==================== macg_byte_packer_flat
macg_byte_packer_flat, wires at chosen ports, followed through buffers:
Scale bar: 20 um.
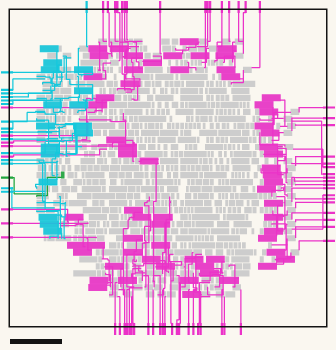

File: src/rtl/macg_byte_packer_if.sv
// ============================================================================
// Module   : macg_byte_packer_if
// Brief    : AXI-Stream bundle (tdata/tvalid/tlast/tready) with master/slave views.
// Revision : 1.0
// ============================================================================
`default_nettype none

interface macg_byte_packer_if #(
  parameter int DATA_W = 8
);
  logic [DATA_W-1:0] tdata;
  logic              tvalid;
  logic              tlast;
  logic              tready;

  modport master (output tdata, output tvalid, output tlast, input  tready);
  modport slave  (input  tdata, input  tvalid, input  tlast, output tready);
endinterface

`default_nettype wire

File: src/rtl/macg_byte_packer.sv
// ============================================================================
// Module   : macg_byte_packer
// Brief    : Packs an 8-bit AXI-Stream big-endian into 64-bit cipher blocks and
//            pads the final block of each frame. Define MACG_PKCS7_PAD_EN for
//            PKCS#7 padding; otherwise the frame tail is zero padded.
// Revision : 1.0
// ============================================================================
`default_nettype none

module macg_byte_packer #(
  parameter int BLK_CNT_W = 16
) (
  input  logic                 clk,
  input  logic                 rst,
  macg_byte_packer_if.slave    s_axis,
  macg_byte_packer_if.master   m_axis,
  output logic [BLK_CNT_W-1:0] blk_cnt
);

  typedef enum logic [0:0] {
    ST_ACC = 1'b0,
    ST_PAD = 1'b1
  } state_t;

  localparam logic [63:0] C_PAD_BLOCK = 64'h0808080808080808;

  state_t               r_state;
  logic [2:0]           r_idx;
  logic [63:0]          r_acc;
  logic [63:0]          r_m_data;
  logic                 r_m_valid;
  logic                 r_m_last;
  logic [BLK_CNT_W-1:0] r_blk_cnt;

  logic                 w_out_free;
  logic                 w_s_hs;
  logic                 w_m_hs;
  logic [7:0]           w_pad_byte;
  logic                 w_block_last;
  logic [63:0]          w_block;

  assign w_out_free = !r_m_valid || m_axis.tready;
  assign w_s_hs     = s_axis.tvalid && s_axis.tready;
  assign w_m_hs     = r_m_valid && m_axis.tready;

  assign s_axis.tready = (r_state == ST_ACC) && w_out_free && !rst;

  assign m_axis.tdata  = r_m_data;
  assign m_axis.tvalid = r_m_valid;
  assign m_axis.tlast  = r_m_last;
  assign blk_cnt       = r_blk_cnt;

`ifdef MACG_PKCS7_PAD_EN
  // Pad value is the number of missing bytes, 8-n with n = idx+1.
  assign w_pad_byte   = {5'd0, 3'd7 - r_idx};
  // A full final block is followed by a dedicated pad block, so it is not last.
  assign w_block_last = s_axis.tlast && (r_idx != 3'd7);
`else
  assign w_pad_byte   = 8'h00;
  assign w_block_last = s_axis.tlast;
`endif

  // Held bytes, the incoming byte at the current index, padding after it.
  always_comb begin
    w_block = '0;
    for (int k = 0; k < 8; k++) begin
      if (3'(k) < r_idx) begin
        w_block[63-8*k -: 8] = r_acc[63-8*k -: 8];
      end else if (3'(k) == r_idx) begin
        w_block[63-8*k -: 8] = s_axis.tdata;
      end else begin
        w_block[63-8*k -: 8] = w_pad_byte;
      end
    end
  end

  always_ff @(posedge clk) begin
    if (rst) begin
      r_state   <= ST_ACC;
      r_idx     <= 3'd0;
      r_acc     <= '0;
      r_m_data  <= '0;
      r_m_valid <= 1'b0;
      r_m_last  <= 1'b0;
      r_blk_cnt <= '0;
    end else begin
      if (w_m_hs) begin
        r_blk_cnt <= r_blk_cnt + 1'b1;
        r_m_valid <= 1'b0;
      end

      case (r_state)
        ST_ACC: begin
          if (w_s_hs) begin
            if (s_axis.tlast || (r_idx == 3'd7)) begin
              r_m_data  <= w_block;
              r_m_valid <= 1'b1;
              r_m_last  <= w_block_last;
              r_idx     <= 3'd0;
              r_acc     <= '0;
`ifdef MACG_PKCS7_PAD_EN
              if (s_axis.tlast && (r_idx == 3'd7)) begin
                r_state <= ST_PAD;
              end
`endif
            end else begin
              r_acc <= w_block;
              r_idx <= r_idx + 3'd1;
            end
          end
        end

        ST_PAD: begin
          if (w_out_free) begin
            r_m_data  <= C_PAD_BLOCK;
            r_m_valid <= 1'b1;
            r_m_last  <= 1'b1;
            r_state   <= ST_ACC;
          end
        end

        default: r_state <= ST_ACC;
      endcase
    end
  end

endmodule

`default_nettype wire

File: src/flat_wrapper.sv
// flat-port wrapper written by rule: the top's interface ports become plain ports
module macg_byte_packer_flat 
#(
  parameter int BLK_CNT_W = 16
)
  (clk, rst, blk_cnt, s_axis_tdata, s_axis_tvalid, s_axis_tlast, s_axis_tready, m_axis_tdata, m_axis_tvalid, m_axis_tlast, m_axis_tready);
  macg_byte_packer_if #(.DATA_W(8)) s_axis_i ();
  macg_byte_packer_if #(.DATA_W(64)) m_axis_i ();
  input  logic clk;
  input  logic rst;
  output logic [BLK_CNT_W-1:0] blk_cnt;
  input wire logic [$bits(s_axis_i.tdata)-1:0] s_axis_tdata;
  input wire logic [$bits(s_axis_i.tvalid)-1:0] s_axis_tvalid;
  input wire logic [$bits(s_axis_i.tlast)-1:0] s_axis_tlast;
  output wire logic [$bits(s_axis_i.tready)-1:0] s_axis_tready;
  output wire logic [$bits(m_axis_i.tdata)-1:0] m_axis_tdata;
  output wire logic [$bits(m_axis_i.tvalid)-1:0] m_axis_tvalid;
  output wire logic [$bits(m_axis_i.tlast)-1:0] m_axis_tlast;
  input wire logic [$bits(m_axis_i.tready)-1:0] m_axis_tready;
  assign s_axis_i.tdata = s_axis_tdata;
  assign s_axis_i.tvalid = s_axis_tvalid;
  assign s_axis_i.tlast = s_axis_tlast;
  assign s_axis_tready = s_axis_i.tready;
  assign m_axis_tdata = m_axis_i.tdata;
  assign m_axis_tvalid = m_axis_i.tvalid;
  assign m_axis_tlast = m_axis_i.tlast;
  assign m_axis_i.tready = m_axis_tready;
  macg_byte_packer #(.BLK_CNT_W(BLK_CNT_W)) u_core (.clk(clk), .rst(rst), .s_axis(s_axis_i), .m_axis(m_axis_i), .blk_cnt(blk_cnt));
endmodule
File: config.mk
export PLATFORM = sky130hd
export DESIGN_NAME = macg_byte_packer_flat
export DESIGN_NICKNAME = d
export VERILOG_FILES = /design/src/rtl/macg_byte_packer_if.sv /design/src/rtl/macg_byte_packer.sv /design/src/flat_wrapper.sv
export SDC_FILE = /design/constraint.sdc
export NUM_CORES = 1
export LEC_CHECK = 0
export CORE_MARGIN = 10
export CORE_UTILIZATION = 57
export DETAILED_ROUTE_END_ITERATION = 6
export HOLD_SLACK_MARGIN = 0.02
export PLACE_DENSITY = 0.91
export SYNTH_ARGS = -nofsm -noshare
export SYNTH_HDL_FRONTEND = slang
export SYNTH_SLANG_ARGS = --single-unit
File: constraint.sdc
create_clock -name clk -period 2.8 [get_ports clk]
set_input_delay 0.56 -clock clk [delete_from_list [all_inputs] [get_ports clk]]
set_output_delay 0.56 -clock clk [all_outputs]
set_load 0.01 [all_outputs]
==================== wall_scroller
--- config.mk ---
export PLATFORM = sky130hd
export DESIGN_NAME = wall_scroller
export DESIGN_NICKNAME = d
export VERILOG_FILES = /design/src/rtl/game_pkg.sv /design/src/rtl/wall_scroller_lfsr8.sv /design/src/rtl/wall_scroller.sv
export SDC_FILE = /design/constraint.sdc
export NUM_CORES = 1
export LEC_CHECK = 0
export CORE_UTILIZATION = 25
export CTS_CLUSTER_DIAMETER = 40
export DETAILED_ROUTE_END_ITERATION = 10
export PLACE_DENSITY = 0.45
export SYNTH_ARGS = -nofsm -noshare
export SYNTH_HDL_FRONTEND = slang
export SYNTH_SLANG_ARGS = --single-unit
--- constraint.sdc ---
create_clock -name clk -period 5.1 [get_ports clk]
set_clock_uncertainty 0.05 [all_clocks]
set_input_delay 0.51 -clock clk [delete_from_list [all_inputs] [get_ports clk]]
set_output_delay 0.51 -clock clk [all_outputs]
set_load 0.01 [all_outputs]
--- src/rtl/game_pkg.sv ---
// Shared game constants, coordinate widths, wall FSM states and LFSR step
// function used by the bird, wall, collision and renderer blocks.
package game_pkg;
  localparam int SCREEN_W = 160;
  localparam int SCREEN_H = 120;
  localparam int X_W      = 9;
  localparam int Y_W      = 7;

  localparam int WALL_SPAWN_X = 159;
  localparam int WALL_WIDTH   = 16;
  localparam int WALL_SPEED   = 1;
  localparam int WALL_GAP_MIN = 8;
  localparam int WALL_GAP_H   = 40;
  localparam int BIRD_COL_X   = 40;
  localparam logic [7:0] WALL_LFSR_SEED = 8'hA5;

  typedef enum logic [1:0] {
    WS_IDLE    = 2'd0,
    WS_RESPAWN = 2'd1,
    WS_SCROLL  = 2'd2,
    WS_HALT    = 2'd3
  } wall_state_e;

  // Fibonacci step for x^8+x^6+x^5+x^4+1; a non-zero state never maps to zero.
  function automatic logic [7:0] lfsr8_step(input logic [7:0] q);
    return {q[6:0], q[7] ^ q[5] ^ q[4] ^ q[3]};
  endfunction
endpackage

--- src/rtl/wall_scroller_lfsr8.sv ---
// Free-running 8-bit maximal-length LFSR; shifts every clock, held at SEED in reset.
module lfsr8
  import game_pkg::*;
#(
  parameter logic [7:0] SEED = WALL_LFSR_SEED
) (
  input  logic       i_clk,
  input  logic       i_rst,
  output logic [7:0] o_lfsr
);
  logic [7:0] r_lfsr;

  always_ff @(posedge i_clk or posedge i_rst) begin
    if (i_rst) r_lfsr <= SEED;
    else       r_lfsr <= lfsr8_step(r_lfsr);
  end

  assign o_lfsr = r_lfsr;
endmodule

--- src/rtl/wall_scroller.sv ---
// Single scrolling wall: moves left on frame ticks, respawns at the right edge
// with a random gap, pulses passed when it clears the bird column.
module wall_scroller
  import game_pkg::*;
#(
  parameter int         SPAWN_X   = WALL_SPAWN_X,
  parameter int         WALL_W    = WALL_WIDTH,
  parameter int         SPEED     = WALL_SPEED,
  parameter int         GAP_MIN   = WALL_GAP_MIN,
  parameter int         GAP_H     = WALL_GAP_H,
  parameter int         BIRD_X    = BIRD_COL_X,
  parameter logic [7:0] LFSR_SEED = WALL_LFSR_SEED
) (
  input  logic           clk,
  input  logic           reset,
  input  logic           start,
  input  logic           halt,
  input  logic           frame_tick,
  output logic [X_W-1:0] wall_xleft,
  output logic [X_W-1:0] wall_xright,
  output logic [Y_W-1:0] wall_topy,
  output logic [Y_W-1:0] wall_bottomy,
  output logic           wall_valid,
  output logic           passed
);
  localparam logic [X_W-1:0] C_SPAWN_X = X_W'(SPAWN_X);
  localparam logic [X_W-1:0] C_SPEED   = X_W'(SPEED);
  localparam logic [X_W-1:0] C_XR_OFS  = X_W'(WALL_W - 1);
  localparam logic [X_W-1:0] C_BIRD_X  = X_W'(BIRD_X);
  localparam logic [Y_W-1:0] C_GAP_MIN = Y_W'(GAP_MIN);
  localparam logic [Y_W-1:0] C_GAP_H   = Y_W'(GAP_H);

  wall_state_e    r_state, w_state_nxt;
  logic [X_W-1:0] r_xleft, w_xleft_nxt;
  logic [Y_W-1:0] r_topy, w_topy_nxt;
  logic           r_valid, r_passed, w_passed_nxt;

  logic [7:0]     w_lfsr;
  logic [Y_W-1:0] w_draw;
  logic [X_W-1:0] w_xleft_mv, w_xr_old, w_xr_new;

  lfsr8 #(.SEED(LFSR_SEED)) u_lfsr (
    .i_clk  (clk),
    .i_rst  (reset),
    .o_lfsr (w_lfsr)
  );

  assign w_draw     = C_GAP_MIN + {1'b0, w_lfsr[5:0]};
  assign w_xleft_mv = r_xleft - C_SPEED;
  assign w_xr_old   = r_xleft + C_XR_OFS;
  assign w_xr_new   = w_xleft_mv + C_XR_OFS;

  // Wrap test is evaluated before the subtract so xleft can never underflow.
  always_comb begin
    w_state_nxt  = r_state;
    w_xleft_nxt  = r_xleft;
    w_topy_nxt   = r_topy;
    w_passed_nxt = 1'b0;
    case (r_state)
      WS_IDLE: begin
        if (start) w_state_nxt = WS_RESPAWN;
      end
      WS_RESPAWN: begin
        w_xleft_nxt = C_SPAWN_X;
        w_topy_nxt  = w_draw;
        w_state_nxt = WS_SCROLL;
      end
      WS_SCROLL: begin
        if (start)                  w_state_nxt = WS_RESPAWN;
        else if (halt)              w_state_nxt = WS_HALT;
        else if (frame_tick) begin
          if (r_xleft < C_SPEED)    w_state_nxt = WS_RESPAWN;
          else begin
            w_xleft_nxt  = w_xleft_mv;
            w_passed_nxt = (w_xr_old >= C_BIRD_X) && (w_xr_new < C_BIRD_X);
          end
        end
      end
      WS_HALT: begin
        if (start) w_state_nxt = WS_RESPAWN;
      end
      default: w_state_nxt = WS_IDLE;
    endcase
  end

  always_ff @(posedge clk or posedge reset) begin
    if (reset) begin
      r_state  <= WS_IDLE;
      r_xleft  <= C_SPAWN_X;
      r_topy   <= C_GAP_MIN;
      r_valid  <= 1'b0;
      r_passed <= 1'b0;
    end else begin
      r_state  <= w_state_nxt;
      r_xleft  <= w_xleft_nxt;
      r_topy   <= w_topy_nxt;
      r_valid  <= (w_state_nxt == WS_SCROLL) || (w_state_nxt == WS_HALT);
      r_passed <= w_passed_nxt;
    end
  end

  assign wall_xleft   = r_xleft;
  assign wall_xright  = r_xleft + C_XR_OFS;
  assign wall_topy    = r_topy;
  assign wall_bottomy = r_topy + C_GAP_H;
  assign wall_valid   = r_valid;
  assign passed       = r_passed;
endmodule

macg_byte_packer_flat, supply network:
Scale bar: 20 um. Pins as bars on the die edge. Tap cells in grey.
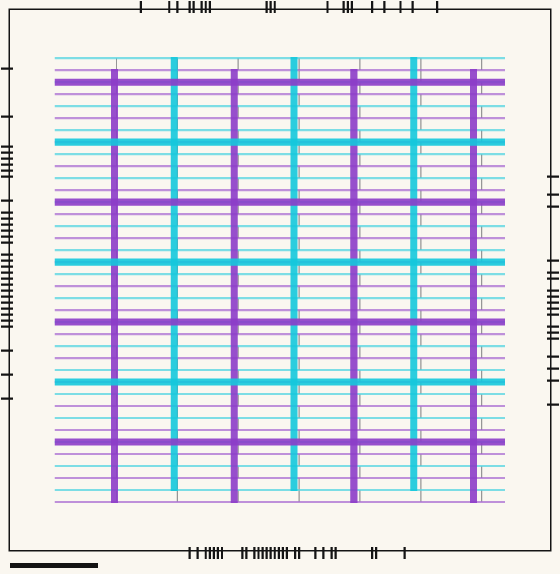
legend:
  VDD:
    colour: cyan
  VSS:
    colour: purple
signal pins: 96
met5 straps: 7
rows: 37
met1 rails: 38
area of the placeable core: 10300 sq um
die height: 122 um
maximum vdd ir drop: 0.469 mV

Notes on 'wires at chosen ports, followed through buffers' of macg_byte_packer_flat above:
legend:
  `s_axis_tready`:
    colour: green
    bits: 1
    direction: output
    edge: left
    end_cells: 1
    buffers: 1
    wire: 36.5 um
  `m_axis_tdata`:
    colour: magenta
    bits: 64
    direction: output
    edge: 22 bottom, 18 right, 16 top, 8 left
    end_cells: 64
    buffers: 64
    wire: 2350 um
  `blk_cnt`:
    colour: cyan
    bits: 16
    direction: output
    edge: 15 left, 1 top
    end_cells: 16
    buffers: 16
    wire: 772 um

==> run summary, macg_byte_packer_flat <==
This note records the results obtained with Yosys and OpenROAD.

Final layout
The layout buffering overhead excluding clock cells is between 10% and 20%. With fillers left out, the area of the finished cells amounts to 7640 sq um. The flop share of the area is roughly 37%. In the layout the commonest cells are 142 x dfxtp_1, 107 x nand2_1, 94 x clkdlybuf4s50_1, 89 x o21ai_0, 79 x nand3_1.

Status
The flow ran to the end, and the final reports show no timing, DRC or antenna violations.

Clock tree
The number of buffers created by CTS is 17. The insertion delay of the later-clocked pin in the worst-skew pair is 0.54 ns.

Synth
The sequential share of the synthesized area is about 48%. The area of the synthesized netlist per yosys stat is approximately 6000 sq um. For this run, asynchronously set or reset flops after synthesis account for 0%. Post-synth the commonest register cell is dfxtp_1.

The area share of the leading cell type in the synthesized netlist is approximately 48%.

Place
The placed standard-cell area is 7020 sq um. Counting tap cells, the placed design contains a total of between 900 and 1000 instances.

STA
After layout, the setup clock skew is reported as 0.00643 ns. For the pin with the worst max-slew slack, the measured transition is ~1.0 ns. The worst hold slack after final layout is approximately 0.45 ns.

Detailed routing
The total number of vias is 5957.

Floorplanning
The inserted tap cell count is about 140.
macg_byte_packer_flat: final timing paths:
kind / start / to / slack (ns) / cells after the start
worst max-delay path: m_axis_tready / s_axis_tready / 0.22 / 4
worst min-delay path: u_core.m_axis.tdata[55]$_SDFFE_PP0P_ / u_core.m_axis.tdata[55]$_SDFFE_PP0P_ / 0.45 / 2
worst max register to register: u_core.r_idx[1]$_SDFFE_PP0P_ / u_core.m_axis.tdata[11]$_SDFFE_PP0P_ / 0.54 / 6
worst min register to register: u_core.m_axis.tdata[55]$_SDFFE_PP0P_ / u_core.m_axis.tdata[55]$_SDFFE_PP0P_ / 0.45 / 2
wall_scroller, wires at chosen ports, followed through buffers:
Scale bar: 20 um.
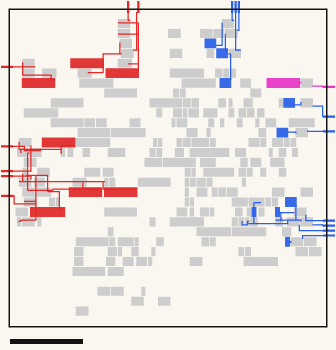
legend:
  `passed`:
    colour: magenta
    bits: 1
    direction: output
    edge: right
    end_cells: 1
    buffers: 1
    wire: 4.00 um
  `wall_topy`:
    colour: red
    bits: 7
    direction: output
    edge: 5 left, 2 top
    end_cells: 7
    buffers: 7
    wire: 246 um
  `wall_xright`:
    colour: blue
    bits: 9
    direction: output
    edge: 6 right, 3 top
    end_cells: 9
    buffers: 9
    wire: 124 um

==> run summary, wall_scroller <==
This note records the results obtained with Yosys and OpenROAD.

Worst setup path
The critical register-to-register path endpoint is passed$_DFF_PP0_. The flop-to-flop setup slack is 2.38 ns. Counting both buffers and inverters, the worst setup path holds a total of 2. Of all nets on the critical path, the largest fanout is 14. The slowest cell on the critical path is or3b_1.

Job
The tool warning count is 28.

Final layout
Ranking logic cells in the layout by count gives the top entries 38 x clkdlybuf4s50_1, 17 x dfrtp_1, 15 x o21ai_0, 14 x a21oi_1, 12 x nor2_1. The fraction of final layout cells with drive strength greater than 1 is between 10% and 20%. The finished cells cover between 2000 and 2500 sq um.

Place
The half-perimeter wire length after placement is 3030 um.

Floorplanning
According to the floorplan report, the total die area is around 7500 sq um. The initial core utilization is a little over a quarter.

Pwr
The part of the power in combinational logic is between 30% and 40%. In the power breakdown, the biggest contributor is registers. The worst IR drop on VDD is ~0.12 mV.

Clock tree
The buffer depth of the longest clock path is 2. The number of gates resized after CTS was 0.

Synth
The most common cell in the synthesized netlist is dfrtp_1. The number of instances in the synthesized netlist is 192.

Detailed routing
The average via count per standard cell is approximately 4.6. Before antenna repair, the detailed router went through 4 iterations. The number of remaining DRC errors is 0.

STA
The final timing summary puts the cycle share of the worst path at ~70%. The max-slew violation total from the final report is 0. Subtracting the final worst setup slack from the clock period gives about 3.6 ns.

Status
The run finished with clean final reports.

Global routing
The sum of overflow across all layers after global routing is 0. The pin count of the biggest net entering global routing is 29.
==> wall_scroller: cell type report <==
| type | instances | area, sq um |
|---|---|---|
| Clock inverter | 1 | 30.0 |
| Timing Repair Buffer | 38 | 380 |
| Sequential cell | 28 | 714 |
| Tap cell | 96 | 120 |
| Clock buffer | 3 | 41.3 |
| Inverter | 11 | 41.3 |
| Fill cell | 716 | 4610 |
| Multi-Input combinational cell | 135 | 935 |
==> wall_scroller: sequential cells by signal, summed over array words and instances, names as in the netlist <==
register       flops
passed             1
r_state            2
u_lfsr.o_lfsr      8
wall_topy          7
wall_valid         1
wall_xleft         9

==> screenshots <==
Cell area per tile.
picture 1
Scale bar: 20 um. 9 x 9 tiles, from white (low) to dark blue (high), 0 to 100% covered.
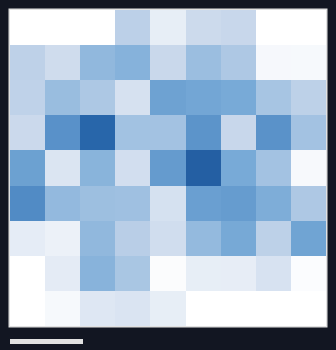
picture 2
Scale bar: 20 um. 12 x 12 tiles, from white (low) to dark blue (high), 0 to 100% covered.
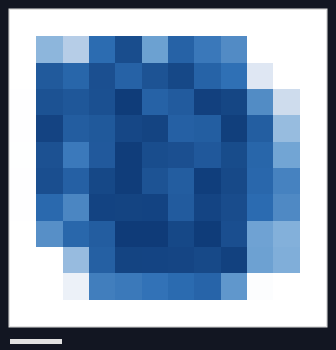
picture 2: macg_byte_packer_flat
picture 1: wall_scroller
- largest die: picture 2
- highest utilization: picture 2


==================== seq_controller
seq_controller, cell placement:
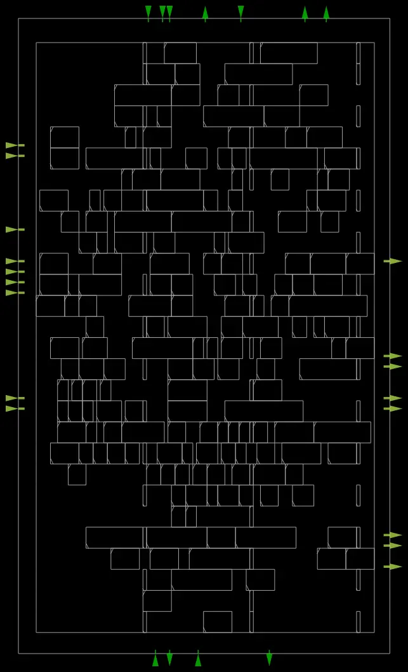

**src/rtl/seq_controller.sv**
```systemverilog
// Instruction sequencer: walks each instruction class through (phase, step) pairs,
// stalling on memory steps, resolving conditional jumps and trapping illegal opcodes.
module seq_controller #(
    parameter int IW       = 8,
    parameter int MEM_WAIT = 1,
    parameter int FW       = 3
) (
    input  logic          clock,
    input  logic          reset,
    input  logic [IW-1:0] I,
    input  logic [FW-1:0] flags,
    input  logic          mem_ready,
    input  logic          run,
    output logic [3:0]    phase,
    output logic [2:0]    step,
    output logic          mem_req,
    output logic          take,
    output logic          end_sq,
    output logic          pause_cc,
    output logic          halted,
    output logic          illegal
);

    typedef enum logic [3:0] {
        PH_RST   = 4'd0,
        PH_FETCH = 4'd1,
        PH_MOV   = 4'd2,
        PH_ALU   = 4'd3,
        PH_UNARY = 4'd4,
        PH_LD    = 4'd5,
        PH_ST    = 4'd6,
        PH_JMP   = 4'd7,
        PH_JCC   = 4'd8,
        PH_HALT  = 4'd9,
        PH_ILL   = 4'd10
    } phase_e;

    localparam logic WAIT_EN = (MEM_WAIT != 0);

    phase_e     phase_q;
    logic [2:0] step_q;
    logic       illegal_q;
    logic [2:0] mask_q;
    logic       neg_q;

    logic [7:0] opcode;
    phase_e     dec_phase;
    logic [2:0] dec_mask;
    logic       dec_neg;
    logic [2:0] last_step;
    logic       mem_step;
    logic       advance;

    assign opcode = I[IW-1 -: 8];

    always_comb begin
        dec_phase = PH_ILL;
        dec_mask  = opcode[3:1];
        dec_neg   = opcode[0];
        casez (opcode)
            8'b0000_????:             dec_phase = PH_MOV;
            8'b0010_????, 8'b0011_00??,
            8'b0011_01??, 8'b0011_11??: dec_phase = PH_ALU;
            8'b0100_00??, 8'b0100_01??,
            8'b0101_00??:             dec_phase = PH_UNARY;
            8'b1000_00??:             dec_phase = PH_LD;
            8'b1010_??00:             dec_phase = PH_ST;
            8'b1100_0000:             dec_phase = PH_JMP;
            8'b1110_????:             dec_phase = (opcode[3:1] == 3'b000) ? PH_ILL : PH_JCC;
            8'b1111_0000: begin
                dec_phase = PH_JCC;
                dec_mask  = 3'b100;
                dec_neg   = 1'b0;
            end
            8'b1111_1111:             dec_phase = PH_HALT;
            default:                  dec_phase = PH_ILL;
        endcase
    end

    always_comb begin
        last_step = 3'd0;
        mem_step  = 1'b0;
        case (phase_q)
            PH_FETCH: begin last_step = 3'd2; mem_step = (step_q == 3'd1); end
            PH_MOV:   last_step = 3'd0;
            PH_ALU:   last_step = 3'd2;
            PH_UNARY: last_step = 3'd1;
            PH_LD:    begin last_step = 3'd4; mem_step = (step_q == 3'd1) || (step_q == 3'd3); end
            PH_ST:    begin last_step = 3'd4; mem_step = (step_q == 3'd1) || (step_q == 3'd4); end
            PH_JMP:   begin last_step = 3'd2; mem_step = (step_q == 3'd1); end
            PH_JCC:   begin last_step = 3'd2; mem_step = (step_q == 3'd1); end
            default:  begin last_step = 3'd0; mem_step = 1'b0; end
        endcase
    end

    // Handshake: mem_req is held for the whole memory step; the step completes on the
    // first cycle mem_ready is high while mem_req is high (mem_ready ignored otherwise).
    assign advance = !mem_step || !WAIT_EN || mem_ready;

    always_ff @(posedge clock) begin
        if (reset) begin
            phase_q   <= PH_RST;
            step_q    <= 3'd0;
            illegal_q <= 1'b0;
            mask_q    <= 3'd0;
            neg_q     <= 1'b0;
        end else begin
            case (phase_q)
                PH_RST: begin
                    phase_q <= PH_FETCH;
                    step_q  <= 3'd0;
                end
                PH_HALT: begin
                    if (run) begin
                        phase_q <= PH_FETCH;
                        step_q  <= 3'd0;
                    end
                end
                PH_ILL: begin
                    phase_q <= PH_ILL;
                end
                PH_FETCH: begin
                    if (advance) begin
                        if (step_q == last_step) begin
                            phase_q <= dec_phase;
                            step_q  <= 3'd0;
                            mask_q  <= dec_mask;
                            neg_q   <= dec_neg;
                            if (dec_phase == PH_ILL) begin
                                illegal_q <= 1'b1;
                            end
                        end else begin
                            step_q <= step_q + 3'd1;
                        end
                    end
                end
                default: begin
                    if (advance) begin
                        if (step_q == last_step) begin
                            phase_q <= PH_FETCH;
                            step_q  <= 3'd0;
                        end else begin
                            step_q <= step_q + 3'd1;
                        end
                    end
                end
            endcase
        end
    end

    assign phase    = phase_q;
    assign step     = step_q;
    assign mem_req  = mem_step;
    assign halted   = (phase_q == PH_HALT) || (phase_q == PH_ILL);
    assign illegal  = illegal_q;
    assign end_sq   = (phase_q inside {PH_MOV, PH_ALU, PH_UNARY, PH_LD, PH_ST, PH_JMP, PH_JCC})
                      && (step_q == last_step);
    assign pause_cc = halted || (mem_step && WAIT_EN && !mem_ready);
    assign take     = (phase_q == PH_JCC) && (step_q == 3'd2)
                      && (neg_q ^ |(mask_q & flags[2:0]));

endmodule

```
**config.mk**
```make
export PLATFORM = sky130hd
export DESIGN_NAME = seq_controller
export DESIGN_NICKNAME = d
export VERILOG_FILES = /design/src/rtl/seq_controller.sv
export SDC_FILE = /design/constraint.sdc
export NUM_CORES = 1
export LEC_CHECK = 0
export CORE_AREA = 2 2 46 80
export DETAILED_ROUTE_END_ITERATION = 12
export DIE_AREA = 0 0 48 82
export SYNTH_ARGS = -nofsm -noshare
export SYNTH_HDL_FRONTEND = slang
export SYNTH_SLANG_ARGS = --single-unit
```
**constraint.sdc**
```tcl
create_clock -name clock -period 3.2 [get_ports clock]
set_clock_uncertainty 0.1 [all_clocks]
set_input_delay 0.96 -clock clock [delete_from_list [all_inputs] [get_ports clock]]
set_output_delay 0.96 -clock clock [all_outputs]
set_load 0.05 [all_outputs]
```
==================== ram8
--- src/rtl/mem_pkg.sv ---
// Shared memory-hierarchy constants and small elaboration helpers.
package mem_pkg;

    localparam int WORD_WIDTH     = 16;
    localparam int RAM8_ADDR_BITS = 3;
    localparam int RAM8_DEPTH     = 8;

    // Tree depth of node k in a heap-indexed binary tree (root = 0).
    function automatic int tree_level(input int k);
        return $clog2(k + 2) - 1;
    endfunction

endpackage

--- src/rtl/ram8_reg_word.sv ---
// One storage word: load-enabled register with asynchronous clear.
module reg_word
    import mem_pkg::*;
#(
    parameter int WIDTH = WORD_WIDTH
) (
    input  logic             clk,
    input  logic             reset,
    input  logic [WIDTH-1:0] in,
    input  logic             load,
    output logic [WIDTH-1:0] out
);

    logic [WIDTH-1:0] word_q;
    logic [WIDTH-1:0] word_d;

    // Next value: take new data when enabled, otherwise hold.
    always_comb begin
        word_d = word_q;
        if (load) word_d = in;
    end

    // Word register; reset clears it immediately, without waiting for clk.
    always_ff @(posedge clk or posedge reset) begin
        if (reset) word_q <= '0;
        else       word_q <= word_d;
    end

    assign out = word_q;

endmodule

--- src/rtl/ram8.sv ---
// Eight-word register file: DMux tree fans load out to one word, Mux reads back.
module ram8
    import mem_pkg::*;
#(
    parameter int WIDTH     = WORD_WIDTH,
    parameter int ADDR_BITS = RAM8_ADDR_BITS
) (
    input  logic                 clk,
    input  logic                 reset,
    input  logic [WIDTH-1:0]     in,
    input  logic                 load,
    input  logic [ADDR_BITS-1:0] address,
    output logic [WIDTH-1:0]     out
);

    localparam int DEPTH = 1 << ADDR_BITS;

    // Heap-indexed demux tree: node 0 is load, node k splits into 2k+1 (bit=0)
    // and 2k+2 (bit=1). Address is consumed MSB first, so leaf DEPTH-1+i is word i.
    logic [2*DEPTH-2:0]          node;
    logic [DEPTH-1:0]            we;
    logic [DEPTH-1:0][WIDTH-1:0] word;

    assign node[0] = load;

    for (genvar k = 0; k < DEPTH - 1; k++) begin : g_dmux
        localparam int LVL = tree_level(k);
        logic sel;
        assign sel          = address[ADDR_BITS-1-LVL];
        assign node[2*k+1]  = node[k] & ~sel;
        assign node[2*k+2]  = node[k] &  sel;
    end

    for (genvar i = 0; i < DEPTH; i++) begin : g_word
        assign we[i] = node[DEPTH-1+i];

        reg_word #(.WIDTH(WIDTH)) u_word (
            .clk   (clk),
            .reset (reset),
            .in    (in),
            .load  (we[i]),
            .out   (word[i])
        );
    end

    // Read mux: purely from stored words, no path from in/load.
    assign out = word[address];

endmodule

--- config.mk ---
export PLATFORM = sky130hd
export DESIGN_NAME = ram8
export DESIGN_NICKNAME = d
export VERILOG_FILES = /design/src/rtl/mem_pkg.sv /design/src/rtl/ram8_reg_word.sv /design/src/rtl/ram8.sv
export SDC_FILE = /design/constraint.sdc
export NUM_CORES = 1
export LEC_CHECK = 0
export ABC_CLOCK_PERIOD_IN_PS = 11960
export CORE_ASPECT_RATIO = 0.5
export CORE_MARGIN = 2
export CORE_UTILIZATION = 40
export CTS_BUF_LIST = sky130_fd_sc_hd__clkbuf_4 sky130_fd_sc_hd__clkbuf_8
export CTS_CLUSTER_SIZE = 16
export DETAILED_ROUTE_END_ITERATION = 7
export HOLD_SLACK_MARGIN = 0.15
export PLACE_DENSITY_LB_ADDON = 0.2
export RECOVER_POWER = 50
export SLEW_MARGIN = 20
export SYNTH_ARGS = -nofsm -noshare
export SYNTH_HDL_FRONTEND = slang
export SYNTH_SLANG_ARGS = --single-unit
--- constraint.sdc ---
create_clock -name clk -period 11.96 [get_ports clk]
set_clock_uncertainty 0.2 [all_clocks]
set_input_delay 2.99 -clock clk [delete_from_list [all_inputs] [get_ports clk]]
set_output_delay 2.99 -clock clk [all_outputs]
set_load 0.02 [all_outputs]
==================== copro_sched
**config.mk**
```make
export PLATFORM = sky130hd
export DESIGN_NAME = copro_sched
export DESIGN_NICKNAME = d
export VERILOG_FILES = /design/src/rtl/copro_sched_pkg.sv /design/src/rtl/copro_sched_rr_arb2.sv /design/src/rtl/copro_sched.sv
export SDC_FILE = /design/constraint.sdc
export NUM_CORES = 1
export LEC_CHECK = 0
export CORE_UTILIZATION = 45
export CTS_CLUSTER_SIZE = 20
export DETAILED_ROUTE_END_ITERATION = 7
export GPL_TIMING_DRIVEN = 1
export PLACE_DENSITY = 0.84
export SLEW_MARGIN = 15
export SYNTH_ARGS = -nofsm -noshare
export SYNTH_HDL_FRONTEND = slang
export SYNTH_SLANG_ARGS = --single-unit
```
**constraint.sdc**
```tcl
create_clock -name clk -period 2.55 [get_ports clk]
set_input_delay 0.3825 -clock clk [delete_from_list [all_inputs] [get_ports clk]]
set_output_delay 0.3825 -clock clk [all_outputs]
set_load 0.02 [all_outputs]
```
**src/rtl/copro_sched_pkg.sv**
```systemverilog
// Shared types and constants for the co-processor scheduler.
package copro_sched_pkg;

    typedef enum logic [1:0] {
        IDLE    = 2'd0,
        SETTLE  = 2'd1,
        CAPTURE = 2'd2
    } state_t;

    localparam int REQ_HOST = 0;
    localparam int REQ_BIST = 1;
    localparam int FLT_W    = 5;
    localparam int OP_W     = 8;
    localparam int CHK_W    = 2;

endpackage

```
**src/rtl/copro_sched_rr_arb2.sv**
```systemverilog
// Two-way round-robin arbiter; produces a one-hot grant only while enabled (scheduler idle).
module rr_arb2
    import copro_sched_pkg::*;
(
    input  logic       en,
    input  logic [1:0] req,
    input  logic       last,
    output logic [1:0] gnt
);

    always_comb begin
        gnt = 2'b00;
        if (en) begin
            case (req)
                2'b01:   gnt[REQ_HOST] = 1'b1;
                2'b10:   gnt[REQ_BIST] = 1'b1;
                // on contention the requester that did not win last time goes first
                2'b11:   gnt[last ? REQ_HOST : REQ_BIST] = 1'b1;
                default: gnt = 2'b00;
            endcase
        end
    end

endmodule

```
**src/rtl/copro_sched.sv**
```systemverilog
// Scheduler sharing the co_processor / fault_pro datapath between host and self-test requesters.
// Optional fault-capture counter output enabled by defining COPRO_SCHED_FAULT_LOG_EN.
module copro_sched
    import copro_sched_pkg::*;
#(
    parameter int SETTLE_CYC = 2,
    parameter int CNT_W      = 4
) (
    input  logic             clk,
    input  logic             reset,
    input  logic [1:0]       req,
    input  logic [OP_W-1:0]  op0,
    input  logic [CHK_W-1:0] chk0,
    input  logic [OP_W-1:0]  op1,
    input  logic [CHK_W-1:0] chk1,
    output logic [1:0]       gnt,
    output logic             busy,
    output logic             done,
    output logic             res_q,
    output logic [FLT_W-1:0] res_flt,
    output logic [OP_W-1:0]  dp_r0,
    output logic [CHK_W-1:0] dp_check,
`ifdef COPRO_SCHED_FAULT_LOG_EN
    output logic [7:0]       flt_cnt,
`endif
    input  logic             dp_q,
    input  logic [2:0]       dp_out,
    input  logic [1:0]       dp_out1
);

    localparam int              SETTLE_EFF = (SETTLE_CYC < 1) ? 1 : SETTLE_CYC;
    localparam logic [CNT_W-1:0] CNT_LOAD  = CNT_W'(SETTLE_EFF - 1);

    state_t           state, state_n;
    logic [CNT_W-1:0] cnt, cnt_n;
    logic             last, last_n;
    logic [1:0]       gnt_n, arb_gnt;
    logic             busy_n, done_n, res_q_n;
    logic [FLT_W-1:0] res_flt_n;
    logic [OP_W-1:0]  r0_n;
    logic [CHK_W-1:0] chk_n;

    rr_arb2 u_arb (
        .en   (state == IDLE),
        .req  (req),
        .last (last),
        .gnt  (arb_gnt)
    );

    always_comb begin
        state_n   = state;
        cnt_n     = cnt;
        last_n    = last;
        gnt_n     = gnt;
        busy_n    = busy;
        done_n    = done;
        res_q_n   = res_q;
        res_flt_n = res_flt;
        r0_n      = dp_r0;
        chk_n     = dp_check;
        case (state)
            IDLE: begin
                if (arb_gnt != 2'b00) begin
                    gnt_n   = arb_gnt;
                    r0_n    = arb_gnt[REQ_BIST] ? op1 : op0;
                    chk_n   = arb_gnt[REQ_BIST] ? chk1 : chk0;
                    cnt_n   = CNT_LOAD;
                    busy_n  = 1'b1;
                    last_n  = arb_gnt[REQ_BIST];
                    state_n = SETTLE;
                end
            end
            SETTLE: begin
                if (cnt != '0) begin
                    cnt_n = cnt - CNT_W'(1);
                end else begin
                    res_q_n   = dp_q;
                    res_flt_n = {dp_out1, dp_out};
                    done_n    = 1'b1;
                    state_n   = CAPTURE;
                end
            end
            CAPTURE: begin
                done_n  = 1'b0;
                gnt_n   = 2'b00;
                busy_n  = 1'b0;
                state_n = IDLE;
            end
            default: state_n = IDLE;
        endcase
    end

    always_ff @(posedge clk) begin
        if (!reset) begin
            state    <= IDLE;
            cnt      <= '0;
            last     <= 1'b1;  // "requester 1 won last" so the host wins first
            gnt      <= 2'b00;
            busy     <= 1'b0;
            done     <= 1'b0;
            res_q    <= 1'b0;
            res_flt  <= '0;
            dp_r0    <= '0;
            dp_check <= '0;
        end else begin
            state    <= state_n;
            cnt      <= cnt_n;
            last     <= last_n;
            gnt      <= gnt_n;
            busy     <= busy_n;
            done     <= done_n;
            res_q    <= res_q_n;
            res_flt  <= res_flt_n;
            dp_r0    <= r0_n;
            dp_check <= chk_n;
        end
    end

`ifdef COPRO_SCHED_FAULT_LOG_EN
    logic flt_hit;
    assign flt_hit = (state == SETTLE) && (cnt == '0) && ({dp_out1, dp_out} != '0);

    always_ff @(posedge clk) begin
        if (!reset) begin
            flt_cnt <= 8'd0;
        end else if (flt_hit && flt_cnt != 8'hFF) begin
            flt_cnt <= flt_cnt + 8'd1;
        end
    end
`endif

endmodule
```
ram8, supply network:
Scale bar: 50 um. Pins as bars on the die edge. Tap cells in grey.
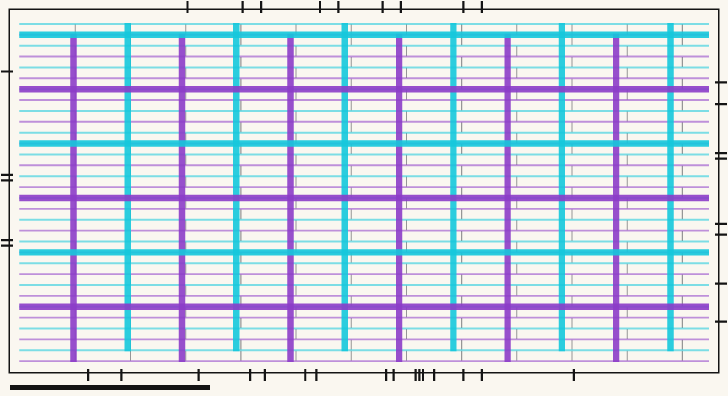
legend:
  VDD:
    colour: cyan
  VSS:
    colour: purple
tap cells: 198
rows: 31
met5 straps: 6
met4 straps: 12
die height: 90.5 um
die width: 177 um

ram8, gate-type map:
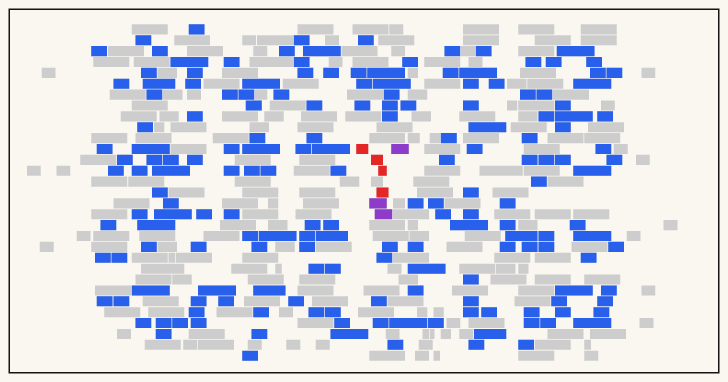
legend:
  and/or cells:
    colour: purple
    cells: 3
  mux cells:
    colour: blue
    cells: 176
  nand cells:
    colour: red
    cells: 4
    where: centre

==> run summary, ram8 <==
This note records the results obtained with Yosys and OpenROAD.

Final layout
The share of final layout cell area taken by clock buffers and inverters is around 6%. The finished design was reported to have a net count of between 300 and 400. The post-layout instance area is 6790 sq um. The multi-input combinational gate total is between 150 and 200. Counting the clock-network buffers in the layout gives 19. The layout-stage area growth over the synthesis result is 13.4%. The filler cells instantiated in the layout total 1251.

Worst setup path
The flop-to-flop setup slack is 10.98 ns.

Pwr
Dividing total power by cell area gives a power density of about 180 nW/um^2.

Status
The final reports fail on max-capacitance violations, max-slew violations. The flow ran to the end, but the final reports show violations.

Place
In this run the tool buffered the top-level ports with 37 buffer cells. The number of cells after detailed placement is 553.

Worst hold path
The capture endpoint of the worst hold path is g_word[5].u_word.out[13]$_DFFE_PP0P_. The launch point of the worst min-delay path is recorded as g_word[5].u_word.out[13]$_DFFE_PP0P_.

Detailed routing
The routed length per placed instance is ~20 um. Routed signal wires occupy layers up through met4.

Floorplanning
The design received a total of ~200 well taps at floorplan.

Global routing
For met3 alone, demand over resource in global routing was under 10%.

Synth
Per the post-synthesis stats, the area per cell is 17.9 sq um. The number of instances in the synthesized netlist is approximately 340.

Job
Max-cap violations in this run came to 3. The tool warning count is 26.

Clock tree
The TritonCTS clock tree is built.

STA
For reference, the final report shows the max-slew violation count at a little under 100.
[ram8: synth_stat cells]
library cell / n / area share [%]
nand4b_4: 3 / 1.2
mux4_1: 27 / 12
buf_2: 10 / 0.84
nor4b_4: 1 / 0.40
inv_1: 1 / 0.063
buf_4: 5 / 0.63
and4bb_2: 3 / 0.63
mux2_2: 144 / 27
nand4_4: 1 / 0.36
buf_6: 5 / 0.94
buf_12: 2 / 0.67
dfrtp_1: 128 / 53
mux4_2: 5 / 1.9
[ram8: where the power goes]
part           internal, uW  switching, uW
logic                   157           91.4
registers               528           43.0
clock network           214            172
total                   899            306
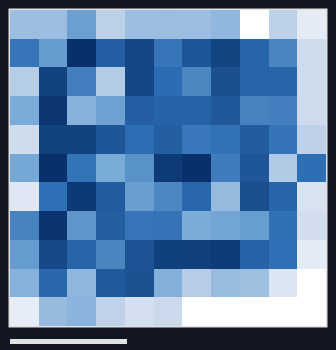
copro_sched: cell area per tile
Scale bar: 20 um. 11 x 11 tiles, from white (low) to dark blue (high), 0 to 100% covered.
tiles over 75% full: 37%
nearly empty tiles: 5.8%
mean over tiles: 59%
fullest tile: 100%
emptiest ninth of the die: lower right

==> run summary, copro_sched <==
This note records the results obtained with Yosys and OpenROAD.

Floorplanning
The horizontal die dimension is 53.9 um. Pin placement for this block handled roughly 50 I/O pins. The placeable core area is about 2500 sq um. The flow inserted 30 tap cells.

Final layout
After layout, the buffer instance count without clock buffers stands at 52. The non-filler instance count after layout is between 200 and 250. 0 antenna diodes ended up in the layout. The total number of nets in the final design is approximately 220.

Global routing
For this run, global-route usage on met3 was measured as 5.08%.

Worst hold path
The capture endpoint of the worst hold path is res_flt[1]$_SDFFE_PN0P_.

Detailed routing
The first TritonRoute pass finished after 4 iterations. For this block, wires on met1 add up to approximately 1400 um. Once detail routing completed, the nets flagged for antenna violations numbered 0.

Clock tree
Clock latency on the worst-skew pair, taken at its later pin, is 0.32 ns. TritonCTS built the clock tree.

Worst setup path
The critical register-to-register path endpoint is res_flt[2]$_SDFFE_PN0P_. Along the worst path, the maximum fanout reaches 2. In the setup report, the worst path falls into the class register to output port.

Synth
The biggest combinational cell group after synthesis is AND-OR/OR-AND gates. Per the synthesis report, the number of distinct cell types is 30. Multiplexer cells account for 0% of the synthesized area. After Yosys synthesis, and, or, nand and nor cells account for 19.5% of the synthesized area.

STA
Across all checked pins, the minimum headroom to the slew limit is around 48%. The timing-limited maximum frequency is about 600 MHz.

Status
The run finished with clean final reports.

Place
For this run the detailed placement stage logged an HPWL of around 2400 um.
==> copro_sched: report_power, final <==
part / switching, uW / leakage, uW / internal [uW] / total, uW
logic: 202 / 0.000369 / 181 / 383
clock network: 130 / 0.0000139 / 59.9 / 190
registers: 35.1 / 0.000223 / 472 / 507
total: 367 / 0.000605 / 713 / 1080
==> copro_sched: tightest hold or removal path, delay by kind of cell, from the launching register on <==
family / cells / cell delay, ns
AND-OR/OR-AND: 2 / 0.12
flip-flops: 1 / 0.34
seq_controller, supply network:
Scale bar: 10 um. Pins as bars on the die edge. Tap cells in grey.
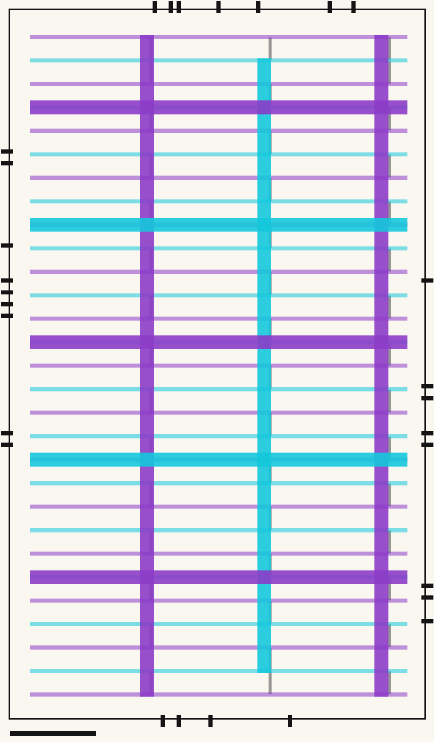
legend:
  VSS:
    colour: purple
  VDD:
    colour: cyan
met1 rails: 29
met4 straps: 3
rows: 28
tap cells: 45
signal pins: 28

## Picture notes: 'cell placement' of seq_controller
Seq area share: 15.1%
number of fillers in the final layout: 331
number of sequential storage elements: 12
standard-cell row count: 28
num tapcells: 45

==> run summary, seq_controller <==
This note records the results obtained with Yosys and OpenROAD.

Status
The flow ran to the end, and the final reports show no timing, DRC or antenna violations.

Worst setup path
The critical register-to-register path startpoint is phase[1]$_SDFFE_PP0P_. The destination of the critical timing path is take.

Place
The number of cells after detailed placement is around 220. After legalization and detailed placement, the total HPWL measured about 2600 um. The placed standard-cell area is 1590 sq um.

Buffers placed on the I/O ports in this run total 27. RePlAce ended its routability-driven mode at a weighted congestion of 0.809.

Global routing
The first global-routing pass estimated 5600 um of wire.

Synth
The main flop type is dfxtp_1. Yosys instantiated no cell more often than dfxtp_1. The commonest cells after synthesis are 12 x dfxtp_1, 11 x nor2_1, 10 x nand2_1.

Final layout
Non-clock buffers in the final layout number 33. Non-clock buffers make up between 20% and 30% of the layout cell area. The multi-input combinational gate total is about 120. The tally of clock buffers in the finished layout is 4.

The multi-input combinational cells in the finished layout cover a total of between 900 and 1000 sq um. The share of cell area taken by multi-input logic gates is 55.9%. 0 antenna diodes ended up in the layout. After the flow finishes, the layout carries non-filler instances totaling ~220.

The number of flip-flops in the largest register is 4.

Clock tree
Per the repair_timing log after CTS, setup buffers inserted total 0. The TritonCTS clock tree is built.

STA
The worst path uses ~97% of the clock period.

Floorplanning
In this run the horizontal extent of the chip is roughly 48 um.

Pwr
The power of the clock network is 166 uW.
## seq_controller: critical path: cells and delay by family
| kind | cells | cell delay [ns] |
|---|---|---|
| AOI/OAI and AO/OA | 1 | 0.33 |
| and+or+nand+nor | 1 | 0.32 |
| xor gates and xnor gates | 1 | 0.16 |
| buffers and inverters | 2 | 0.26 |
## seq_controller: layer usage
layer / up-vias / wire, um / GRT usage, %
met2: 41 / 1870 / 35.3
met4: 0 / 67 / 8.11
met3: 6 / 107 / 1.98
met5: - / 0 / 0
met1: 595 / 1180 / 20.2
li1: 618 / - / -

==================== cache_line_addr_gen_flat
===== src/rtl/cache_cfg_pkg.sv =====
// Shared configuration for the reconfigurable cache: geometry, associativity
// mode encoding and the writeback/refill address generator FSM states.
package cache_cfg_pkg;

    localparam int WIDTH      = 32;
    localparam int TAG_W      = 19;
    localparam int INDEX_W    = 12;
    localparam int OFFSET_W   = 4;
    localparam int LINE_BEATS = 4;
    localparam int BEAT_W     = $clog2(LINE_BEATS);

    typedef enum logic [1:0] {
        MODE_DM = 2'b00,
        MODE_2W = 2'b01,
        MODE_4W = 2'b10,
        MODE_8W = 2'b11
    } mode_e;

    typedef enum logic [1:0] {
        ST_IDLE  = 2'd0,
        ST_BURST = 2'd1,
        ST_DONE  = 2'd2
    } state_t;

endpackage


===== src/rtl/cache_line_addr_gen_if.sv =====
// Memory-side beat port of the line address generator (valid/ready burst).
interface cache_line_addr_gen_if;
    import cache_cfg_pkg::*;

    logic [WIDTH-1:0] mem_addr;
    logic             mem_valid;
    logic             mem_ready;
    logic             mem_last;

    modport master (
        output mem_addr,
        output mem_valid,
        output mem_last,
        input  mem_ready
    );

    modport slave (
        input  mem_addr,
        input  mem_valid,
        input  mem_last,
        output mem_ready
    );

endinterface


===== src/rtl/cache_addr_compose.sv =====
// Inverse of the set decode: rebuilds a line base address from the stored
// tag and index; each extra way moves one bit from index to tag.
module cache_addr_compose
    import cache_cfg_pkg::*;
(
    input  mode_e              i_mode,
    input  logic [TAG_W-1:0]   i_tag,
    input  logic [INDEX_W-1:0] i_index,
    output logic [WIDTH-1:0]   o_base
);

    always_comb begin
        o_base = '0;
        case (i_mode)
            MODE_DM: o_base = {i_tag[15:0], i_index[11:0], 4'h0};
            MODE_2W: o_base = {i_tag[16:0], i_index[10:0], 4'h0};
            MODE_4W: o_base = {i_tag[17:0], i_index[9:0],  4'h0};
            MODE_8W: o_base = {i_tag[18:0], i_index[8:0],  4'h0};
            default: o_base = '0;
        endcase
    end

endmodule


===== src/rtl/cache_line_addr_gen.sv =====
// Issues a cache line as a 4-beat word burst for writeback/refill.
// Define CRIT_WORD_FIRST_EN for wrapping, critical-word-first beat order.
module cache_line_addr_gen
    import cache_cfg_pkg::*;
(
    input  logic                  clk,
    input  logic                  reset,
    input  logic                  i_start,
    input  logic [1:0]            i_mode,
    input  logic [TAG_W-1:0]      i_line_tag,
    input  logic [INDEX_W-1:0]    i_line_index,
    input  logic [OFFSET_W-1:0]   i_start_offset,
    cache_line_addr_gen_if.master mem,
    output logic                  o_busy,
    output logic                  o_done
);

    localparam logic [BEAT_W-1:0] LAST_BEAT = BEAT_W'(LINE_BEATS - 1);

    state_t            r_state, w_state_nxt;
    logic [BEAT_W-1:0] r_beat, w_beat_nxt;
    logic [BEAT_W-1:0] w_beat_word;
    logic [WIDTH-1:0]  w_base;
    logic [WIDTH-1:0]  r_base;
    logic              w_capture;

    cache_addr_compose u_compose (
        .i_mode  (mode_e'(i_mode)),
        .i_tag   (i_line_tag),
        .i_index (i_line_index),
        .o_base  (w_base)
    );

    assign w_capture = (r_state == ST_IDLE) && i_start;

`ifdef CRIT_WORD_FIRST_EN
    logic [BEAT_W-1:0] r_word_ofs;
    logic              w_unused_ofs;

    // Beat counter is added to the requested word so the order wraps mod 4.
    assign w_beat_word  = r_word_ofs + r_beat;
    assign w_unused_ofs = ^i_start_offset[1:0];

    always_ff @(posedge clk) begin
        if (w_capture) r_word_ofs <= i_start_offset[3:2];
    end
`else
    logic w_unused_ofs;

    assign w_beat_word  = r_beat;
    assign w_unused_ofs = ^i_start_offset;
`endif

    // Line base is snapshotted so later input changes cannot disturb a burst.
    always_ff @(posedge clk) begin
        if (w_capture) r_base <= w_base;
    end

    always_ff @(posedge clk) begin
        if (!reset) begin
            r_state <= ST_IDLE;
            r_beat  <= '0;
        end else begin
            r_state <= w_state_nxt;
            r_beat  <= w_beat_nxt;
        end
    end

    always_comb begin
        w_state_nxt   = r_state;
        w_beat_nxt    = r_beat;
        mem.mem_addr  = '0;
        mem.mem_valid = 1'b0;
        mem.mem_last  = 1'b0;
        o_busy        = 1'b0;
        o_done        = 1'b0;
        case (r_state)
            ST_IDLE: begin
                if (i_start) begin
                    w_state_nxt = ST_BURST;
                    w_beat_nxt  = '0;
                end
            end
            ST_BURST: begin
                o_busy        = 1'b1;
                mem.mem_valid = 1'b1;
                mem.mem_addr  = r_base | {{(WIDTH-BEAT_W-2){1'b0}}, w_beat_word, 2'b00};
                mem.mem_last  = (r_beat == LAST_BEAT);
                if (mem.mem_ready) begin
                    w_beat_nxt = r_beat + 1'b1;
                    if (r_beat == LAST_BEAT) w_state_nxt = ST_DONE;
                end
            end
            ST_DONE: begin
                o_done      = 1'b1;
                w_state_nxt = ST_IDLE;
            end
            default: begin
                w_state_nxt = ST_IDLE;
            end
        endcase
    end

endmodule


===== src/flat_wrapper.sv =====
// flat-port wrapper written by rule: the top's interface ports become plain ports
module cache_line_addr_gen_flat import cache_cfg_pkg::*;
  (clk, reset, i_start, i_mode, i_line_tag, i_line_index, i_start_offset, o_busy, o_done, mem_mem_addr, mem_mem_valid, mem_mem_last, mem_mem_ready);
  cache_line_addr_gen_if mem_i ();
  input  logic clk;
  input  logic reset;
  input  logic i_start;
  input  logic [1:0] i_mode;
  input  logic [TAG_W-1:0] i_line_tag;
  input  logic [INDEX_W-1:0] i_line_index;
  input  logic [OFFSET_W-1:0] i_start_offset;
  output logic o_busy;
  output logic o_done;
  output wire logic [$bits(mem_i.mem_addr)-1:0] mem_mem_addr;
  output wire logic [$bits(mem_i.mem_valid)-1:0] mem_mem_valid;
  output wire logic [$bits(mem_i.mem_last)-1:0] mem_mem_last;
  input wire logic [$bits(mem_i.mem_ready)-1:0] mem_mem_ready;
  assign mem_mem_addr = mem_i.mem_addr;
  assign mem_mem_valid = mem_i.mem_valid;
  assign mem_mem_last = mem_i.mem_last;
  assign mem_i.mem_ready = mem_mem_ready;
  cache_line_addr_gen u_core (.clk(clk), .reset(reset), .i_start(i_start), .i_mode(i_mode), .i_line_tag(i_line_tag), .i_line_index(i_line_index), .i_start_offset(i_start_offset), .mem(mem_i), .o_busy(o_busy), .o_done(o_done));
endmodule

===== config.mk =====
export PLATFORM = sky130hd
export DESIGN_NAME = cache_line_addr_gen_flat
export DESIGN_NICKNAME = d
export VERILOG_FILES = /design/src/rtl/cache_cfg_pkg.sv /design/src/rtl/cache_line_addr_gen_if.sv /design/src/rtl/cache_addr_compose.sv /design/src/rtl/cache_line_addr_gen.sv /design/src/flat_wrapper.sv
export SDC_FILE = /design/constraint.sdc
export NUM_CORES = 1
export LEC_CHECK = 0
export ABC_AREA = 1
export CAP_MARGIN = 40
export CORE_MARGIN = 5
export CORE_UTILIZATION = 30
export DETAILED_ROUTE_END_ITERATION = 10
export REMOVE_ABC_BUFFERS = 1
export SETUP_SLACK_MARGIN = 0.5
export SLEW_MARGIN = 20
export SYNTH_ARGS = -nofsm -noshare
export SYNTH_HDL_FRONTEND = slang
export SYNTH_SLANG_ARGS = --single-unit

===== constraint.sdc =====
create_clock -name clk -period 1.4 [get_ports clk]
set_input_delay 0.14 -clock clk [delete_from_list [all_inputs] [get_ports clk]]
set_output_delay 0.14 -clock clk [all_outputs]
set_load 0.01 [all_outputs]

==================== regfile_writeback
==> src/rtl/regfile_writeback.sv <==
// regfile_writeback: round-robin arbitration of ALU/LSU/MDU results onto the
// register-file write port, plus a per-register pending scoreboard for issue.
module regfile_writeback #(
    parameter int DATA_WIDTH = 64
) (
    input  logic                  clk,
    input  logic                  rst_n,
    input  logic                  alu_valid,
    input  logic [4:0]            alu_rd,
    input  logic [DATA_WIDTH-1:0] alu_data,
    output logic                  alu_ready,
    input  logic                  lsu_valid,
    input  logic [4:0]            lsu_rd,
    input  logic [DATA_WIDTH-1:0] lsu_data,
    output logic                  lsu_ready,
    input  logic                  mdu_valid,
    input  logic [4:0]            mdu_rd,
    input  logic [DATA_WIDTH-1:0] mdu_data,
    output logic                  mdu_ready,
    input  logic                  iss_valid,
    input  logic [4:0]            iss_rd,
    input  logic [4:0]            rs1,
    input  logic [4:0]            rs2,
    output logic                  rs1_busy,
    output logic                  rs2_busy,
    input  logic                  flush,
    output logic                  W_en,
    output logic [4:0]            Rd,
    output logic [DATA_WIDTH-1:0] Wr_data
);
    logic [1:0]            ptr, p1, p2, sel;
    logic [3:0]            v;
    logic                  any;
    logic [4:0]            rd;
    logic [DATA_WIDTH-1:0] data;
    logic [31:0]           pending, nxt;

    always_comb begin
        v    = {1'b0, mdu_valid, lsu_valid, alu_valid};
        p1   = (ptr == 2'd2) ? 2'd0 : ptr + 2'd1;
        p2   = (ptr == 2'd0) ? 2'd2 : ptr - 2'd1;
        sel  = v[ptr] ? ptr : v[p1] ? p1 : p2;
        any  = rst_n && !flush && |v;
        rd   = (sel == 2'd0) ? alu_rd : (sel == 2'd1) ? lsu_rd : mdu_rd;
        data = (sel == 2'd0) ? alu_data : (sel == 2'd1) ? lsu_data : mdu_data;
        nxt  = pending;
        if (any && rd != 5'd0) nxt[rd] = 1'b0;
        // a same-edge issue to the retiring register re-owns it
        if (iss_valid && iss_rd != 5'd0) nxt[iss_rd] = 1'b1;
    end

    assign alu_ready = any && sel == 2'd0;
    assign lsu_ready = any && sel == 2'd1;
    assign mdu_ready = any && sel == 2'd2;
    assign rs1_busy  = (rs1 != 5'd0) && pending[rs1];
    assign rs2_busy  = (rs2 != 5'd0) && pending[rs2];

    always_ff @(posedge clk) begin
        if (!rst_n) begin
            ptr     <= 2'd0;
            pending <= '0;
            W_en    <= 1'b0;
            Rd      <= 5'd0;
            Wr_data <= '0;
        end else if (flush) begin
            pending <= '0;
            W_en    <= 1'b0;
        end else begin
            pending <= nxt;
            W_en    <= any && rd != 5'd0;
            if (any) begin
                ptr     <= (sel == 2'd2) ? 2'd0 : sel + 2'd1;
                Rd      <= rd;
                Wr_data <= data;
            end
        end
    end
endmodule

==> config.mk <==
export PLATFORM = sky130hd
export DESIGN_NAME = regfile_writeback
export DESIGN_NICKNAME = d
export VERILOG_FILES = /design/src/rtl/regfile_writeback.sv
export SDC_FILE = /design/constraint.sdc
export NUM_CORES = 1
export LEC_CHECK = 0
export CORE_MARGIN = 4
export CORE_UTILIZATION = 40
export CTS_CLUSTER_SIZE = 8
export DETAILED_ROUTE_END_ITERATION = 16
export PLACE_DENSITY = 0.85
export SETUP_SLACK_MARGIN = 0.3
export SLEW_MARGIN = 20
export SYNTH_ARGS = -nofsm -noshare
export SYNTH_HDL_FRONTEND = slang
export SYNTH_SLANG_ARGS = --single-unit
==> constraint.sdc <==
create_clock -name clk -period 5.7 [get_ports clk]
set_clock_uncertainty 0.15 [all_clocks]
set_input_delay 1.425 -clock clk [delete_from_list [all_inputs] [get_ports clk]]
set_output_delay 1.425 -clock clk [all_outputs]
set_load 0.02 [all_outputs]
==================== led_activity_monitor
## src/rtl/led_mon_pkg.sv

```systemverilog
// Shared mode encodings and the PWM breathing helper for the LED activity monitor.
package led_mon_pkg;

    typedef enum logic [1:0] {
        MODE_BIN    = 2'd0,
        MODE_WALK   = 2'd1,
        MODE_PWM    = 2'd2,
        MODE_FREEZE = 2'd3
    } mode_e;

    localparam int PWM_W = 8;

    // Triangle ramp: the brightness rises over the first half of the period and falls over the second.
    function automatic logic [PWM_W-1:0] breath_level(input logic [PWM_W:0] t);
        return t[PWM_W] ? ~t[PWM_W-1:0] : t[PWM_W-1:0];
    endfunction

endpackage

```

## src/rtl/act_stretcher.sv

```systemverilog
// One activity channel: a retriggerable down-counter that keeps its LED lit
// for 2^STRETCH_W-1 cycles after the last event strobe.
module act_stretcher #(
    parameter int STRETCH_W  = 22,
    parameter bit ACTIVE_LOW = 1'b1
) (
    input  logic clk,
    input  logic reset_n,
    input  logic pulse_i,
    output logic led_o
);

    localparam logic [STRETCH_W-1:0] S_ONE = 1;

    logic [STRETCH_W-1:0] s_q, s_d;

    always_comb begin
        // NOTE: every combinational output gets a value before any branch, so no path can infer a latch.
        s_d = s_q;
        if (pulse_i) begin
            s_d = '1;
        end else if (s_q != '0) begin
            s_d = s_q - S_ONE;
        end
    end

    // NOTE: state registers use non-blocking assignments so all flops update together at the edge.
    always_ff @(posedge clk or negedge reset_n) begin
        if (!reset_n) begin
            s_q <= '0;
        end else begin
            s_q <= s_d;
        end
    end

    assign led_o = (s_q != '0) ^ ACTIVE_LOW;

endmodule

```

## src/rtl/led_activity_monitor.sv

```systemverilog
// Free-running counter driving a selectable display pattern plus a bank of
// stretched activity LEDs, all in the monitored clock domain.
module led_activity_monitor
    import led_mon_pkg::*;
#(
    parameter int CNT_W      = 30,
    parameter int DISP_W     = 4,
    parameter int NUM_ACT    = 4,
    parameter int STRETCH_W  = 22,
    parameter bit ACTIVE_LOW = 1'b1
) (
    input  logic               clk,
    input  logic               reset_n,
    input  logic               enable,
    input  logic               clear,
    input  logic [1:0]         mode,
    input  logic [NUM_ACT-1:0] act_pulse,
    output logic [DISP_W-1:0]  disp,
    output logic [NUM_ACT-1:0] act_led,
    output logic               tick
);

    localparam int IDX_W = (DISP_W > 1) ? $clog2(DISP_W) : 1;
    localparam logic [CNT_W-1:0] CNT_ONE = 1;

    logic [CNT_W-1:0]  cnt_q, cnt_d;
    logic              tick_q, tick_d;
    logic [DISP_W-1:0] pat_q, pat_d;

    mode_e             mode_sel;
    logic [IDX_W-1:0]  walk_idx;
    logic [DISP_W-1:0] walk_pat;
    logic [PWM_W:0]    pwm_t;
    logic              pwm_on;

    assign mode_sel = mode_e'(mode);

    always_comb begin
        cnt_d = cnt_q;
        if (clear) begin
            cnt_d = '0;
        end else if (enable) begin
            cnt_d = cnt_q + CNT_ONE;
        end
    end

    // Only a real increment out of all-ones counts as a wrap; a clear never ticks.
    assign tick_d = enable & ~clear & (&cnt_q);

    assign walk_idx = cnt_q[CNT_W-1 -: IDX_W];

    always_comb begin
        walk_pat = '0;
        for (int i = 0; i < DISP_W; i++) begin
            walk_pat[i] = (DISP_W == 1) || (walk_idx == IDX_W'(i));
        end
    end

    assign pwm_t  = cnt_q[CNT_W-1 -: PWM_W+1];
    assign pwm_on = cnt_q[PWM_W-1:0] < breath_level(pwm_t);

    always_comb begin
        pat_d = pat_q;
        case (mode_sel)
            MODE_BIN:    pat_d = cnt_q[CNT_W-1 -: DISP_W];
            MODE_WALK:   pat_d = walk_pat;
            MODE_PWM:    pat_d = {DISP_W{pwm_on}};
            MODE_FREEZE: pat_d = pat_q;
        endcase
    end

    always_ff @(posedge clk or negedge reset_n) begin
        if (!reset_n) begin
            cnt_q  <= '0;
            tick_q <= 1'b0;
            pat_q  <= '0;
        end else begin
            cnt_q  <= cnt_d;
            tick_q <= tick_d;
            pat_q  <= pat_d;
        end
    end

    assign disp = pat_q ^ {DISP_W{ACTIVE_LOW}};
    assign tick = tick_q;

    for (genvar g = 0; g < NUM_ACT; g++) begin : g_act
        act_stretcher #(
            .STRETCH_W  (STRETCH_W),
            .ACTIVE_LOW (ACTIVE_LOW)
        ) u_stretch (
            .clk     (clk),
            .reset_n (reset_n),
            .pulse_i (act_pulse[g]),
            .led_o   (act_led[g])
        );
    end

endmodule

```

## config.mk

```make
export PLATFORM = sky130hd
export DESIGN_NAME = led_activity_monitor
export DESIGN_NICKNAME = d
export VERILOG_FILES = /design/src/rtl/led_mon_pkg.sv /design/src/rtl/act_stretcher.sv /design/src/rtl/led_activity_monitor.sv
export SDC_FILE = /design/constraint.sdc
export NUM_CORES = 1
export LEC_CHECK = 0
export ABC_AREA = 0
export CAP_MARGIN = 40
export CORE_ASPECT_RATIO = 0.9
export CORE_MARGIN = 2
export CORE_UTILIZATION = 35
export DETAILED_ROUTE_END_ITERATION = 12
export HOLD_SLACK_MARGIN = 0.03
export PLACE_DENSITY_LB_ADDON = 0.3
export SLEW_MARGIN = 40
export SYNTH_ARGS = -nofsm -noshare
export SYNTH_HDL_FRONTEND = slang
export SYNTH_HIERARCHICAL = 1
export SYNTH_SLANG_ARGS = --single-unit
export TNS_END_PERCENT = 10
```

## constraint.sdc

```tcl
create_clock -name clk -period 6.66 [get_ports clk]
set_input_delay 0.999 -clock clk [delete_from_list [all_inputs] [get_ports clk]]
set_output_delay 0.999 -clock clk [all_outputs]
set_load 0.1 [all_outputs]
```

==================== div_issue_sequencer_flat
**src/rtl/div_pkg.sv**
```systemverilog
// rtl/div_pkg.sv - shared widths, error encodings, FSM states and operand screening
package div_pkg;

    localparam int DW = 7;
    localparam int MW = 4;
    localparam int QW = 4;
    localparam int RW = 4;

    localparam logic [1:0] ERR_NONE = 2'b00;
    localparam logic [1:0] ERR_DIV0 = 2'b01;
    localparam logic [1:0] ERR_OVF  = 2'b10;

    typedef enum logic [1:0] {
        IDLE,
        EVAL,
        HOLD
    } state_t;

    // A quotient fits in QW bits only when the top dividend bits are below the divisor.
    function automatic logic [1:0] screen(input logic [DW-1:0] d, input logic [MW-1:0] m);
        if (m == '0)
            return ERR_DIV0;
        if ({1'b0, d[DW-1:DW-3]} >= m)
            return ERR_OVF;
        return ERR_NONE;
    endfunction

endpackage

```
**src/rtl/div_issue_sequencer_if.sv**
```systemverilog
// rtl/div_issue_sequencer_if.sv - operand input and result output handshakes
interface div_issue_sequencer_if;

    logic                    in_valid;
    logic                    in_ready;
    logic [div_pkg::DW-1:0]  in_D;
    logic [div_pkg::MW-1:0]  in_M;
    logic                    out_valid;
    logic                    out_ready;
    logic [div_pkg::QW-1:0]  out_Q;
    logic [div_pkg::RW-1:0]  out_R;
    logic [1:0]              out_err;

    modport master (
        output in_valid, in_D, in_M, out_ready,
        input  in_ready, out_valid, out_Q, out_R, out_err
    );

    modport slave (
        input  in_valid, in_D, in_M, out_ready,
        output in_ready, out_valid, out_Q, out_R, out_err
    );

endinterface

```
**src/rtl/div_op_fifo.sv**
```systemverilog
// rtl/div_op_fifo.sv - synchronous FIFO of {D, M} operand pairs
module div_op_fifo
    import div_pkg::*;
#(
    parameter int DEPTH = 4,
    localparam int AW   = $clog2(DEPTH)
) (
    input  logic          clk,
    input  logic          rst,
    input  logic          push,
    input  logic          pop,
    input  logic [DW-1:0] wr_D,
    input  logic [MW-1:0] wr_M,
    output logic [DW-1:0] rd_D,
    output logic [MW-1:0] rd_M,
    output logic          full,
    output logic          empty,
    output logic [AW:0]   count
);

    logic [DW+MW-1:0] mem [DEPTH];
    logic [AW-1:0]    wr_ptr;
    logic [AW-1:0]    rd_ptr;
    logic             do_push;
    logic             do_pop;

    assign full    = (count == (AW+1)'(DEPTH));
    assign empty   = (count == '0);
    assign do_push = push && !full;
    assign do_pop  = pop && !empty;
    assign {rd_D, rd_M} = mem[rd_ptr];

    always_ff @(posedge clk) begin
        if (do_push)
            mem[wr_ptr] <= {wr_D, wr_M};
    end

    // Pointers wrap naturally because DEPTH is a power of two.
    always_ff @(posedge clk or posedge rst) begin
        if (rst) begin
            wr_ptr <= '0;
            rd_ptr <= '0;
            count  <= '0;
        end else begin
            if (do_push)
                wr_ptr <= wr_ptr + 1'b1;
            if (do_pop)
                rd_ptr <= rd_ptr + 1'b1;
            case ({do_push, do_pop})
                2'b10:   count <= count + 1'b1;
                2'b01:   count <= count - 1'b1;
                default: count <= count;
            endcase
        end
    end

endmodule

```
**src/rtl/div_issue_sequencer.sv**
```systemverilog
// rtl/div_issue_sequencer.sv - queues operand pairs, screens them and sequences the combinational divider
module div_issue_sequencer
    import div_pkg::*;
#(
    parameter int FIFO_DEPTH    = 4,
    parameter int SETTLE_CYCLES = 1
) (
    input  logic                 clk,
    input  logic                 rst,
    div_issue_sequencer_if.slave io,
    output logic [DW-1:0]        div_D,
    output logic [MW-1:0]        div_M,
    input  logic [QW-1:0]        div_Q,
    input  logic [RW-1:0]        div_R,
    output logic                 busy
);

    localparam int CW = $clog2(SETTLE_CYCLES + 1);
    localparam int AW = $clog2(FIFO_DEPTH);

    state_t          state;
    logic [CW-1:0]   cnt;
    logic            out_valid_q;
    logic [QW-1:0]   out_Q_q;
    logic [RW-1:0]   out_R_q;
    logic [1:0]      out_err_q;
    logic [DW-1:0]   head_D;
    logic [MW-1:0]   head_M;
    logic [1:0]      head_err;
    logic            push;
    logic            pop;
    logic            full;
    logic            empty;
    logic [AW:0]     fifo_count;

    assign io.in_ready  = !full;
    assign io.out_valid = out_valid_q;
    assign io.out_Q     = out_Q_q;
    assign io.out_R     = out_R_q;
    assign io.out_err   = out_err_q;

    assign push     = io.in_valid && !full;
    assign pop      = !empty && (state == IDLE || (state == HOLD && io.out_ready));
    assign head_err = screen(head_D, head_M);
    assign busy     = (state != IDLE) || (fifo_count != '0);

    div_op_fifo #(.DEPTH(FIFO_DEPTH)) u_fifo (
        .clk   (clk),
        .rst   (rst),
        .push  (push),
        .pop   (pop),
        .wr_D  (io.in_D),
        .wr_M  (io.in_M),
        .rd_D  (head_D),
        .rd_M  (head_M),
        .full  (full),
        .empty (empty),
        .count (fifo_count)
    );

    always_ff @(posedge clk or posedge rst) begin
        if (rst) begin
            state       <= IDLE;
            cnt         <= '0;
            div_D       <= '0;
            div_M       <= '0;
            out_valid_q <= 1'b0;
            out_Q_q     <= '0;
            out_R_q     <= '0;
            out_err_q   <= ERR_NONE;
        end else begin
            case (state)
                IDLE, HOLD: begin
                    // HOLD pops only on the accepting edge, so a queued pair follows back-to-back.
                    if (pop) begin
                        div_D <= head_D;
                        div_M <= head_M;
                        if (head_err != ERR_NONE) begin
                            out_Q_q     <= '1;
                            out_R_q     <= '0;
                            out_err_q   <= head_err;
                            out_valid_q <= 1'b1;
                            state       <= HOLD;
                        end else begin
                            out_valid_q <= 1'b0;
                            cnt         <= CW'(SETTLE_CYCLES);
                            state       <= EVAL;
                        end
                    end else if (state == HOLD && io.out_ready) begin
                        out_valid_q <= 1'b0;
                        state       <= IDLE;
                    end
                end
                EVAL: begin
                    cnt <= cnt - CW'(1);
                    if (cnt == CW'(1)) begin
                        out_Q_q     <= div_Q;
                        out_R_q     <= div_R;
                        out_err_q   <= ERR_NONE;
                        out_valid_q <= 1'b1;
                        state       <= HOLD;
                    end
                end
                default: state <= IDLE;
            endcase
        end
    end

endmodule

```
**src/flat_wrapper.sv**
```systemverilog
// flat-port wrapper written by rule: the top's interface ports become plain ports
module div_issue_sequencer_flat import div_pkg::*;
#(
    parameter int FIFO_DEPTH    = 4,
    parameter int SETTLE_CYCLES = 1
)
  (clk, rst, div_D, div_M, div_Q, div_R, busy, io_in_valid, io_in_D, io_in_M, io_out_ready, io_in_ready, io_out_valid, io_out_Q, io_out_R, io_out_err);
  div_issue_sequencer_if io_i ();
  input  logic clk;
  input  logic rst;
  output logic [DW-1:0] div_D;
  output logic [MW-1:0] div_M;
  input  logic [QW-1:0] div_Q;
  input  logic [RW-1:0] div_R;
  output logic busy;
  input wire logic [$bits(io_i.in_valid)-1:0] io_in_valid;
  input wire logic [$bits(io_i.in_D)-1:0] io_in_D;
  input wire logic [$bits(io_i.in_M)-1:0] io_in_M;
  input wire logic [$bits(io_i.out_ready)-1:0] io_out_ready;
  output wire logic [$bits(io_i.in_ready)-1:0] io_in_ready;
  output wire logic [$bits(io_i.out_valid)-1:0] io_out_valid;
  output wire logic [$bits(io_i.out_Q)-1:0] io_out_Q;
  output wire logic [$bits(io_i.out_R)-1:0] io_out_R;
  output wire logic [$bits(io_i.out_err)-1:0] io_out_err;
  assign io_i.in_valid = io_in_valid;
  assign io_i.in_D = io_in_D;
  assign io_i.in_M = io_in_M;
  assign io_i.out_ready = io_out_ready;
  assign io_in_ready = io_i.in_ready;
  assign io_out_valid = io_i.out_valid;
  assign io_out_Q = io_i.out_Q;
  assign io_out_R = io_i.out_R;
  assign io_out_err = io_i.out_err;
  div_issue_sequencer #(.FIFO_DEPTH(FIFO_DEPTH), .SETTLE_CYCLES(SETTLE_CYCLES)) u_core (.clk(clk), .rst(rst), .io(io_i), .div_D(div_D), .div_M(div_M), .div_Q(div_Q), .div_R(div_R), .busy(busy));
endmodule
```
**config.mk**
```make
export PLATFORM = sky130hd
export DESIGN_NAME = div_issue_sequencer_flat
export DESIGN_NICKNAME = d
export VERILOG_FILES = /design/src/rtl/div_pkg.sv /design/src/rtl/div_issue_sequencer_if.sv /design/src/rtl/div_op_fifo.sv /design/src/rtl/div_issue_sequencer.sv /design/src/flat_wrapper.sv
export SDC_FILE = /design/constraint.sdc
export NUM_CORES = 1
export LEC_CHECK = 0
export CAP_MARGIN = 20
export CORE_MARGIN = 2
export CORE_UTILIZATION = 23
export DETAILED_ROUTE_END_ITERATION = 12
export MAX_ROUTING_LAYER = met4
export PLACE_DENSITY_LB_ADDON = 0.1
export SETUP_SLACK_MARGIN = 0.02
export SLEW_MARGIN = 10
export SYNTH_ARGS = -nofsm -noshare
export SYNTH_HDL_FRONTEND = slang
export SYNTH_SLANG_ARGS = --single-unit
```
**constraint.sdc**
```tcl
create_clock -name clk -period 4.9 [get_ports clk]
set_input_delay 0.98 -clock clk [delete_from_list [all_inputs] [get_ports clk]]
set_output_delay 0.98 -clock clk [all_outputs]
set_load 0.01 [all_outputs]
```

==> screenshots <==
Cell placement.
Plate I
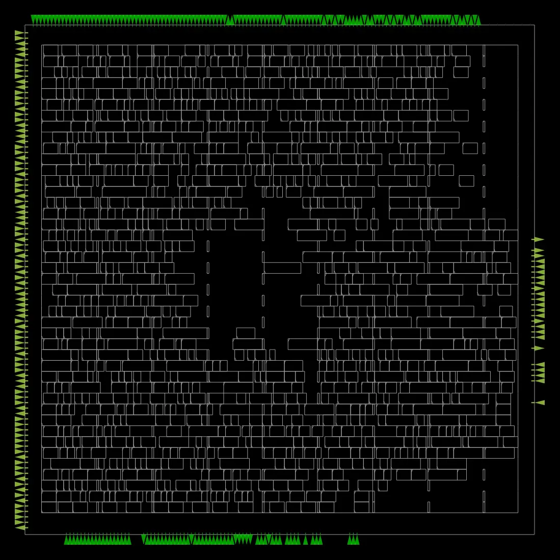
Plate II
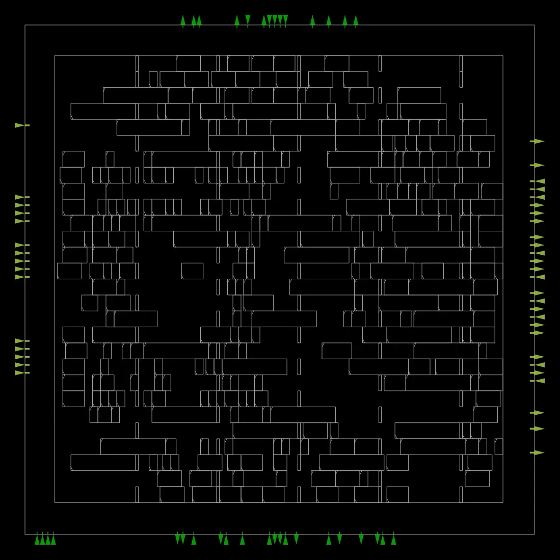
Plate III
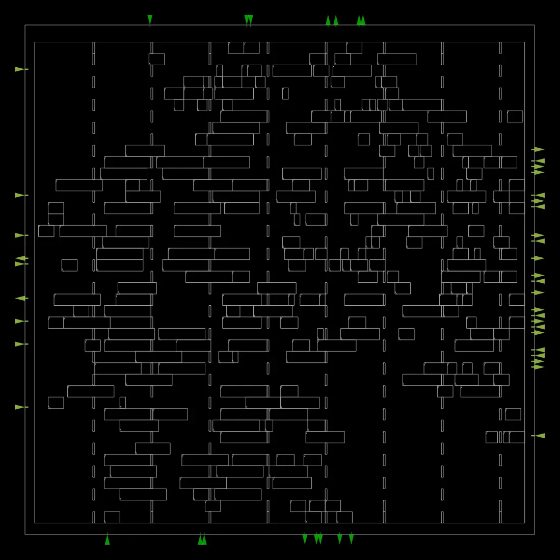
Plate IV
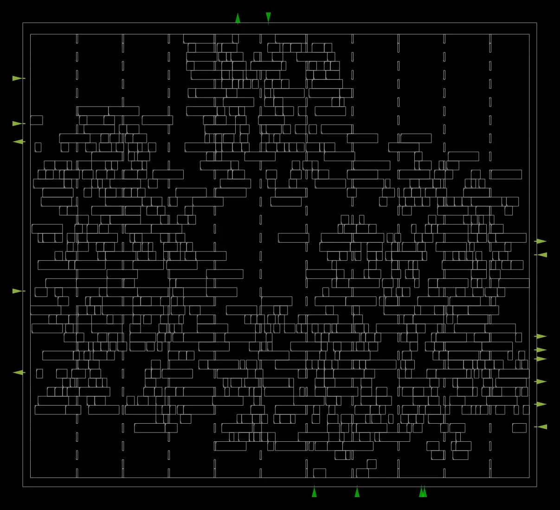
The one with the most sequential cells is Plate IV.
The one with the lowest utilization is Plate III.
led_activity_monitor: Plate IV
regfile_writeback: Plate I
div_issue_sequencer_flat: Plate III
cache_line_addr_gen_flat: Plate II

div_issue_sequencer_flat, cell area per tile:
Scale bar: 20 um. 12 x 12 tiles, from white (low) to dark blue (high), 0 to 100% covered.
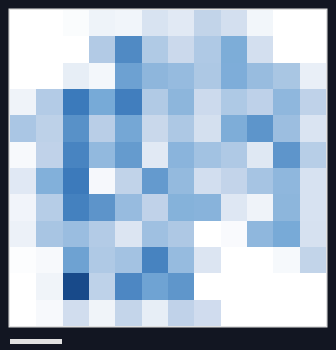
emptiest ninth of the die: lower right
tiles over 75% full: 0.70%
nearly empty tiles: 18%
fullest tile: 89%
mean over tiles: 27%

==> run summary, div_issue_sequencer_flat <==
This note records the results obtained with Yosys and OpenROAD.

Worst setup path
The worst setup path startpoint is u_core.u_fifo.rd_ptr[0]$_DFFE_PP0P_. The setup check on the worst reg-to-reg path leaves a slack of about 1.6 ns. Traced cell by cell, the critical path runs through mux4_2 > ha_1 > nand2b_1 > a211oi_1 > nor3_1 > o31ai_2 > buf_4 > mux2_1.

Global routing
Per the GRT congestion report, total overflow comes to 0. The pin count of the biggest net entering global routing is 33. The number of antenna violations at the first check in global routing was 0.

Final layout
The multi-input combinational gate total is roughly 90. Registers represent a cell area share of between 50% and 60%. The net count of the finished layout is ~270. The post-route utilization of the core is recorded as 30.9%. Of the total standard cell area in the layout, the multi-input combinational portion is 22.8%.

Job
The tool warning count is 29.

Pwr
The static leakage is between 0.0015 and 0.002 uW. Across the VDD grid, the largest voltage drop is around 0.16 mV.

Clock tree
The number of levels in the clock H-tree is 3. Gates resized during post-CTS repair numbered 0.

STA
The last timing report of the flow puts the setup violation total at 0.

Status
The flow ran to the end, and the final reports show no timing, DRC or antenna violations.

Worst hold path
The class of the tightest hold or removal check is register to register.

Floorplanning
Once the floorplan was initialized, standard cells occupied about a quarter of the core.

Detailed routing
For this block, the via count after detailed routing is ~1700.
div_issue_sequencer_flat: metal layers:
layer / part of all wire [%] / global-route usage [%]
met1: 46 / 12.3
met2: 47 / 14.3
met3: 4.8 / 2.87
met4: 2.2 / 5.89
met5: 0 / -
div_issue_sequencer_flat: worst max-delay path, delay by kind of cell (launching register included):
kind                     cells  cell delay, ns
AND/OR/NAND/NOR              2            0.27
flip-flops                   1            0.87
adder cells (fa/ha/maj)      1            0.30
buffers and inverters        1            0.25
multiplexers                 2            0.97
AND-OR/OR-AND                2            0.52
regfile_writeback, wires at chosen ports, followed through buffers:
Scale bar: 50 um.
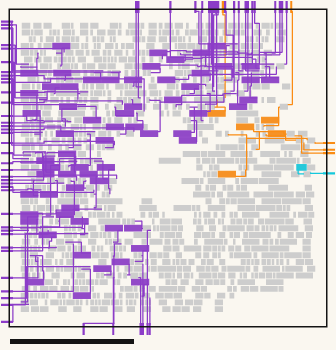
legend:
  `rs2_busy`:
    colour: cyan
    bits: 1
    direction: output
    edge: right
    end_cells: 1
    buffers: 1
    wire: 10.0 um
  `Rd`:
    colour: orange
    bits: 5
    direction: output
    edge: 3 right, 2 top
    end_cells: 5
    buffers: 5
    wire: 227 um
  `Wr_data`:
    colour: purple
    bits: 64
    direction: output
    edge: 37 left, 21 top, 6 bottom
    end_cells: 64
    buffers: 64
    wire: 2990 um

regfile_writeback, cell area per tile:
Scale bar: 50 um. 13 x 13 tiles, from white (low) to dark blue (high), 0 to 100% covered.
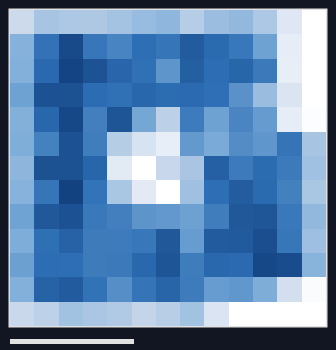
mean over tiles: 55%
emptiest ninth of the die: upper right
nearly empty tiles: 6.5%

==> run summary, regfile_writeback <==
This note records the results obtained with Yosys and OpenROAD.

Status
The run finished with clean final reports.

Place
The worst slack at placement is ~0.25 ns.

Global routing
The most used routing layer is met2. The first global-routing pass estimated ~35000 um of wire. The via count of the first global-routing pass is 6369.

Final layout
The tally of clock buffers in the finished layout is 11. The layout has 6 inverters outside the clock class. The share of final layout cell area taken by clock buffers and inverters is between 3 and 4%.

In the final layout, excluding clock buffers the buffer count is roughly 320.

Worst setup path
STA classifies the critical path startpoint as an input port. In this run the worst setup path begins at alu_valid.

Floorplanning
The horizontal die dimension is 127 um. The floorplan report gives the top-level pin count as 304.

Detailed routing
For this sky-water flow run, the detailed-routed wirelength per cell is reported as 19.9 um.

Clock tree
The buffer depth of the longest clock path is 2. TritonCTS built the clock tree.

Job
In this run the maximum-capacitance check reported violations numbering 0.

Pwr
The reported sequential group power is a little over 800 uW. The power density over the cells is 253 nW/um^2. Combinational cells consume a total of roughly 800 uW. The clock network consumes a total of just over 700 uW.

The group that draws the most power in this run is registers.

Synth
After Yosys synthesis, AND-OR and OR-AND compound gates account for ~28% of the synthesized area. The count of instantiated cells in the yosys netlist is ~760.

STA
The worst hold slack after final layout is 0.319 ns. Setup repair after global routing could not meet its margin everywhere.
## regfile_writeback: Yosys cell counts (6+ instances only)
cell type  number  area share [%]
nand2b_1        6            0.66
inv_1           6            0.39
nor2b_1        10             1.1
o211ai_1       19             2.5
mux4_2         18             7.1
dfxtp_1       103              36
nand3b_1        6            0.79
o21ai_0        92             8.1
nand2_1       148             9.7
clkbuf_1       57             3.8
nand3_1        76             6.7
a21oi_1       141              12
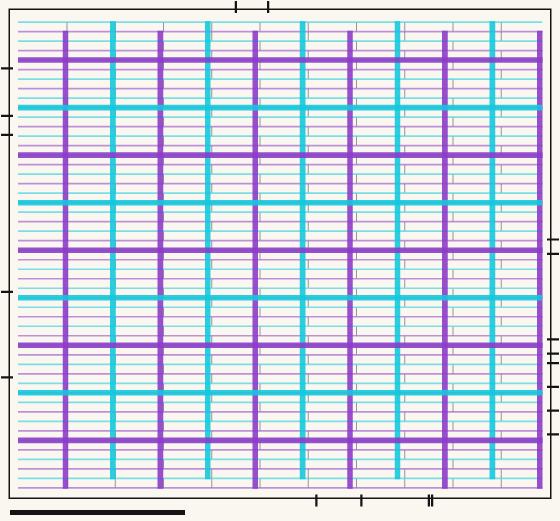
led_activity_monitor: supply network
Scale bar: 50 um. Pins as bars on the die edge. Tap cells in grey.
legend:
  VSS:
    colour: purple
  VDD:
    colour: cyan
met4 straps: 11
met5 straps: 9
die height: 139 um
area of the placeable core: 20000 sq um
maximum vdd ir drop: 0.128 mV
die width: 154 um

led_activity_monitor, wires at chosen ports, followed through buffers:
Scale bar: 50 um.
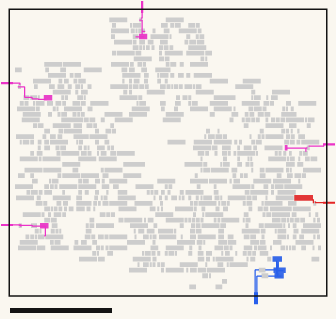
legend:
  `mode`:
    colour: blue
    bits: 2
    direction: input
    edge: bottom
    end_cells: 5
    buffers: 2
    wire: 52.9 um
  `act_led`:
    colour: magenta
    bits: 4
    direction: output
    edge: 2 left, 1 right, 1 top
    end_cells: 4
    buffers: 4
    wire: 87.9 um
  `tick`:
    colour: red
    bits: 1
    direction: output
    edge: right
    end_cells: 1
    buffers: 1
    wire: 7.50 um
PortBufs: 18
number of I/O pins: 19

==> run summary, led_activity_monitor <==
This note records the results obtained with Yosys and OpenROAD.

Detailed routing
Per the post-route antenna check, the number of violating nets is 0. In the log, the iteration count for the first detailed-route pass is 5. In the post-route report, total wirelength is listed as 13400 um.

Worst setup path
Per the timing report, the most critical flop-to-flop path originates at g_act[3].u_stretch/s_q[10]$_DFFE_PN0P_.

STA
For the final routed database, the setup TNS stands at 0 ns.

Clock tree
The post-cts hold-fix buffer tally is 0.

Synth
The flip-flop and latch count after synthesis is about 120. The chip area line in the Yosys stat output reads 7130 sq um.

Status
The run finished with clean final reports.

Final layout
The total number of nets in the final design is approximately 750. For this run, the script counts the antenna cells in the layout as 0. The non-filler instance count after layout is approximately 990.

Global routing
The wire length of the first global-routing pass is approximately 24000 um.

Pwr
The power density over the cells is 228 nW/um^2.

Place
The pre-CTS setup check shows a worst slack of ~3.4 ns.
[led_activity_monitor: state kept, by name, indices dropped and copies added (netlist names)]
signal	count
cnt_q	30
tick	1
pat_q	4
g_act.u_stretch/s_q	88
[led_activity_monitor: worst max-delay path, stage by stage (launching register included)]
cell,delay [ns]
dfrtp_1,0.41
inv_1,0.09
ha_1,0.17
nor3b_1,0.48
nand4_1,0.43
nor2_1,0.24
buf_2,0.46
[led_activity_monitor: per-layer routing]
metal,vias up,GRT usage [%],wire length (um)
met4,0,4.82,163
met3,14,3.08,351
met2,47,19.6,5820
li1,2670,-,-
met5,-,0,0
met1,2550,19.4,7110
cache_line_addr_gen_flat, register map, names as in the netlist:
Scale bar: 20 um.
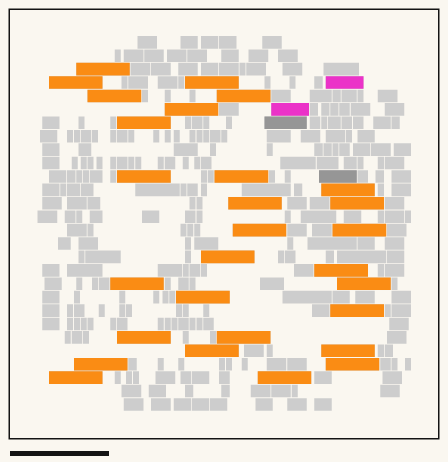
legend:
  `u_core.r_base`:
    colour: orange
    sequential_cells: 28
  `u_core.r_beat`:
    colour: magenta
    sequential_cells: 2
not coloured: 2
Final Util: 53.9%
Sequential cell area: 928 sq um
power in sequential cells: 1140 uW

==> run summary, cache_line_addr_gen_flat <==
This note records the results obtained with Yosys and OpenROAD.

Status
The flow ran to the end, and the final reports show no timing, DRC or antenna violations.

Worst setup path
The endpoint identified for the worst register-to-register timing path is u_core.r_base[24]$_DFFE_PP_. Per STA, the worst path accumulates the most delay in the family buffers and inverters. Per the OpenROAD timing report, the critical path contains 5 cells. The biggest fanout along the worst timing path is 8.

STA puts the critical path data required time at 1.26 ns. The OpenROAD report gives the critical path a data arrival time of ~1.2 ns.

Synth
The netlist area before placement is ~1800 sq um. The number of instances in the synthesized netlist is 224.

Global routing
The number of antenna violations at the first check in global routing is 0. Overall routing resource usage recorded by global route was between 10% and 20%. Global routing consumed, on the met1 layer, approximately 16% of the routing resources.

Place
In this run the tool buffered the top-level ports with around 70 buffer cells. Logged for this run, the post-placement worst setup slack is -0.233 ns.

Floorplanning
The floorplan step set the die height to about 87 um.

Final layout
The flop share of the area is 29.6%. The layout-stage area growth over the synthesis result is 77.2%. The combinational gate area is roughly 850 sq um.

Pwr
The sequential group share of total power is ~45%. The internal power consumption is 1840 uW.

STA
The smallest clock period supported by the final layout is computed as about 1.3 ns.
[cache_line_addr_gen_flat: state kept, by name, indices dropped and copies added (netlist names)]
name,cells
u_core.r_base,28
u_core.r_state,2
u_core.r_beat,2
[cache_line_addr_gen_flat: worst register-to-register path: stages (launching register included)]
cell	delay, ns
dfxtp_4	0.37
buf_6	0.13
nor2_1	0.11
nand2_2	0.10
inv_6	0.12
clkbuf_16	0.16
[cache_line_addr_gen_flat: repair_timing]
item                                    4_1_cts  5_1_grt
pin swaps                                     3        1
buffers inserted                              5        0
cloned                                        4        1
endpoints found under the setup margin       85       66
gates resized                               176       72


==> screenshots <==
Cell area per tile.
(a)
Scale bar: 10 um. 5 x 8 tiles, from white (low) to dark blue (high), 0 to 100% covered.
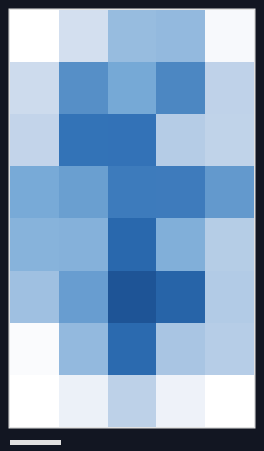
(b)
Scale bar: 20 um. 9 x 9 tiles, from white (low) to dark blue (high), 0 to 100% covered.
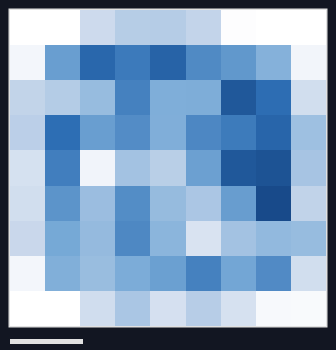
(c)
Scale bar: 50 um. 18 x 9 tiles, from white (low) to dark blue (high), 0 to 100% covered.
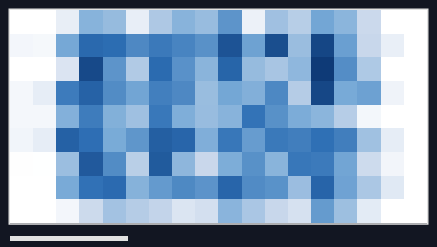
For seq_controller, see (a).
For ram8, see (c).
For cache_line_addr_gen_flat, see (b).


==> notes/layouts.md <==
Pictures saved along the way, in no particular order.

Register map, names as in the netlist.
shot_01.png
Scale bar: 10 um.
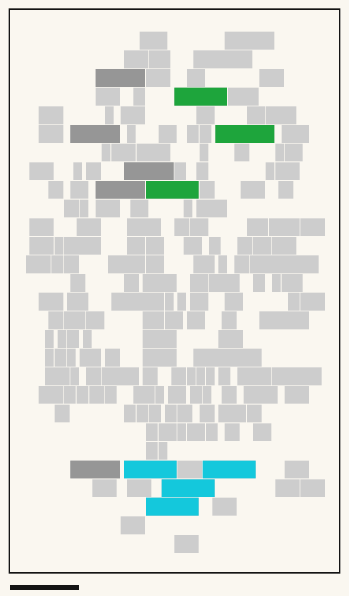
shot_02.png
Scale bar: 20 um.
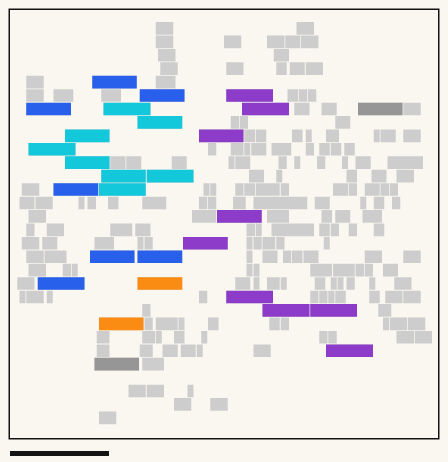
shot_03.png
Scale bar: 20 um.
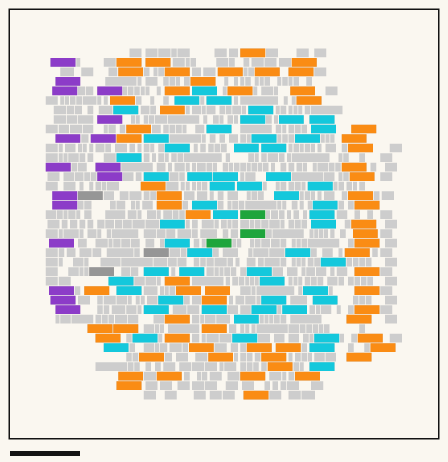
shot_04.png
Scale bar: 20 um.
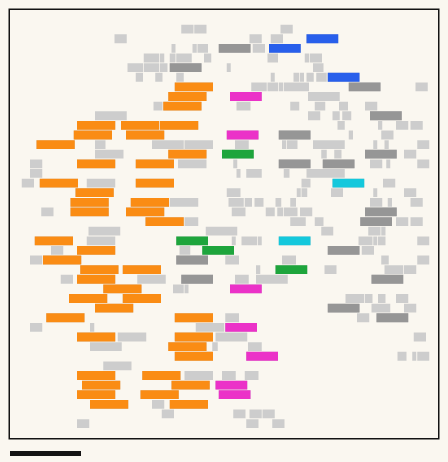
shot_05.png
Scale bar: 20 um.
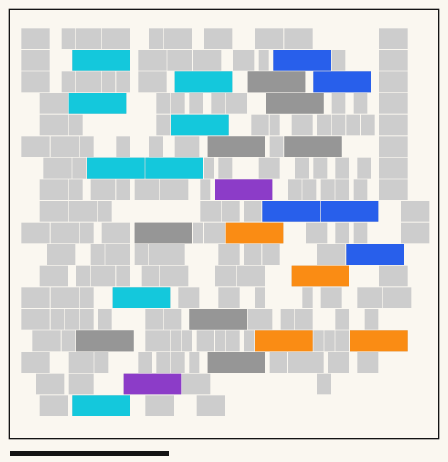
shot_06.png
Scale bar: 50 um.
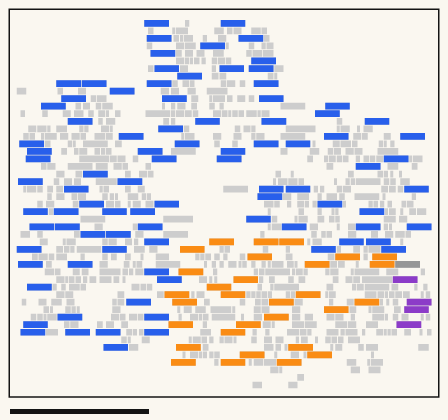
shot_04.png -> div_issue_sequencer_flat
shot_02.png -> wall_scroller
shot_03.png -> macg_byte_packer_flat
shot_01.png -> seq_controller
shot_06.png -> led_activity_monitor
shot_05.png -> copro_sched

Key to shot_04.png:
legend:
  `u_core.u_fifo.mem`:
    colour: orange
    sequential_cells: 44
  `u_core.div_M`:
    colour: green
    sequential_cells: 4
    where: centre
  `u_core.u_fifo.count`:
    colour: blue
    sequential_cells: 3
  `u_core.io.out_err`:
    colour: cyan
    sequential_cells: 2
  `u_core.div_D`:
    colour: magenta
    sequential_cells: 7
not coloured: 16

Power figures rest on the tool's default switching activity, not on a simulated workload.
